# ---- processed_data_sink ----
==> processed_data_sink/wires.png <==
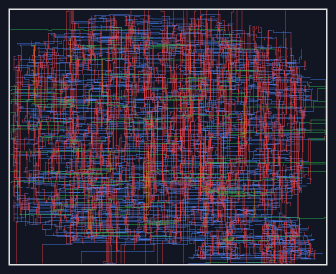

File: config.mk
export PLATFORM = sky130hd
export DESIGN_NAME = processed_data_sink
export DESIGN_NICKNAME = d
export VERILOG_FILES = /design/src/rtl/fpga_pkg.sv /design/src/rtl/sink_fifo_mem.sv /design/src/rtl/processed_data_sink.sv
export SDC_FILE = /design/constraint.sdc
export NUM_CORES = 1
export LEC_CHECK = 0
export CELL_PAD_IN_SITES_DETAIL_PLACEMENT = 0
export CELL_PAD_IN_SITES_GLOBAL_PLACEMENT = 1
export CORE_ASPECT_RATIO = 0.8
export CORE_MARGIN = 2
export CORE_UTILIZATION = 55
export CTS_CLUSTER_SIZE = 16
export DETAILED_ROUTE_END_ITERATION = 16
export DONT_BUFFER_PORTS = 1
export PLACE_DENSITY = 0.79
export SKIP_LAST_GASP = 1
export SLEW_MARGIN = 20
export SYNTH_ARGS = -nofsm -noshare
export SYNTH_HDL_FRONTEND = slang
export SYNTH_SLANG_ARGS = --single-unit
File: constraint.sdc
create_clock -name clk -period 5.6 [get_ports clk]
set_input_delay 0.56 -clock clk [delete_from_list [all_inputs] [get_ports clk]]
set_output_delay 0.56 -clock clk [all_outputs]
set_load 0.01 [all_outputs]
File: src/rtl/fpga_pkg.sv
// rtl/fpga_pkg.sv - shared widths and state type for the processed data sink
package fpga_pkg;

  localparam int SINK_DATA_W   = 32;
  localparam int SINK_ERRCNT_W = 16;

  typedef enum logic [0:0] {
    RUN   = 1'b0,
    FLUSH = 1'b1
  } sink_state_t;

endpackage

File: src/rtl/sink_fifo_mem.sv
// rtl/sink_fifo_mem.sv - DEPTH x (DATA_W+1) storage array, one write port, async read
module sink_fifo_mem
  import fpga_pkg::*;
#(
  parameter int DATA_W = SINK_DATA_W,
  parameter int DEPTH  = 16,
  parameter int AW     = $clog2(DEPTH)
) (
  input  logic            clk,
  input  logic            wr_en,
  input  logic [AW-1:0]   wr_addr,
  input  logic [DATA_W:0] wr_data,
  input  logic [AW-1:0]   rd_addr,
  output logic [DATA_W:0] rd_data
);

  logic [DATA_W:0] mem [DEPTH];

  // Entry storage; contents carry no reset, validity is tracked by the controller.
  always_ff @(posedge clk) begin
    if (wr_en) begin
      mem[wr_addr] <= wr_data;
    end
  end

  assign rd_data = mem[rd_addr];

endmodule

File: src/rtl/processed_data_sink.sv
// rtl/processed_data_sink.sv - FWFT buffer for processed words with error count and overflow; option SINK_ERR_DROP_EN
module processed_data_sink
  import fpga_pkg::*;
#(
  parameter int DATA_W   = SINK_DATA_W,
  parameter int DEPTH    = 16,
  parameter int ERRCNT_W = SINK_ERRCNT_W
) (
  input  logic                     clk,
  input  logic                     reset_n,
  input  logic                     in_valid,
  input  logic [DATA_W-1:0]        in_data,
  input  logic                     in_error,
  input  logic                     flush,
  input  logic                     clr_status,
  output logic                     out_valid,
  input  logic                     out_ready,
  output logic [DATA_W-1:0]        out_data,
  output logic                     out_err,
  output logic [$clog2(DEPTH):0]   level,
  output logic                     overflow,
  output logic [ERRCNT_W-1:0]      err_count
);

  localparam int AW = $clog2(DEPTH);
  localparam int LW = AW + 1;

  sink_state_t     state;
  logic [AW-1:0]   wr_ptr;
  logic [AW-1:0]   rd_ptr;
  logic [DATA_W:0] next_entry;
  logic            full;
  logic            running;
  logic            keep_word;
  logic            in_tag;
  logic            push;
  logic            pop;
  logic            drop;
  logic            err_evt;

`ifdef SINK_ERR_DROP_EN
  // Error words never enter the buffer, so every stored tag is zero.
  assign keep_word = !in_error;
  assign in_tag    = 1'b0;
`else
  assign keep_word = 1'b1;
  assign in_tag    = in_error;
`endif

  assign full    = (level == LW'(DEPTH));
  assign running = (state == RUN) && !flush;
  // full is judged before any same-cycle pop, so a word arriving at full is lost.
  assign push    = running && in_valid && keep_word && !full;
  assign drop    = running && in_valid && keep_word && full;
  assign pop     = running && out_valid && out_ready;
  assign err_evt = (state == RUN) && in_valid && in_error;

  // The array is read one entry past the head so the next word is ready when the head pops.
  sink_fifo_mem #(
    .DATA_W (DATA_W),
    .DEPTH  (DEPTH),
    .AW     (AW)
  ) u_mem (
    .clk     (clk),
    .wr_en   (push),
    .wr_addr (wr_ptr),
    .wr_data ({in_tag, in_data}),
    .rd_addr (rd_ptr + AW'(1)),
    .rd_data (next_entry)
  );

  // Pointer, level and registered head-of-queue tracking with the RUN/FLUSH sequencing.
  always_ff @(posedge clk) begin
    if (!reset_n) begin
      state     <= RUN;
      wr_ptr    <= '0;
      rd_ptr    <= '0;
      level     <= '0;
      out_valid <= 1'b0;
      out_data  <= '0;
      out_err   <= 1'b0;
    end else begin
      case (state)
        RUN:     if (flush) state <= FLUSH;
        default: state <= RUN;
      endcase

      if (state == FLUSH || flush) begin
        wr_ptr    <= '0;
        rd_ptr    <= '0;
        level     <= '0;
        out_valid <= 1'b0;
      end else begin
        if (push) wr_ptr <= wr_ptr + AW'(1);
        if (pop)  rd_ptr <= rd_ptr + AW'(1);

        case ({push, pop})
          2'b10:   level <= level + LW'(1);
          2'b01:   level <= level - LW'(1);
          default: level <= level;
        endcase

        if (pop) begin
          if (level > LW'(1)) begin
            {out_err, out_data} <= next_entry;
          end else if (push) begin
            // Last word leaves while a new one lands in the slot being read.
            {out_err, out_data} <= {in_tag, in_data};
          end else begin
            out_valid <= 1'b0;
          end
        end else if (push && level == '0) begin
          {out_err, out_data} <= {in_tag, in_data};
          out_valid           <= 1'b1;
        end
      end
    end
  end

  // Sticky overflow and saturating error count; a clear outranks a same-cycle event.
  always_ff @(posedge clk) begin
    if (!reset_n) begin
      overflow  <= 1'b0;
      err_count <= '0;
    end else if (clr_status) begin
      overflow  <= 1'b0;
      err_count <= '0;
    end else begin
      if (drop) overflow <= 1'b1;
      if (err_evt && err_count != '1) err_count <= err_count + ERRCNT_W'(1);
    end
  end

endmodule

# ---- fetch_ctrl ----
===== src/rtl/mips_pkg.sv =====
// Shared encodings for the fetch/decode controller: opcodes, functs,
// ALU operation codes, register-write destination codes and FSM states.
package mips_pkg;

  localparam logic [5:0] OP_R    = 6'h00;
  localparam logic [5:0] OP_ADDI = 6'h08;
  localparam logic [5:0] OP_LW   = 6'h23;
  localparam logic [5:0] OP_SW   = 6'h2B;
  localparam logic [5:0] OP_BEQ  = 6'h04;
  localparam logic [5:0] OP_J    = 6'h02;
  localparam logic [5:0] OP_HLT  = 6'h3F;

  localparam logic [5:0] FN_ADD = 6'h20;
  localparam logic [5:0] FN_SUB = 6'h22;
  localparam logic [5:0] FN_AND = 6'h24;
  localparam logic [5:0] FN_OR  = 6'h25;
  localparam logic [5:0] FN_SLT = 6'h2A;

  localparam logic [4:0] ALUOP_NONE = 5'd0;
  localparam logic [4:0] ALUOP_ADD  = 5'd1;
  localparam logic [4:0] ALUOP_SUB  = 5'd2;
  localparam logic [4:0] ALUOP_AND  = 5'd3;
  localparam logic [4:0] ALUOP_OR   = 5'd4;
  localparam logic [4:0] ALUOP_SLT  = 5'd5;

  localparam logic [1:0] REGW_NONE = 2'b00;
  localparam logic [1:0] REGW_RD   = 2'b01;
  localparam logic [1:0] REGW_RT   = 2'b10;

  typedef enum logic [2:0] {
    S_FETCH,
    S_DECODE,
    S_EXEC,
    S_MEM,
    S_WB,
    S_HALT
  } state_e;

  typedef enum logic [2:0] {
    CLS_R,
    CLS_ADDI,
    CLS_LW,
    CLS_SW,
    CLS_BEQ,
    CLS_J,
    CLS_HLT,
    CLS_ILL
  } inst_cls_e;

  // Word-aligned branch displacement from the 16-bit immediate.
  function automatic logic [31:0] branch_offset(input logic [15:0] imm);
    return {{14{imm[15]}}, imm, 2'b00};
  endfunction

endpackage


===== src/rtl/ctrl_decode.sv =====
// Combinational opcode/funct decoder: instruction class plus the static
// datapath controls that class implies.
import mips_pkg::*;

module ctrl_decode (
  input  logic [5:0] opcode_i,
  input  logic [5:0] funct_i,
  output inst_cls_e  cls_o,
  output logic [4:0] aluop_o,
  output logic       cdataop_o,
  output logic [1:0] regw_o
);

  // Class and static controls; an unknown R funct collapses to illegal.
  always_comb begin
    cls_o     = CLS_ILL;
    aluop_o   = ALUOP_NONE;
    cdataop_o = 1'b0;
    regw_o    = REGW_NONE;
    case (opcode_i)
      OP_R: begin
        cls_o     = CLS_R;
        cdataop_o = 1'b1;
        regw_o    = REGW_RD;
        case (funct_i)
          FN_ADD:  aluop_o = ALUOP_ADD;
          FN_SUB:  aluop_o = ALUOP_SUB;
          FN_AND:  aluop_o = ALUOP_AND;
          FN_OR:   aluop_o = ALUOP_OR;
          FN_SLT:  aluop_o = ALUOP_SLT;
          default: begin
            cls_o     = CLS_ILL;
            cdataop_o = 1'b0;
            regw_o    = REGW_NONE;
          end
        endcase
      end
      OP_ADDI: begin
        cls_o   = CLS_ADDI;
        aluop_o = ALUOP_ADD;
        regw_o  = REGW_RT;
      end
      OP_LW: begin
        cls_o   = CLS_LW;
        aluop_o = ALUOP_ADD;
        regw_o  = REGW_RT;
      end
      OP_SW: begin
        cls_o   = CLS_SW;
        aluop_o = ALUOP_ADD;
      end
      OP_BEQ: begin
        cls_o     = CLS_BEQ;
        aluop_o   = ALUOP_SUB;
        cdataop_o = 1'b1;
      end
      OP_J:    cls_o = CLS_J;
      OP_HLT:  cls_o = CLS_HLT;
      default: cls_o = CLS_ILL;
    endcase
  end

endmodule


===== src/rtl/fetch_ctrl.sv =====
// Multi-cycle fetch/decode controller: owns the PC, the instruction
// register and the sequencing FSM, and drives the datapath control bus.
//
// state  | meaning
// FETCH  | latch instruction word into IR
// DECODE | classify IR; HLT or undefined opcode goes to HALT
// EXEC   | ALU operation; branches and jumps resolve here
// MEM    | data memory access (LW read, SW write)
// WB     | register file write
// HALT   | absorbing stop state, left only by reset
import mips_pkg::*;

module fetch_ctrl #(
  parameter logic [31:0] RESET_PC = 32'h0000_0000
) (
  input  logic        clk,
  input  logic        rst,
  input  logic        en,
  input  logic [31:0] id,
  input  logic        zf,
  output logic [31:0] instr_addr,
  output logic        immop,
  output logic [4:0]  aluop,
  output logic        memw,
  output logic [1:0]  regw,
  output logic        cdataop,
  output logic        cdatast,
  output logic        halted,
  output logic        illegal
);

  state_e      state_q;
  logic [31:0] ir_q;
  logic [31:0] pc_q;
  logic [31:0] pc_d;
  logic [31:0] pc4;
  logic        halted_q;
  logic        illegal_q;

  inst_cls_e   dec_cls;
  logic [4:0]  dec_aluop;
  logic        dec_cdataop;
  logic [1:0]  dec_regw;

  ctrl_decode u_dec (
    .opcode_i  (ir_q[31:26]),
    .funct_i   (ir_q[5:0]),
    .cls_o     (dec_cls),
    .aluop_o   (dec_aluop),
    .cdataop_o (dec_cdataop),
    .regw_o    (dec_regw)
  );

  assign pc4 = pc_q + 32'd4;

  // Next PC, consumed only on the transition back into FETCH.
  always_comb begin
    pc_d = pc4;
    case (dec_cls)
      CLS_BEQ: pc_d = zf ? (pc4 + branch_offset(ir_q[15:0])) : pc4;
      CLS_J:   pc_d = {pc4[31:28], ir_q[25:0], 2'b00};
      default: pc_d = pc4;
    endcase
  end

  // Sequencing FSM with IR, PC and the sticky status flags.
  always_ff @(posedge clk) begin
    if (rst) begin
      state_q   <= S_FETCH;
      pc_q      <= RESET_PC;
      ir_q      <= '0;
      halted_q  <= 1'b0;
      illegal_q <= 1'b0;
    end else if (en) begin
      case (state_q)
        S_FETCH: begin
          ir_q    <= id;
          state_q <= S_DECODE;
        end
        S_DECODE: begin
          if (dec_cls == CLS_ILL) begin
            illegal_q <= 1'b1;
            halted_q  <= 1'b1;
            state_q   <= S_HALT;
          end else if (dec_cls == CLS_HLT) begin
            halted_q <= 1'b1;
            state_q  <= S_HALT;
          end else begin
            state_q <= S_EXEC;
          end
        end
        S_EXEC: begin
          case (dec_cls)
            CLS_LW, CLS_SW:  state_q <= S_MEM;
            CLS_R, CLS_ADDI: state_q <= S_WB;
            default: begin
              pc_q    <= pc_d;
              state_q <= S_FETCH;
            end
          endcase
        end
        S_MEM: begin
          if (dec_cls == CLS_LW) begin
            state_q <= S_WB;
          end else begin
            pc_q    <= pc_d;
            state_q <= S_FETCH;
          end
        end
        S_WB: begin
          pc_q    <= pc_d;
          state_q <= S_FETCH;
        end
        S_HALT:  state_q <= S_HALT;
        default: state_q <= S_FETCH;
      endcase
    end
  end

  // Control bus from the current state; write strobes also need en and no reset.
  always_comb begin
    immop   = 1'b0;
    aluop   = ALUOP_NONE;
    cdataop = 1'b0;
    memw    = 1'b0;
    regw    = REGW_NONE;
    cdatast = 1'b1;
    if (!rst) begin
      if (state_q inside {S_DECODE, S_EXEC, S_MEM, S_WB}) begin
        aluop   = dec_aluop;
        cdataop = dec_cdataop;
      end
      if (en) begin
        memw = (state_q == S_MEM) && (dec_cls == CLS_SW);
        regw = (state_q == S_WB) ? dec_regw : REGW_NONE;
      end
      cdatast = !((state_q == S_WB) && (dec_cls == CLS_LW));
    end
  end

  assign instr_addr = pc_q;
  assign halted     = halted_q;
  assign illegal    = illegal_q;

endmodule

===== config.mk =====
export PLATFORM = sky130hd
export DESIGN_NAME = fetch_ctrl
export DESIGN_NICKNAME = d
export VERILOG_FILES = /design/src/rtl/mips_pkg.sv /design/src/rtl/ctrl_decode.sv /design/src/rtl/fetch_ctrl.sv
export SDC_FILE = /design/constraint.sdc
export NUM_CORES = 1
export LEC_CHECK = 0
export ABC_AREA = 1
export CAP_MARGIN = 15
export CORE_MARGIN = 1
export CORE_UTILIZATION = 39
export CTS_CLUSTER_DIAMETER = 60
export DETAILED_ROUTE_END_ITERATION = 12
export PLACE_DENSITY = 0.71
export SETUP_SLACK_MARGIN = 0.15
export SLEW_MARGIN = 20
export SYNTH_ARGS = -nofsm -noshare
export SYNTH_HDL_FRONTEND = slang
export SYNTH_SLANG_ARGS = --single-unit

===== constraint.sdc =====
create_clock -name clk -period 3.55 [get_ports clk]
set_input_delay 1.065 -clock clk [delete_from_list [all_inputs] [get_ports clk]]
set_output_delay 1.065 -clock clk [all_outputs]
set_load 0.05 [all_outputs]

==> fetch_ctrl/clk_routes.png <==
Scale bar: 50 um.
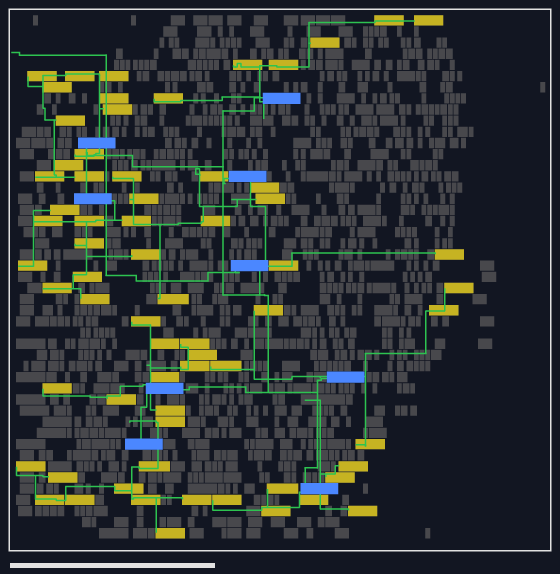
Key: clock drivers = blue [count 9]; clock wires = green [length 1200 um]; flip-flops = yellow [count 67]
There are 10 routed clock nets.
worst skew pair latency: 360 ps
clock skew: 14.4 ps
clock share of power: 35.0%
clock network power: 954 uW

==> deck_impl_summary.md, fetch_ctrl <==
Flow Results at a Glance

Yosys
  • Area share, top type: 20.4%
  • Cell type with the largest total area: dfxtp_1
  • Top cells by area: dfxtp_1 20%, nand2_1 20%, inv_1 10%
  • Dominant register cell: dfxtp_1
  • Syn avg cell area: 5.64 um^2
  • Sequential area share after synthesis: 20.4%
  • Synth warn: 0
  • Async SR Flop Fraction: 0%
  • Logic family by area: simple AND/OR/NAND/NOR gates

Clock network
  • Root buf cell: clkbuf_16
  • Clk pin slew, worst setup/hold paths: 50 ps
  • CTS resizes: 0

Finish
  • Final Cell Area: 8130 um^2
  • Largest cell class by area: logic gates
  • Layout Nets: 1314
  • Sequential Area: 1350 um^2
  • Final-layout clock buffer total: 13
  • Gate Area: 4480 um^2

Run status
  • Status: completed

Final timing
  • Setup violators final: 0
  • RSZ-0062 raised after global routing: true
  • Slew HR: 44.8%
  • Minimum clock period: 3350 ps

Floorplanning
  • FP Util: 39.7%
  • Tap cells: 220
  • Die H: 132 um
  • Core area: 16500 um^2

Hold path
  • Worst min path class: flip-flop to flip-flop
  • Hold endpoint: ir_q[23]

Route
  • Final antenna-violating net count: 0
  • Drt initial violations: 787
  • Metal-1 WL: 10.3 mm

GRT
  • Grt peak-use layer: met2
  • Met1 Use GR: 35.2%
  • Gr ovfl total: 0
  • Grt met2 use: 43.6%

Placed design
  • PortBufs: 75
  • Hpwl dp: 17.7 mm

Critical path
  • Critical R2R Capture: instr_addr[28]
  • Worst setup path startpoint: en

Power
  • PwrDens: 336 nW/um^2
[fetch_ctrl: report_power, final]
part / switching (uW) / total, uW / internal (uW)
Sequential: 79.3 / 893 / 814
Combinational: 580 / 880 / 300
Clock: 369 / 954 / 585
Total: 1030 / 2730 / 1700
[fetch_ctrl: state kept, by name, indices dropped and copies added, names as in the netlist]
name and count:
halted 1, illegal 1, instr_addr 30, ir_q 32, state_q 3
[fetch_ctrl: worst max-delay path, cell delays in order]
cell and delay, ps:
clkdlybuf4s50_1 540, inv_1 120, nor3_1 200, nand3_1 110, inv_1 110, buf_12 140
==> processed_data_sink/clocks.png <==
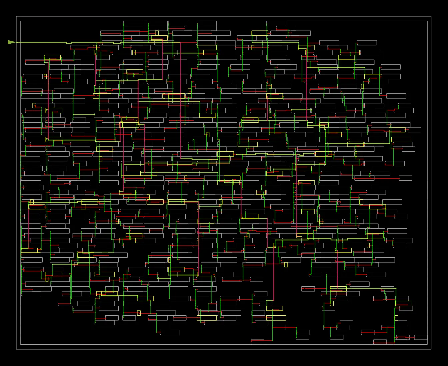
clk sinks: 593
worst skew pair latency: 600 ps

Notes on processed_data_sink/wires.png above:
Key: metal 2 = red [wire length 24.4 mm]; metal 1 = blue [wire length 20.8 mm]; metal 3 = green [wire length 3540 um]; metal 4 = orange [wire length 849 um]
Routed Wire Length: 49.6 mm
routed via count: 11300
gr usage total: 23.1%
drt wl/cell: 27.7 um

==> deck_impl_summary.md, processed_data_sink <==
Flow Results at a Glance

Yosys
  • Yosys Chip Area: 23200 um^2
  • Area share, top type: 68.4%
  • Mapped Nets: 1234
  • Post-synthesis register bit count: 593
  • Syn avg cell area: 19.6 um^2
  • XOR-XNOR Cells, Area Fraction: 0.869%
  • Mapped cell area: 23200 um^2
  • Async SR Flop Fraction: 0%

Critical path
  • CP max FO: 64
  • CP Data Required Time: 6070 ps
  • CP Capture Point: out_data[21]
  • CP Launch Type: flip-flop

Finish
  • Largest cell class by area: sequential cells
  • Ant. Diodes: 0
  • Register share of the cell area: 66.8%
  • Fillers: 2911
  • Gate Area: 5720 um^2
  • Post-Layout Cell Count: 1793
  • Invs w/o clock: 10
  • Fin util: 61.5%

Placed design
  • PortBufs: 0
  • Hpwl dp: 26.0 mm
  • Placed instance area: 23800 um^2
  • Pre-CTS WS: 2210 ps
  • Dpl cells: 1690

GRT
  • Gr ovfl total: 0
  • Global-route wire length before repair: 74.6 mm

Clock network
  • CTS tree: built
  • Post-CTS setup repair buffer count: 0
  • Max clock buf depth: 3

Final timing
  • Setup violators final: 0
  • Clock skew: 23.8 ps
  • Minimum clock period: 3440 ps
  • Fin. max-slew vios: 0

Power
  • PwrDens: 341 nW/um^2
  • Peak supply drop: 0.317 mV

Route
  • Routed met3 length: 3.54 mm
  • Final antenna-violating net count: 0

Hold path
  • Hold path depth: 0
  • Hold endpoint: u_mem.mem[3][8]

Run status
  • Status: completed

Floorplanning
  • Core area: 41700 um^2
[processed_data_sink: where the power goes]
part	switching, uW	total (uW)	internal [uW]
sequential	25.1	4860	4840
combinational	53.4	90.6	37.2
clock	1600	3800	2200
total	1680	8750	7080
[processed_data_sink: Yosys cell counts, types with 9 or more instances]
cell type and n:
nand2_1 27, a311o_1 31, xnor2_1 14, buf_2 22, mux2i_1 66, nor2_1 73, a21oi_1 17, clkbuf_1 28
a211oi_1 10, ha_1 12, dfxtp_1 65, nand3_1 39, xor2_1 9, inv_1 10, buf_6 13, edfxtp_1 528
mux4_2 132, o22ai_1 30

# ---- bias_buffer_ctrl ----
==> bias_buffer_ctrl/io_fan.png <==
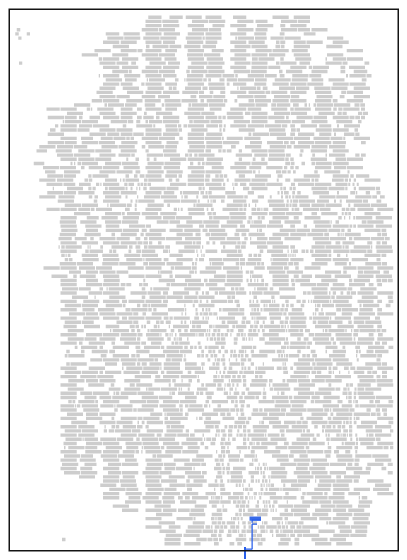

<file path="config.mk">
export PLATFORM = sky130hd
export DESIGN_NAME = bias_buffer_ctrl
export DESIGN_NICKNAME = d
export VERILOG_FILES = /design/src/rtl/bias_buffer_ctrl.sv
export SDC_FILE = /design/constraint.sdc
export NUM_CORES = 1
export LEC_CHECK = 0
export ABC_CLOCK_PERIOD_IN_PS = 2800
export CAP_MARGIN = 20
export CORE_ASPECT_RATIO = 1.4
export CORE_MARGIN = 2
export CORE_UTILIZATION = 49
export DETAILED_ROUTE_END_ITERATION = 16
export PLACE_DENSITY = 0.65
export SLEW_MARGIN = 20
export SYNTH_ARGS = -nofsm -noshare
export SYNTH_HDL_FRONTEND = slang
export SYNTH_SLANG_ARGS = --single-unit
</file>
<file path="constraint.sdc">
create_clock -name i_sclk -period 2.8 [get_ports i_sclk]
set_input_delay 0.56 -clock i_sclk [delete_from_list [all_inputs] [get_ports i_sclk]]
set_output_delay 0.56 -clock i_sclk [all_outputs]
set_load 0.01 [all_outputs]
</file>
<file path="src/rtl/bias_buffer_ctrl.sv">
// Bias register file: captures a runtime-sized set of bias words during a load
// phase, then replays them in order with 1-based indices and last-channel marking.
module bias_buffer_ctrl #(
    parameter int WD      = 8,
    parameter int MAX_NUM = 128,
    parameter int NW      = 8
) (
    input  logic          i_sclk,
    input  logic          i_rst,
    input  logic [NW-1:0] i_cfg_num,
    input  logic          i_load_start,
    input  logic          i_ld_en,
    input  logic [WD-1:0] i_ld_data,
    output logic          o_ld_done,
    output logic          o_ready,
    input  logic          i_rd_en,
    output logic          o_b_en,
    output logic [NW-1:0] o_b_num,
    output logic          o_b_last,
    output logic [WD-1:0] o_bias,
    input  logic          i_err_clr,
    output logic          o_err
);

    localparam int            AW        = (MAX_NUM > 1) ? $clog2(MAX_NUM) : 1;
    localparam logic [NW-1:0] MAX_NUM_W = NW'(MAX_NUM);
    localparam logic [NW-1:0] ONE_W     = NW'(1);

    typedef enum logic [1:0] {
        ST_IDLE  = 2'd0,
        ST_LOAD  = 2'd1,
        ST_READY = 2'd2
    } state_e;

    state_e        state_q, state_d;
    logic [NW-1:0] num_q, num_d;
    logic [NW-1:0] wr_ptr_q, wr_ptr_d;
    logic [NW-1:0] rd_ptr_q, rd_ptr_d;
    logic          ld_done_q, ld_done_d;
    logic          ready_q, ready_d;
    logic          b_en_q, b_en_d;
    logic          b_last_q, b_last_d;
    logic          err_q, err_d;
    logic [NW-1:0] b_num_q, b_num_d;
    logic [WD-1:0] bias_q, bias_d;

    logic [WD-1:0] mem [MAX_NUM];

    logic cfg_ok_s;
    logic start_s;
    logic bad_start_s;
    logic wr_last_s;
    logic rd_last_s;
    logic mem_we_s;
    logic err_set_s;

    assign cfg_ok_s    = (i_cfg_num != '0) && (i_cfg_num <= MAX_NUM_W);
    assign start_s     = i_load_start && cfg_ok_s;
    assign bad_start_s = i_load_start && !cfg_ok_s;
    assign wr_last_s   = (wr_ptr_q == (num_q - ONE_W));
    assign rd_last_s   = (rd_ptr_q == (num_q - ONE_W));

    // Next-state, pointer, output and error-flag logic.
    always_comb begin
        state_d   = state_q;
        num_d     = num_q;
        wr_ptr_d  = wr_ptr_q;
        rd_ptr_d  = rd_ptr_q;
        ld_done_d = 1'b0;
        b_en_d    = 1'b0;
        b_last_d  = 1'b0;
        b_num_d   = b_num_q;
        bias_d    = bias_q;
        mem_we_s  = 1'b0;
        err_set_s = bad_start_s;

        // A valid start overrides any load, read or write in the same cycle.
        if (start_s) begin
            num_d    = i_cfg_num;
            wr_ptr_d = '0;
            rd_ptr_d = '0;
            state_d  = ST_LOAD;
        end else begin
            case (state_q)
                ST_LOAD: begin
                    if (i_rd_en) begin
                        err_set_s = 1'b1;
                    end else begin
                        err_set_s = bad_start_s;
                    end
                    if (i_ld_en) begin
                        mem_we_s = 1'b1;
                        wr_ptr_d = wr_ptr_q + ONE_W;
                        if (wr_last_s) begin
                            state_d   = ST_READY;
                            ld_done_d = 1'b1;
                        end else begin
                            state_d   = ST_LOAD;
                        end
                    end else begin
                        mem_we_s = 1'b0;
                    end
                end
                ST_READY: begin
                    if (i_rd_en) begin
                        b_en_d   = 1'b1;
                        bias_d   = mem[rd_ptr_q[AW-1:0]];
                        b_num_d  = rd_ptr_q + ONE_W;
                        b_last_d = rd_last_s;
                        rd_ptr_d = rd_last_s ? '0 : (rd_ptr_q + ONE_W);
                    end else begin
                        b_en_d   = 1'b0;
                    end
                end
                default: begin
                    if (i_rd_en) begin
                        err_set_s = 1'b1;
                    end else begin
                        err_set_s = bad_start_s;
                    end
                end
            endcase
        end

        ready_d = (state_d == ST_READY);

        // Set takes priority over clear.
        if (err_set_s) begin
            err_d = 1'b1;
        end else if (i_err_clr) begin
            err_d = 1'b0;
        end else begin
            err_d = err_q;
        end
    end

    // Control and output registers with synchronous reset.
    always_ff @(posedge i_sclk) begin
        if (i_rst) begin
            state_q   <= ST_IDLE;
            num_q     <= '0;
            wr_ptr_q  <= '0;
            rd_ptr_q  <= '0;
            ld_done_q <= 1'b0;
            ready_q   <= 1'b0;
            b_en_q    <= 1'b0;
            b_last_q  <= 1'b0;
            err_q     <= 1'b0;
            b_num_q   <= '0;
            bias_q    <= '0;
        end else begin
            state_q   <= state_d;
            num_q     <= num_d;
            wr_ptr_q  <= wr_ptr_d;
            rd_ptr_q  <= rd_ptr_d;
            ld_done_q <= ld_done_d;
            ready_q   <= ready_d;
            b_en_q    <= b_en_d;
            b_last_q  <= b_last_d;
            err_q     <= err_d;
            b_num_q   <= b_num_d;
            bias_q    <= bias_d;
        end
    end

    // Bias storage; contents survive reset.
    always_ff @(posedge i_sclk) begin
        if (mem_we_s && !i_rst) begin
            mem[wr_ptr_q[AW-1:0]] <= i_ld_data;
        end
    end

    assign o_ld_done = ld_done_q;
    assign o_ready   = ready_q;
    assign o_b_en    = b_en_q;
    assign o_b_num   = b_num_q;
    assign o_b_last  = b_last_q;
    assign o_bias    = bias_q;
    assign o_err     = err_q;

endmodule

</file>
# ---- fp_mul_issue ----
==> config.mk <==
export PLATFORM = sky130hd
export DESIGN_NAME = fp_mul_issue
export DESIGN_NICKNAME = d
export VERILOG_FILES = /design/src/rtl/fp_mul_issue.sv
export SDC_FILE = /design/constraint.sdc
export NUM_CORES = 1
export LEC_CHECK = 0
export ABC_AREA = 0
export CAP_MARGIN = 20
export CORE_MARGIN = 2
export CORE_UTILIZATION = 45
export CTS_BUF_LIST = sky130_fd_sc_hd__clkbuf_16
export CTS_CLUSTER_DIAMETER = 150
export DETAILED_ROUTE_END_ITERATION = 8
export HOLD_SLACK_MARGIN = 0.15
export PLACE_DENSITY = 0.72
export SLEW_MARGIN = 15
export SYNTH_ARGS = -nofsm -noshare
export SYNTH_HDL_FRONTEND = slang
export SYNTH_SLANG_ARGS = --single-unit
==> constraint.sdc <==
create_clock -name clk -period 3.23 [get_ports clk]
set_clock_uncertainty 0.1 [all_clocks]
set_input_delay 0.8075 -clock clk [delete_from_list [all_inputs] [get_ports clk]]
set_output_delay 0.8075 -clock clk [all_outputs]
set_load 0.05 [all_outputs]
==> src/rtl/fp_mul_issue.sv <==
// Issue/retire stage for a combinational single-precision multiplier: an operand FIFO feeds
// the multiplier from its head, and each product is captured with its tag and class flags.
module fp_mul_issue #(
    parameter int DEPTH = 4,
    parameter int TAG_W = 4
) (
    input  logic                       clk,
    input  logic                       rst,
    input  logic                       in_valid,
    output logic                       in_ready,
    input  logic [31:0]                in_a,
    input  logic [31:0]                in_b,
    input  logic [TAG_W-1:0]           in_tag,
    output logic [31:0]                mul_a,
    output logic [31:0]                mul_b,
    input  logic [31:0]                mul_p,
    output logic                       out_valid,
    input  logic                       out_ready,
    output logic [31:0]                out_p,
    output logic [TAG_W-1:0]           out_tag,
    output logic [3:0]                 out_flags,
    output logic [$clog2(DEPTH+1)-1:0] occupancy
);

    localparam int PTR_W = $clog2(DEPTH);
    localparam int CNT_W = $clog2(DEPTH + 1);

    typedef enum logic {
        OUT_EMPTY = 1'b0,
        OUT_HOLD  = 1'b1
    } out_state_t;

    out_state_t state_reg, state_next;

    logic [PTR_W-1:0] wr_ptr_reg, wr_ptr_next;
    logic [PTR_W-1:0] rd_ptr_reg, rd_ptr_next;
    logic [CNT_W-1:0] count_reg, count_next;

    logic [31:0]      mem_a   [DEPTH];
    logic [31:0]      mem_b   [DEPTH];
    logic [TAG_W-1:0] mem_tag [DEPTH];

    logic [31:0]      out_p_reg;
    logic [TAG_W-1:0] out_tag_reg;
    logic [3:0]       out_flags_reg;

    logic push;
    logic load;
    logic not_empty;
    logic [3:0] mul_class;

    assign not_empty = (count_reg != '0);
    assign in_ready  = (count_reg != CNT_W'(DEPTH));
    assign push      = in_valid & in_ready;

    // Head entry is read asynchronously so the multiplier sees it in the same cycle.
    assign mul_a = not_empty ? mem_a[rd_ptr_reg] : 32'h0;
    assign mul_b = not_empty ? mem_b[rd_ptr_reg] : 32'h0;

    // Storage: one write-enable per entry, no reset needed on the data.
    generate
        for (genvar gi = 0; gi < DEPTH; gi++) begin : g_entry
            always_ff @(posedge clk) begin
                if (!rst && push && (wr_ptr_reg == PTR_W'(gi))) begin
                    mem_a[gi]   <= in_a;
                    mem_b[gi]   <= in_b;
                    mem_tag[gi] <= in_tag;
                end
            end
        end
    endgenerate

    // Product classification: {nan, inf, zero, subnormal}.
    always_comb begin
        logic exp_all_ones;
        logic exp_zero;
        logic man_zero;
        exp_all_ones = (mul_p[30:23] == 8'hFF);
        exp_zero     = (mul_p[30:23] == 8'h00);
        man_zero     = (mul_p[22:0] == 23'h0);
        mul_class    = {exp_all_ones & ~man_zero,
                        exp_all_ones &  man_zero,
                        exp_zero     &  man_zero,
                        exp_zero     & ~man_zero};
    end

    always_comb begin
        state_next = state_reg;
        load       = 1'b0;
        case (state_reg)
            OUT_EMPTY: begin
                if (not_empty) begin
                    load       = 1'b1;
                    state_next = OUT_HOLD;
                end
            end
            OUT_HOLD: begin
                if (out_ready) begin
                    if (not_empty) begin
                        load = 1'b1;
                    end else begin
                        state_next = OUT_EMPTY;
                    end
                end
            end
            default: begin
                state_next = OUT_EMPTY;
            end
        endcase
    end

    always_comb begin
        wr_ptr_next = push ? wr_ptr_reg + PTR_W'(1) : wr_ptr_reg;
        rd_ptr_next = load ? rd_ptr_reg + PTR_W'(1) : rd_ptr_reg;
        count_next  = count_reg;
        case ({push, load})
            2'b10:   count_next = count_reg + CNT_W'(1);
            2'b01:   count_next = count_reg - CNT_W'(1);
            default: count_next = count_reg;
        endcase
    end

    always_ff @(posedge clk) begin
        if (rst) begin
            state_reg  <= OUT_EMPTY;
            wr_ptr_reg <= '0;
            rd_ptr_reg <= '0;
            count_reg  <= '0;
        end else begin
            state_reg  <= state_next;
            wr_ptr_reg <= wr_ptr_next;
            rd_ptr_reg <= rd_ptr_next;
            count_reg  <= count_next;
        end
    end

    always_ff @(posedge clk) begin
        if (rst) begin
            out_p_reg     <= 32'h0;
            out_tag_reg   <= '0;
            out_flags_reg <= 4'h0;
        end else if (load) begin
            out_p_reg     <= mul_p;
            out_tag_reg   <= mem_tag[rd_ptr_reg];
            out_flags_reg <= mul_class;
        end
    end

    assign out_valid = (state_reg == OUT_HOLD);
    assign out_p     = out_p_reg;
    assign out_tag   = out_tag_reg;
    assign out_flags = out_flags_reg;
    assign occupancy = count_reg;

endmodule
# ---- serial_shift_tx ----
## src/rtl/serial_shift_tx_pkg.sv

```systemverilog
// Shared definitions for the serial transmitter and its matching receiver.
// FSM encodings and line levels live here so both ends agree.
package serial_shift_tx_pkg;

  typedef enum logic [1:0] {
    ST_IDLE  = 2'd0,
    ST_START = 2'd1,
    ST_DATA  = 2'd2,
    ST_STOP  = 2'd3
  } tx_state_t;

  localparam logic LINE_IDLE  = 1'b1;
  localparam logic LINE_START = 1'b0;
  localparam logic LINE_STOP  = 1'b1;

endpackage

```

## src/rtl/bit_tick_gen.sv

```systemverilog
// Bit-period divider: counts 0..CLK_DIV-1 while enabled.
// tick pulses for one cycle on the terminal count.
module bit_tick_gen #(
  parameter int CLK_DIV = 1000
) (
  input  logic clk,
  input  logic rst,
  input  logic clear,
  input  logic en,
  output logic tick
);

  localparam int CW = (CLK_DIV > 1) ? $clog2(CLK_DIV) : 1;
  localparam logic [CW-1:0] LAST = CW'(CLK_DIV - 1);

  logic [CW-1:0] r_cnt;
  logic          w_term;

  assign w_term = (r_cnt == LAST);
  assign tick   = en && w_term;

  always_ff @(posedge clk or posedge rst) begin
    if (rst) begin
      r_cnt <= '0;
    end else if (clear) begin
      r_cnt <= '0;
    end else if (en) begin
      r_cnt <= w_term ? '0 : r_cnt + CW'(1);
    end
  end

endmodule

```

## src/rtl/serial_shift_tx.sv

```systemverilog
// Parallel-in / serial-out transmitter: start bit, DATA_W data bits,
// stop bit, each lasting CLK_DIV clocks, loaded over valid/ready.
import serial_shift_tx_pkg::*;

module serial_shift_tx #(
  parameter int CLK_DIV   = 1000,
  parameter int DATA_W    = 8,
  parameter bit LSB_FIRST = 1'b1
) (
  input  logic              clk,
  input  logic              rst,
  input  logic [DATA_W-1:0] din,
  input  logic              din_valid,
  output logic              din_ready,
  output logic              tx,
  output logic              busy,
  output logic              done
);

  localparam int IW = $clog2(DATA_W + 1);
  localparam logic [IW-1:0] LAST_IDX = IW'(DATA_W - 1);

  tx_state_t         r_state;
  logic [DATA_W-1:0] r_sh;
  logic [IW-1:0]     r_idx;
  logic              r_tx;
  logic              r_ready;
  logic              r_busy;
  logic              r_done;

  logic              w_tick;
  logic              w_idle;
  logic              w_bit;
  logic [DATA_W-1:0] w_shift;

  assign w_idle  = (r_state == ST_IDLE);
  assign w_bit   = LSB_FIRST ? r_sh[0] : r_sh[DATA_W-1];
  assign w_shift = LSB_FIRST ? (r_sh >> 1) : (r_sh << 1);

  bit_tick_gen #(
    .CLK_DIV(CLK_DIV)
  ) u_tick (
    .clk  (clk),
    .rst  (rst),
    .clear(w_idle),
    .en   (!w_idle),
    .tick (w_tick)
  );

  // tx always carries the current shift-reg bit; the shift happens as it loads
  always_ff @(posedge clk or posedge rst) begin
    if (rst) begin
      r_state <= ST_IDLE;
      r_sh    <= '0;
      r_idx   <= '0;
      r_tx    <= LINE_IDLE;
      r_ready <= 1'b1;
      r_busy  <= 1'b0;
      r_done  <= 1'b0;
    end else begin
      r_done <= 1'b0;
      unique case (r_state)
        ST_IDLE: begin
          if (din_valid && r_ready) begin
            r_sh    <= din;
            r_idx   <= '0;
            r_tx    <= LINE_START;
            r_ready <= 1'b0;
            r_busy  <= 1'b1;
            r_state <= ST_START;
          end
        end
        ST_START: begin
          if (w_tick) begin
            r_tx    <= w_bit;
            r_sh    <= w_shift;
            r_idx   <= '0;
            r_state <= ST_DATA;
          end
        end
        ST_DATA: begin
          if (w_tick) begin
            if (r_idx == LAST_IDX) begin
              r_tx    <= LINE_STOP;
              r_state <= ST_STOP;
            end else begin
              r_tx  <= w_bit;
              r_sh  <= w_shift;
              r_idx <= r_idx + IW'(1);
            end
          end
        end
        ST_STOP: begin
          if (w_tick) begin
            r_tx    <= LINE_IDLE;
            r_ready <= 1'b1;
            r_busy  <= 1'b0;
            r_done  <= 1'b1;
            r_state <= ST_IDLE;
          end
        end
      endcase
    end
  end

  assign din_ready = r_ready;
  assign tx        = r_tx;
  assign busy      = r_busy;
  assign done      = r_done;

endmodule

```

## config.mk

```make
export PLATFORM = sky130hd
export DESIGN_NAME = serial_shift_tx
export DESIGN_NICKNAME = d
export VERILOG_FILES = /design/src/rtl/serial_shift_tx_pkg.sv /design/src/rtl/bit_tick_gen.sv /design/src/rtl/serial_shift_tx.sv
export SDC_FILE = /design/constraint.sdc
export NUM_CORES = 1
export LEC_CHECK = 0
export CORE_MARGIN = 5
export CORE_UTILIZATION = 43
export DETAILED_ROUTE_END_ITERATION = 6
export DONT_BUFFER_PORTS = 1
export SETUP_SLACK_MARGIN = 0.05
export SKIP_CTS_REPAIR_TIMING = 1
export SLEW_MARGIN = 25
export SYNTH_ARGS = -nofsm -noshare
export SYNTH_HDL_FRONTEND = slang
export SYNTH_SLANG_ARGS = --single-unit
```

## constraint.sdc

```tcl
create_clock -name clk -period 2.93 [get_ports clk]
set_input_delay 0.7325 -clock clk [delete_from_list [all_inputs] [get_ports clk]]
set_output_delay 0.7325 -clock clk [all_outputs]
set_load 0.1 [all_outputs]
```

# ---- rs_issue_sched_flat ----
<file path="src/rtl/rs_issue_sched_if.sv">
// rtl/rs_issue_sched_if.sv - dispatch, CDB, flush and issue bundle for rs_issue_sched
// master: dispatch/CDB/flush producer side, observes full and the issue bundle.
// slave : the reservation-station scheduler.
interface rs_issue_sched_if #(
  parameter int OP_W   = 6,
  parameter int DATA_W = 32,
  parameter int TAG_W  = 4
);
  logic              flush;
  logic              disp_valid;
  logic [OP_W-1:0]   disp_op;
  logic [DATA_W-1:0] disp_v1;
  logic [DATA_W-1:0] disp_v2;
  logic [TAG_W-1:0]  disp_q1;
  logic [TAG_W-1:0]  disp_q2;
  logic              disp_b1;
  logic              disp_b2;
  logic [DATA_W-1:0] disp_imm;
  logic [DATA_W-1:0] disp_pc;
  logic [TAG_W-1:0]  disp_tag;
  logic              cdb_valid;
  logic [TAG_W-1:0]  cdb_tag;
  logic [DATA_W-1:0] cdb_data;
  logic              full;
  logic              iss_valid;
  logic [OP_W-1:0]   iss_op;
  logic [DATA_W-1:0] iss_v1;
  logic [DATA_W-1:0] iss_v2;
  logic [DATA_W-1:0] iss_imm;
  logic [DATA_W-1:0] iss_pc;
  logic [TAG_W-1:0]  iss_tag;

  modport master (
    output flush, disp_valid, disp_op, disp_v1, disp_v2, disp_q1, disp_q2,
           disp_b1, disp_b2, disp_imm, disp_pc, disp_tag,
           cdb_valid, cdb_tag, cdb_data,
    input  full, iss_valid, iss_op, iss_v1, iss_v2, iss_imm, iss_pc, iss_tag
  );

  modport slave (
    input  flush, disp_valid, disp_op, disp_v1, disp_v2, disp_q1, disp_q2,
           disp_b1, disp_b2, disp_imm, disp_pc, disp_tag,
           cdb_valid, cdb_tag, cdb_data,
    output full, iss_valid, iss_op, iss_v1, iss_v2, iss_imm, iss_pc, iss_tag
  );
endinterface

</file>
<file path="src/rtl/rs_issue_sched.sv">
// rtl/rs_issue_sched.sv - integer ALU reservation station with CDB wakeup and oldest-slot-first select
// Ports: clk, rst_n (async active-low), sif (rs_issue_sched_if.slave):
//   flush, disp_* dispatch request, cdb_* result broadcast in;
//   full and the registered iss_* issue bundle out.
module rs_issue_sched #(
  parameter int ENTRIES = 8,
  parameter int OP_W    = 6,
  parameter int DATA_W  = 32,
  parameter int TAG_W   = 4
) (
  input logic              clk,
  input logic              rst_n,
  rs_issue_sched_if.slave  sif
);
  localparam int IDX_W = (ENTRIES > 1) ? $clog2(ENTRIES) : 1;

  logic [ENTRIES-1:0] busy;
  logic [ENTRIES-1:0] b1;
  logic [ENTRIES-1:0] b2;
  logic [ENTRIES-1:0] ready;
  logic [OP_W-1:0]    op  [ENTRIES];
  logic [DATA_W-1:0]  v1  [ENTRIES];
  logic [DATA_W-1:0]  v2  [ENTRIES];
  logic [DATA_W-1:0]  imm [ENTRIES];
  logic [DATA_W-1:0]  pc  [ENTRIES];
  logic [TAG_W-1:0]   q1  [ENTRIES];
  logic [TAG_W-1:0]   q2  [ENTRIES];
  logic [TAG_W-1:0]   tag [ENTRIES];

  logic [IDX_W-1:0]   sel_idx;
  logic               sel_any;
  logic [IDX_W-1:0]   free_idx;
  logic               free_any;
  logic [ENTRIES-1:0] iss_oh;
  logic [ENTRIES-1:0] disp_oh;

  logic              disp_hit1;
  logic              disp_hit2;

  logic              iss_valid_q;
  logic [OP_W-1:0]   iss_op_q;
  logic [DATA_W-1:0] iss_v1_q;
  logic [DATA_W-1:0] iss_v2_q;
  logic [DATA_W-1:0] iss_imm_q;
  logic [DATA_W-1:0] iss_pc_q;
  logic [TAG_W-1:0]  iss_tag_q;

  // Readiness uses the start-of-cycle operand flags, so a wakeup or dispatch
  // at this edge only becomes selectable one cycle later.
  assign ready    = busy & ~b1 & ~b2;
  assign sif.full = &busy;

  // Downward scan leaves the lowest matching index in the result.
  always_comb begin
    sel_idx  = '0;
    sel_any  = 1'b0;
    free_idx = '0;
    free_any = 1'b0;
    for (int i = ENTRIES - 1; i >= 0; i--) begin
      if (ready[i]) begin
        sel_idx = IDX_W'(i);
        sel_any = 1'b1;
      end
      if (!busy[i]) begin
        free_idx = IDX_W'(i);
        free_any = 1'b1;
      end
    end
  end

  always_comb begin
    iss_oh  = '0;
    disp_oh = '0;
    for (int i = 0; i < ENTRIES; i++) begin
      iss_oh[i]  = sel_any && (sel_idx == IDX_W'(i));
      disp_oh[i] = sif.disp_valid && free_any && (free_idx == IDX_W'(i));
    end
  end

  // Same-cycle bypass: a pending dispatch operand whose producer broadcasts now.
  assign disp_hit1 = sif.disp_b1 && sif.cdb_valid && (sif.disp_q1 == sif.cdb_tag);
  assign disp_hit2 = sif.disp_b2 && sif.cdb_valid && (sif.disp_q2 == sif.cdb_tag);

  // The issue slot is always busy and the dispatch slot never is, so the two
  // one-hot vectors cannot collide.
  always_ff @(posedge clk or negedge rst_n) begin
    if (!rst_n) begin
      busy        <= '0;
      iss_valid_q <= 1'b0;
      iss_op_q    <= '0;
      iss_v1_q    <= '0;
      iss_v2_q    <= '0;
      iss_imm_q   <= '0;
      iss_pc_q    <= '0;
      iss_tag_q   <= '0;
    end else if (sif.flush) begin
      busy        <= '0;
      iss_valid_q <= 1'b0;
      iss_op_q    <= '0;
      iss_v1_q    <= '0;
      iss_v2_q    <= '0;
      iss_imm_q   <= '0;
      iss_pc_q    <= '0;
      iss_tag_q   <= '0;
    end else begin
      busy        <= (busy & ~iss_oh) | disp_oh;
      iss_valid_q <= sel_any;
      iss_op_q    <= sel_any ? op[sel_idx]  : '0;
      iss_v1_q    <= sel_any ? v1[sel_idx]  : '0;
      iss_v2_q    <= sel_any ? v2[sel_idx]  : '0;
      iss_imm_q   <= sel_any ? imm[sel_idx] : '0;
      iss_pc_q    <= sel_any ? pc[sel_idx]  : '0;
      iss_tag_q   <= sel_any ? tag[sel_idx] : '0;
    end
  end

  // Payload is only meaningful while busy is set, so it carries no reset.
  // Writes during a flush are harmless because busy is cleared at the same edge.
  always_ff @(posedge clk) begin
    for (int i = 0; i < ENTRIES; i++) begin
      if (disp_oh[i]) begin
        op[i]  <= sif.disp_op;
        imm[i] <= sif.disp_imm;
        pc[i]  <= sif.disp_pc;
        tag[i] <= sif.disp_tag;
        q1[i]  <= sif.disp_q1;
        q2[i]  <= sif.disp_q2;
        v1[i]  <= disp_hit1 ? sif.cdb_data : sif.disp_v1;
        v2[i]  <= disp_hit2 ? sif.cdb_data : sif.disp_v2;
        b1[i]  <= sif.disp_b1 && !disp_hit1;
        b2[i]  <= sif.disp_b2 && !disp_hit2;
      end else begin
        if (busy[i] && b1[i] && sif.cdb_valid && (q1[i] == sif.cdb_tag)) begin
          v1[i] <= sif.cdb_data;
          b1[i] <= 1'b0;
        end
        if (busy[i] && b2[i] && sif.cdb_valid && (q2[i] == sif.cdb_tag)) begin
          v2[i] <= sif.cdb_data;
          b2[i] <= 1'b0;
        end
      end
    end
  end

  assign sif.iss_valid = iss_valid_q;
  assign sif.iss_op    = iss_op_q;
  assign sif.iss_v1    = iss_v1_q;
  assign sif.iss_v2    = iss_v2_q;
  assign sif.iss_imm   = iss_imm_q;
  assign sif.iss_pc    = iss_pc_q;
  assign sif.iss_tag   = iss_tag_q;
endmodule

</file>
<file path="src/flat_wrapper.sv">
// flat-port wrapper written by rule: the top's interface ports become plain ports
module rs_issue_sched_flat 
#(
  parameter int ENTRIES = 8,
  parameter int OP_W    = 6,
  parameter int DATA_W  = 32,
  parameter int TAG_W   = 4
)
  (clk, rst_n, sif_flush, sif_disp_valid, sif_disp_op, sif_disp_v1, sif_disp_v2, sif_disp_q1, sif_disp_q2, sif_disp_b1, sif_disp_b2, sif_disp_imm, sif_disp_pc, sif_disp_tag, sif_cdb_valid, sif_cdb_tag, sif_cdb_data, sif_full, sif_iss_valid, sif_iss_op, sif_iss_v1, sif_iss_v2, sif_iss_imm, sif_iss_pc, sif_iss_tag);
  rs_issue_sched_if #(.OP_W(OP_W), .DATA_W(DATA_W), .TAG_W(TAG_W)) sif_i ();
  input logic clk;
  input logic rst_n;
  input wire logic [$bits(sif_i.flush)-1:0] sif_flush;
  input wire logic [$bits(sif_i.disp_valid)-1:0] sif_disp_valid;
  input wire logic [$bits(sif_i.disp_op)-1:0] sif_disp_op;
  input wire logic [$bits(sif_i.disp_v1)-1:0] sif_disp_v1;
  input wire logic [$bits(sif_i.disp_v2)-1:0] sif_disp_v2;
  input wire logic [$bits(sif_i.disp_q1)-1:0] sif_disp_q1;
  input wire logic [$bits(sif_i.disp_q2)-1:0] sif_disp_q2;
  input wire logic [$bits(sif_i.disp_b1)-1:0] sif_disp_b1;
  input wire logic [$bits(sif_i.disp_b2)-1:0] sif_disp_b2;
  input wire logic [$bits(sif_i.disp_imm)-1:0] sif_disp_imm;
  input wire logic [$bits(sif_i.disp_pc)-1:0] sif_disp_pc;
  input wire logic [$bits(sif_i.disp_tag)-1:0] sif_disp_tag;
  input wire logic [$bits(sif_i.cdb_valid)-1:0] sif_cdb_valid;
  input wire logic [$bits(sif_i.cdb_tag)-1:0] sif_cdb_tag;
  input wire logic [$bits(sif_i.cdb_data)-1:0] sif_cdb_data;
  output wire logic [$bits(sif_i.full)-1:0] sif_full;
  output wire logic [$bits(sif_i.iss_valid)-1:0] sif_iss_valid;
  output wire logic [$bits(sif_i.iss_op)-1:0] sif_iss_op;
  output wire logic [$bits(sif_i.iss_v1)-1:0] sif_iss_v1;
  output wire logic [$bits(sif_i.iss_v2)-1:0] sif_iss_v2;
  output wire logic [$bits(sif_i.iss_imm)-1:0] sif_iss_imm;
  output wire logic [$bits(sif_i.iss_pc)-1:0] sif_iss_pc;
  output wire logic [$bits(sif_i.iss_tag)-1:0] sif_iss_tag;
  assign sif_i.flush = sif_flush;
  assign sif_i.disp_valid = sif_disp_valid;
  assign sif_i.disp_op = sif_disp_op;
  assign sif_i.disp_v1 = sif_disp_v1;
  assign sif_i.disp_v2 = sif_disp_v2;
  assign sif_i.disp_q1 = sif_disp_q1;
  assign sif_i.disp_q2 = sif_disp_q2;
  assign sif_i.disp_b1 = sif_disp_b1;
  assign sif_i.disp_b2 = sif_disp_b2;
  assign sif_i.disp_imm = sif_disp_imm;
  assign sif_i.disp_pc = sif_disp_pc;
  assign sif_i.disp_tag = sif_disp_tag;
  assign sif_i.cdb_valid = sif_cdb_valid;
  assign sif_i.cdb_tag = sif_cdb_tag;
  assign sif_i.cdb_data = sif_cdb_data;
  assign sif_full = sif_i.full;
  assign sif_iss_valid = sif_i.iss_valid;
  assign sif_iss_op = sif_i.iss_op;
  assign sif_iss_v1 = sif_i.iss_v1;
  assign sif_iss_v2 = sif_i.iss_v2;
  assign sif_iss_imm = sif_i.iss_imm;
  assign sif_iss_pc = sif_i.iss_pc;
  assign sif_iss_tag = sif_i.iss_tag;
  rs_issue_sched #(.ENTRIES(ENTRIES), .OP_W(OP_W), .DATA_W(DATA_W), .TAG_W(TAG_W)) u_core (.clk(clk), .rst_n(rst_n), .sif(sif_i));
endmodule
</file>
<file path="config.mk">
export PLATFORM = sky130hd
export DESIGN_NAME = rs_issue_sched_flat
export DESIGN_NICKNAME = d
export VERILOG_FILES = /design/src/rtl/rs_issue_sched_if.sv /design/src/rtl/rs_issue_sched.sv /design/src/flat_wrapper.sv
export SDC_FILE = /design/constraint.sdc
export NUM_CORES = 2
export LEC_CHECK = 0
export ABC_AREA = 1
export CAP_MARGIN = 20
export CELL_PAD_IN_SITES_DETAIL_PLACEMENT = 0
export CELL_PAD_IN_SITES_GLOBAL_PLACEMENT = 1
export CORE_ASPECT_RATIO = 0.6
export CORE_UTILIZATION = 28
export DETAILED_ROUTE_END_ITERATION = 6
export GPL_TIMING_DRIVEN = 0
export HOLD_SLACK_MARGIN = 0.08
export PLACE_DENSITY_LB_ADDON = 0.1
export SKIP_CTS_REPAIR_TIMING = 1
export SLEW_MARGIN = 0
export SYNTH_ARGS = -nofsm -noshare
export SYNTH_HDL_FRONTEND = slang
export SYNTH_SLANG_ARGS = --single-unit
export TNS_END_PERCENT = 20
</file>
<file path="constraint.sdc">
create_clock -name clk -period 12.6 [get_ports clk]
set_clock_uncertainty 0.15 [all_clocks]
set_input_delay 2.52 -clock clk [delete_from_list [all_inputs] [get_ports clk]]
set_output_delay 2.52 -clock clk [all_outputs]
set_load 0.02 [all_outputs]
</file>
==> fp_mul_issue/logic_types.png <==
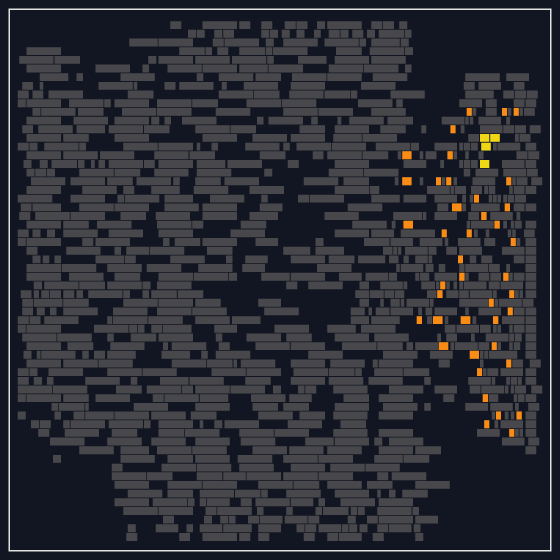
Key: aoi and oai cells = orange [cells 41, most used a21oi_1, where right middle]; non-inverting ao/oa cells = yellow [cells 4, most used a22o_1, where top right]
Comb area share: 17.6%
Commonest Layout Cell: edfxtp_1
Post-Layout Cell Count: 1266

==> deck_impl_summary.md, fp_mul_issue <==
Flow Results at a Glance

Run status
  • Status: completed

Final timing
  • Setup TNS: 0 ps
  • Slew HR: 63.2%
  • Crit share post-route: 95.4%
  • Fin. max-slew vios: 0
  • Final hold slack: 351 ps
  • Fmax: 0.324 GHz

Route
  • DRC Markers: 0
  • Routed via count: 6674
  • Met2 WL: 12.3 mm
  • Avg Vias per Cell: 5.27
  • Uppermost layer routed: met5

Power
  • PwrDens: 980 nW/um^2
  • Pint: 9980 uW
  • Peak supply drop: 0.763 mV
  • Top power group: combinational logic

Yosys
  • Async SR Flop Fraction: 0%
  • Mapped cell area: 12300 um^2
  • Post-synth top cells: 272 x edfxtp_1, 75 x nand2_1, 68 x and2_1, 68 x mux4_2, 50 x dfxtp_1
  • Area share, top type: 66.4%
  • XOR-XNOR Cells, Area Fraction: 0.356%
  • Synth warn: 0
  • Cell Type Count: 32
  • # Cells Yosys: 663

Hold path
  • Hold endpoint: out_p[12]

Critical path
  • Crit Path Class: flip-flop to primary output
  • Crit end category: primary output
  • Critical R2R Capture: occupancy[2]
  • Slowest CP cell: dfxtp_4
  • Largest stage delay on the critical path: 650 ps
  • CP Data Required Time: 2320 ps
  • Critical Path Stages: 4

Finish
  • Layout cells sized above 1: 24.3%
  • Fillers: 2001
  • Clock-cell share: 7.59%
  • Largest cell class by area: sequential cells
  • Layout Nets: 1006

Floorplanning
  • Row count: 60
  • Core area: 26900 um^2

Placed design
  • Hpwl dp: 16.0 mm
  • Dpl cells: 1199

GRT
  • Met1 Use GR: 23.9%

Clock network
  • Worst skew pair latency: 510 ps
  • Root buf cell: clkbuf_16
-- fp_mul_issue: cell usage in the layout, fill, tap and decap left out, types with 2 or more instances in the layout --
cell type and instances:
inv_6 2, clkinv_1 7, nand4_1 3, and2_4 4
dfxtp_4 2, clkdlybuf4s50_1 147, xnor2_1 2, a21oi_2 8
bufinv_16 7, buf_4 57, dfxtp_1 48, diode_2 2
ha_1 5, inv_1 10, nor3_1 3, a22o_1 4
buf_12 26, nand2_1 75, nand3_1 2, and2_1 64
mux4_2 68, nor2_1 10, edfxtp_1 272, clkinv_2 5
xor2_1 3, nor4_1 8, clkbuf_16 36, a21oi_1 32
==> serial_shift_tx/logic_types.png <==
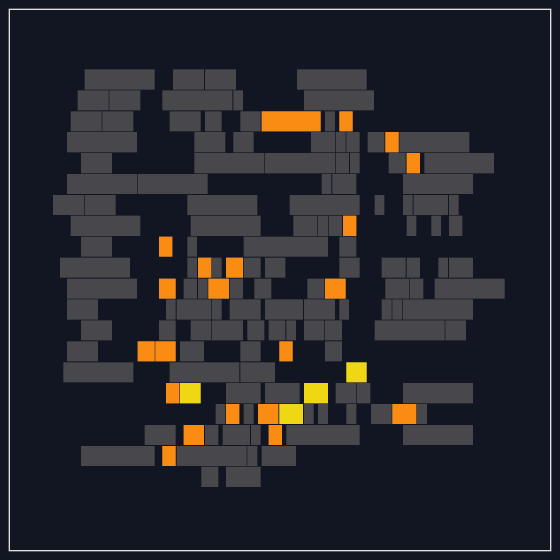
Key: aoi and oai cells = orange [cells 21, most used o21ai_0]; non-inverting ao/oa cells = yellow [cells 4]
Post-Layout Cell Count: 198
Commonest Layout Cell: dfrtp_1

==> deck_impl_summary.md, serial_shift_tx <==
Flow Results at a Glance

Power
  • Peak supply drop: 0.186 mV
  • Clock share of power: 38.5%
  • Top power group: registers

Clock network
  • Max clock buf depth: 2
  • Clk pin slew, worst setup/hold paths: 160 ps

GRT
  • Gr ovfl total: 0
  • Vias in the first global route: 1107

Finish
  • Top reg by flops: u_tick.r_cnt
  • Top cells excl fill/tap: 26 x dfrtp_1, 15 x mux2_2, 11 x nor2_1
  • Largest register FFs: 10

Final timing
  • Setup violators final: 0

Critical path
  • CP max FO: 11
  • R2R depth: 6
  • Crit path DAT: 2870 ps

Yosys
  • Synthesized netlist cell count: 149
  • Async SR Flop Fraction: 100%
  • Area share, top type: 41.7%

Placed design
  • Pre-CTS WS: 347 ps
  • PortBufs: 0

Run status
  • Status: completed

Floorplanning
  • Row count: 21

Route
  • Routed met3 length: 114 um
==> serial_shift_tx: final cells by class <==
cell class / instances / area (um^2) / share of cell area [%]
sequential: 28 / 703 / 42.1
tap: 46 / 57.6 / 3.45
multi-input combinational: 107 / 797 / 47.7
timing repair buffer: 3 / 22.5 / 1.35
inverter: 10 / 37.5 / 2.25
clock inverter: 1 / 30.0 / 1.80
clock buffer: 3 / 22.5 / 1.35
==> serial_shift_tx: worst reg2reg max path, cell delays in order, from the launching register on <==
cell and delay, ps:
dfrtp_1 410, inv_1 110, ha_1 320, or3b_4 440, or4_4 530, a22oi_4 320, mux2_2 390
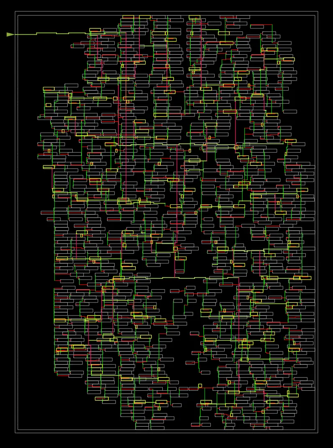
(bias_buffer_ctrl/clocks.png)
clock skew: 33.6 ps
worst skew pair latency: 680 ps
clock network power: 13300 uW

About bias_buffer_ctrl/io_fan.png:
Key: o_b_last = blue [bits 1, direction output, end cells 1, buffers 1, wire 31.5 um]
PortBufs: 42
IO Pins: 43

==> deck_impl_summary.md, bias_buffer_ctrl <==
Flow Results at a Glance

Power
  • Leak: 0.0157 uW
  • Combinational cell fraction of total power: 1.7%
  • Switch share: 19.5%
  • Flop pwr share: 55.8%

GRT
  • Met3 Use GR: 4.33%

Floorplanning
  • FP Util: 49.4%
  • Die H: 351 um

Hold path
  • Worst min path class: input port to flip-flop
  • Hold endpoint: mem[124][7]

Finish
  • Ant. Diodes: 0
  • Layout Nets: 2685

Final timing
  • Setup violators final: 1
  • Setup ws final: -49.1 ps
  • Fin. max-slew vios: 0
  • Fmax: 0.351 GHz

Critical path
  • Worst setup path startpoint: rd_ptr_q[1]
  • R2R depth: 9

Run status
  • Failing checks: setup timing
  • Status: finished, violations left

Flow run
  • Max-Cap Viols: 0

Placed design
  • Hpwl dp: 76.6 mm
  • Dpl cells: 3647

Route
  • Drt first pass iters: 5

Yosys
  • Top cells by area: edfxtp_1 73%, mux4_2 8.4%, mux2i_1 5.4%
[bias_buffer_ctrl: worst max-delay path: stages, from the launching register on]
cell	delay, ps
dfxtp_4	600
buf_12	250
buf_4	240
mux2i_1	250
a22oi_1	120
nand3_1	150
nand4_1	250
o41ai_1	570
buf_4	230
o21ai_0	70
[bias_buffer_ctrl: layout make-up]
cell class / instances / share of cell area [%]
repair buffers: 384 / 7.39
multi-input cells: 1094 / 20.4
flip-flops and latches: 1071 / 63.0
inverters: 14 / 0.104
well taps: 1096 / 2.73
clock inverters: 57 / 1.38
clock buffers: 116 / 4.92
==> rs_issue_sched_flat/wires.png <==
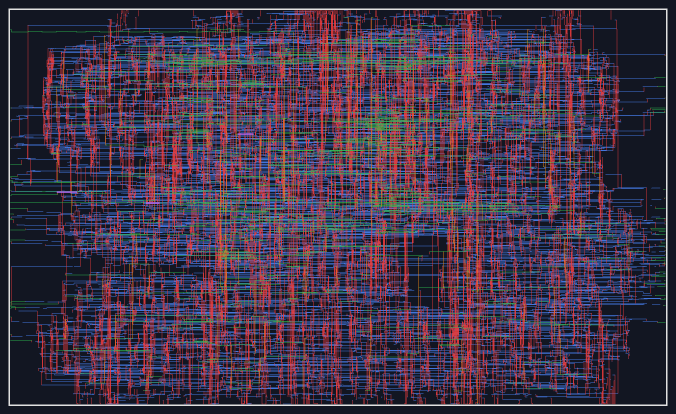
Key: metal 1 = blue [wire length 134 mm]; metal 4 = orange [wire length 5380 um]; metal 2 = red [wire length 106 mm]; metal 5 = purple [wire length 42.3 um]; metal 3 = green [wire length 19700 um]
routed via count: 48400
Routed Wire Length: 265 mm
drt wl/cell: 26.2 um
gr usage total: 22.8%

==> deck_impl_summary.md, rs_issue_sched_flat <==
Flow Results at a Glance

Run status
  • Status: completed

Finish
  • Comb area share: 24.8%
  • Commonest Layout Cell: nand2_1
  • Fin util: 33.8%
  • Post-Layout Cell Count: 10100
  • Register share of the cell area: 52.0%
  • Non-Clock Buffer Count: 797
  • Invs w/o clock: 820
  • Final Cell Area: 75500 um^2
  • Clock-cell share: 6.30%

Yosys
  • Yosys Chip Area: 63100 um^2
  • XOR-XNOR Cells, Area Fraction: 0.680%
  • Fa+ha+maj area frac: 0%
  • Cell type with the largest total area: edfxtp_1
  • Synthesized netlist cell count: 6494
  • Sequential area share after synthesis: 62.2%
  • Syn avg cell area: 9.72 um^2
  • Synth warn: 0

Clock network
  • Worst skew pair latency: 820 ps
  • H-tree depth: 4
  • Num CTS Buffers: 156
  • Clk sinks: 1331

Power
  • Pint: 7600 uW
  • PwrDens: 133 nW/um^2
  • Net Switching: 2420 uW
  • Peak supply drop: 0.120 mV

Floorplanning
  • IO Pins: 329

Final timing
  • Minimum clock period: 6280 ps

GRT
  • Gr ovfl total: 0
  • Largest net degree at the start of global routing: 79

Critical path
  • Critical path, cell by cell: clkdlybuf4s50_1, xor2_1, nor4_1, nand3_1, buf_2, o21ai_1, mux2i_1
  • CP Buf/Inv Count: 2
  • CP Capture Point: u_core.v1[6][1]
  • Slowest CP cell: nor4_1
  • CP max FO: 10

Route
  • Drt first pass iters: 5
  • Avg Vias per Cell: 4.79
  • Uppermost layer routed: met5

Hold path
  • Critical hold path startpoint: u_core.busy[5]

Flow run
  • Tool warnings: 27
[rs_issue_sched_flat: kinds of logic after synthesis]
group                  after synthesis
buffers and inverters             1290
multiplexers                        32
flip-flops                        1331
AND-OR/OR-AND                      707
AND/OR/NAND/NOR                   3085
XOR/XNOR                            49
[rs_issue_sched_flat: worst min-delay path, delay by kind of cell, from the launching register on]
family | cells | cell delay, ps
AND-OR/OR-AND | 1 | 50
flip-flops | 1 | 420
AND/OR/NAND/NOR | 1 | 80

## Gallery

Clock network drawn from the DEF.
(a)
Scale bar: 20 um.
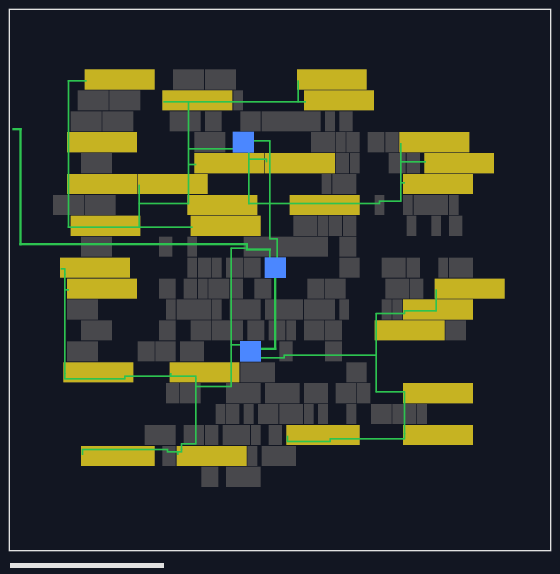
(b)
Scale bar: 200 um.
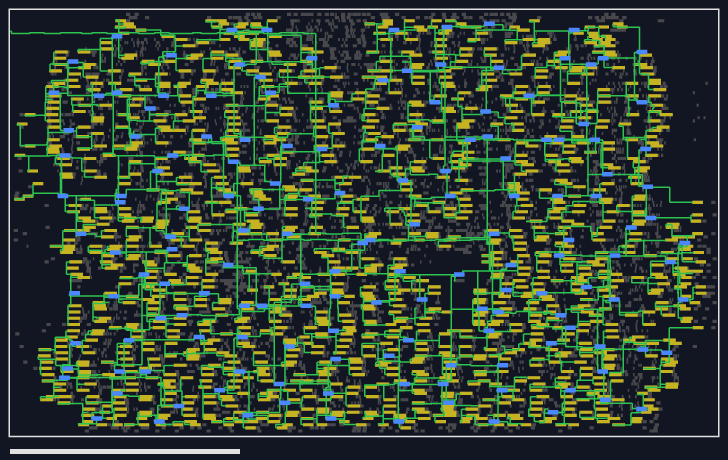
(c)
Scale bar: 50 um.
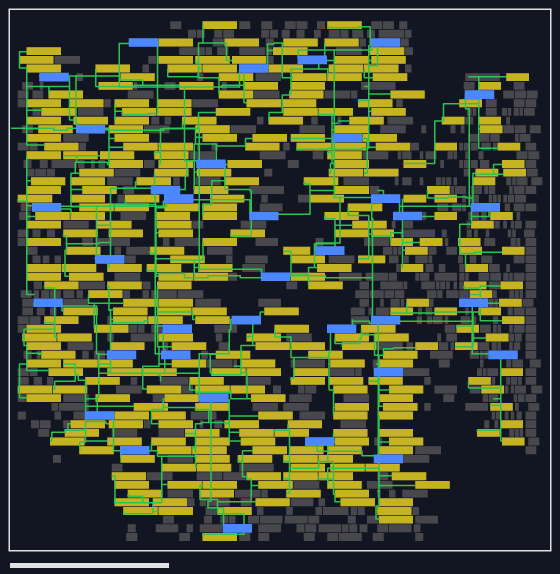
(d)
Scale bar: 100 um.
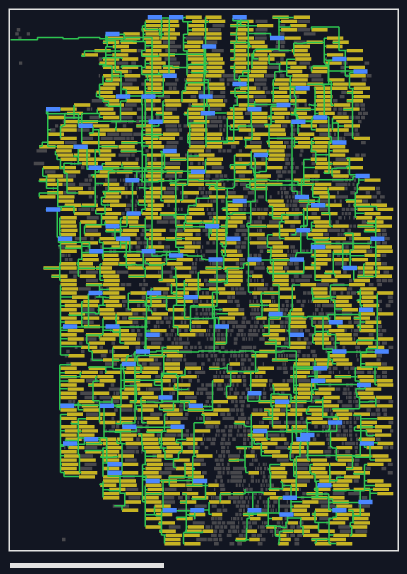
Of these, largest die: (b)
Of these, most sequential cells: (b)
(a): serial_shift_tx
(c): fp_mul_issue
(d): bias_buffer_ctrl
(b): rs_issue_sched_flat



## Gallery

Metal layers overlaid.
panel A
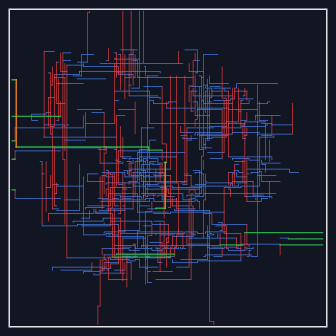
panel B
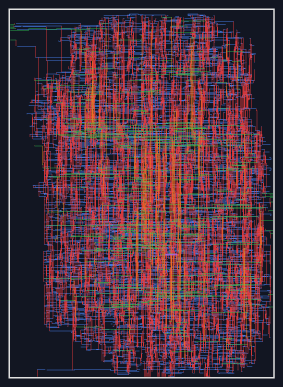
panel C
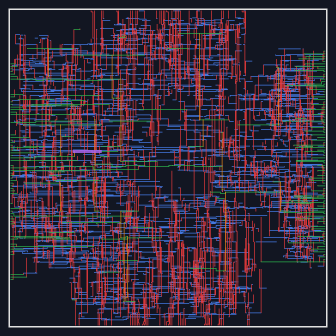
panel D
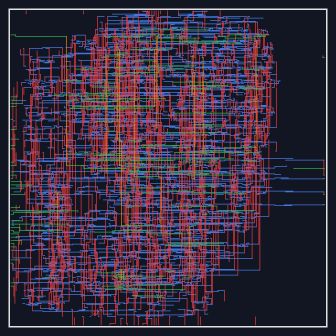
- panel D = fetch_ctrl
- panel B = bias_buffer_ctrl
- panel C = fp_mul_issue
- panel A = serial_shift_tx
Of these, least wire: panel A
Of these, most wire: panel B

Key to panel C:
Key: metal 1 = blue [wire length 10800 um]; metal 5 = purple [wire length 13.8 um]; metal 4 = orange [wire length 437 um]; metal 2 = red [wire length 12300 um]; metal 3 = green [wire length 2060 um]


## Gallery

Port wiring.
picture 1
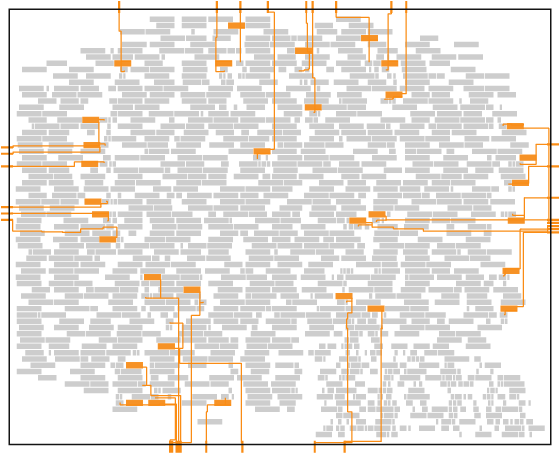
picture 2
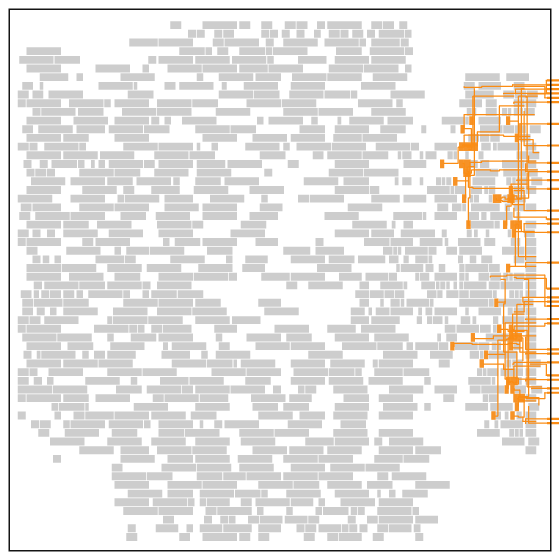
picture 3
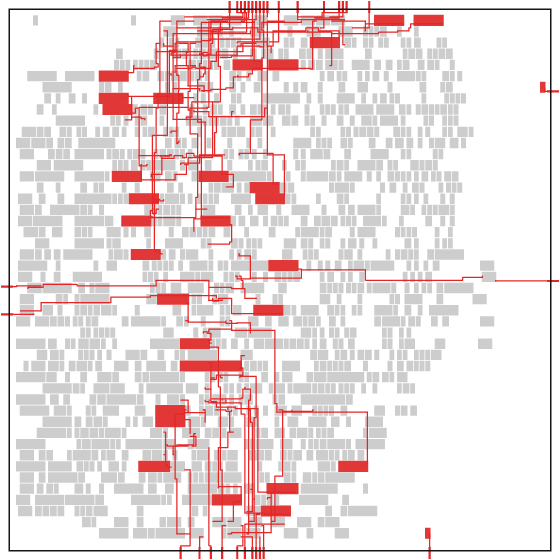
picture 4
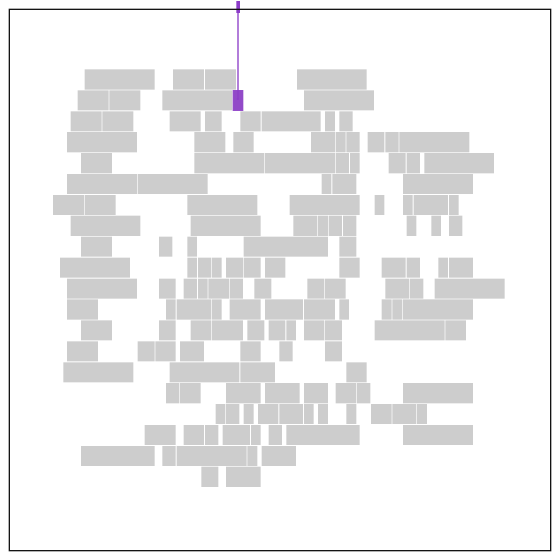
picture 5
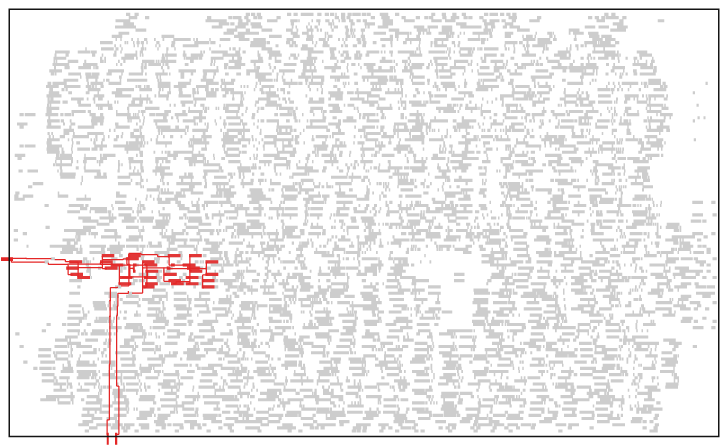
serial_shift_tx: picture 4
fp_mul_issue: picture 2
processed_data_sink: picture 1
rs_issue_sched_flat: picture 5
fetch_ctrl: picture 3
Of these, most cells: picture 5
Of these, fewest cells: picture 4

Key to picture 3:
Key: instr_addr = red [bits 32, direction output, end cells 32, buffers 33, wire 2230 um]

Power is estimated from default activity; no workload was simulated.
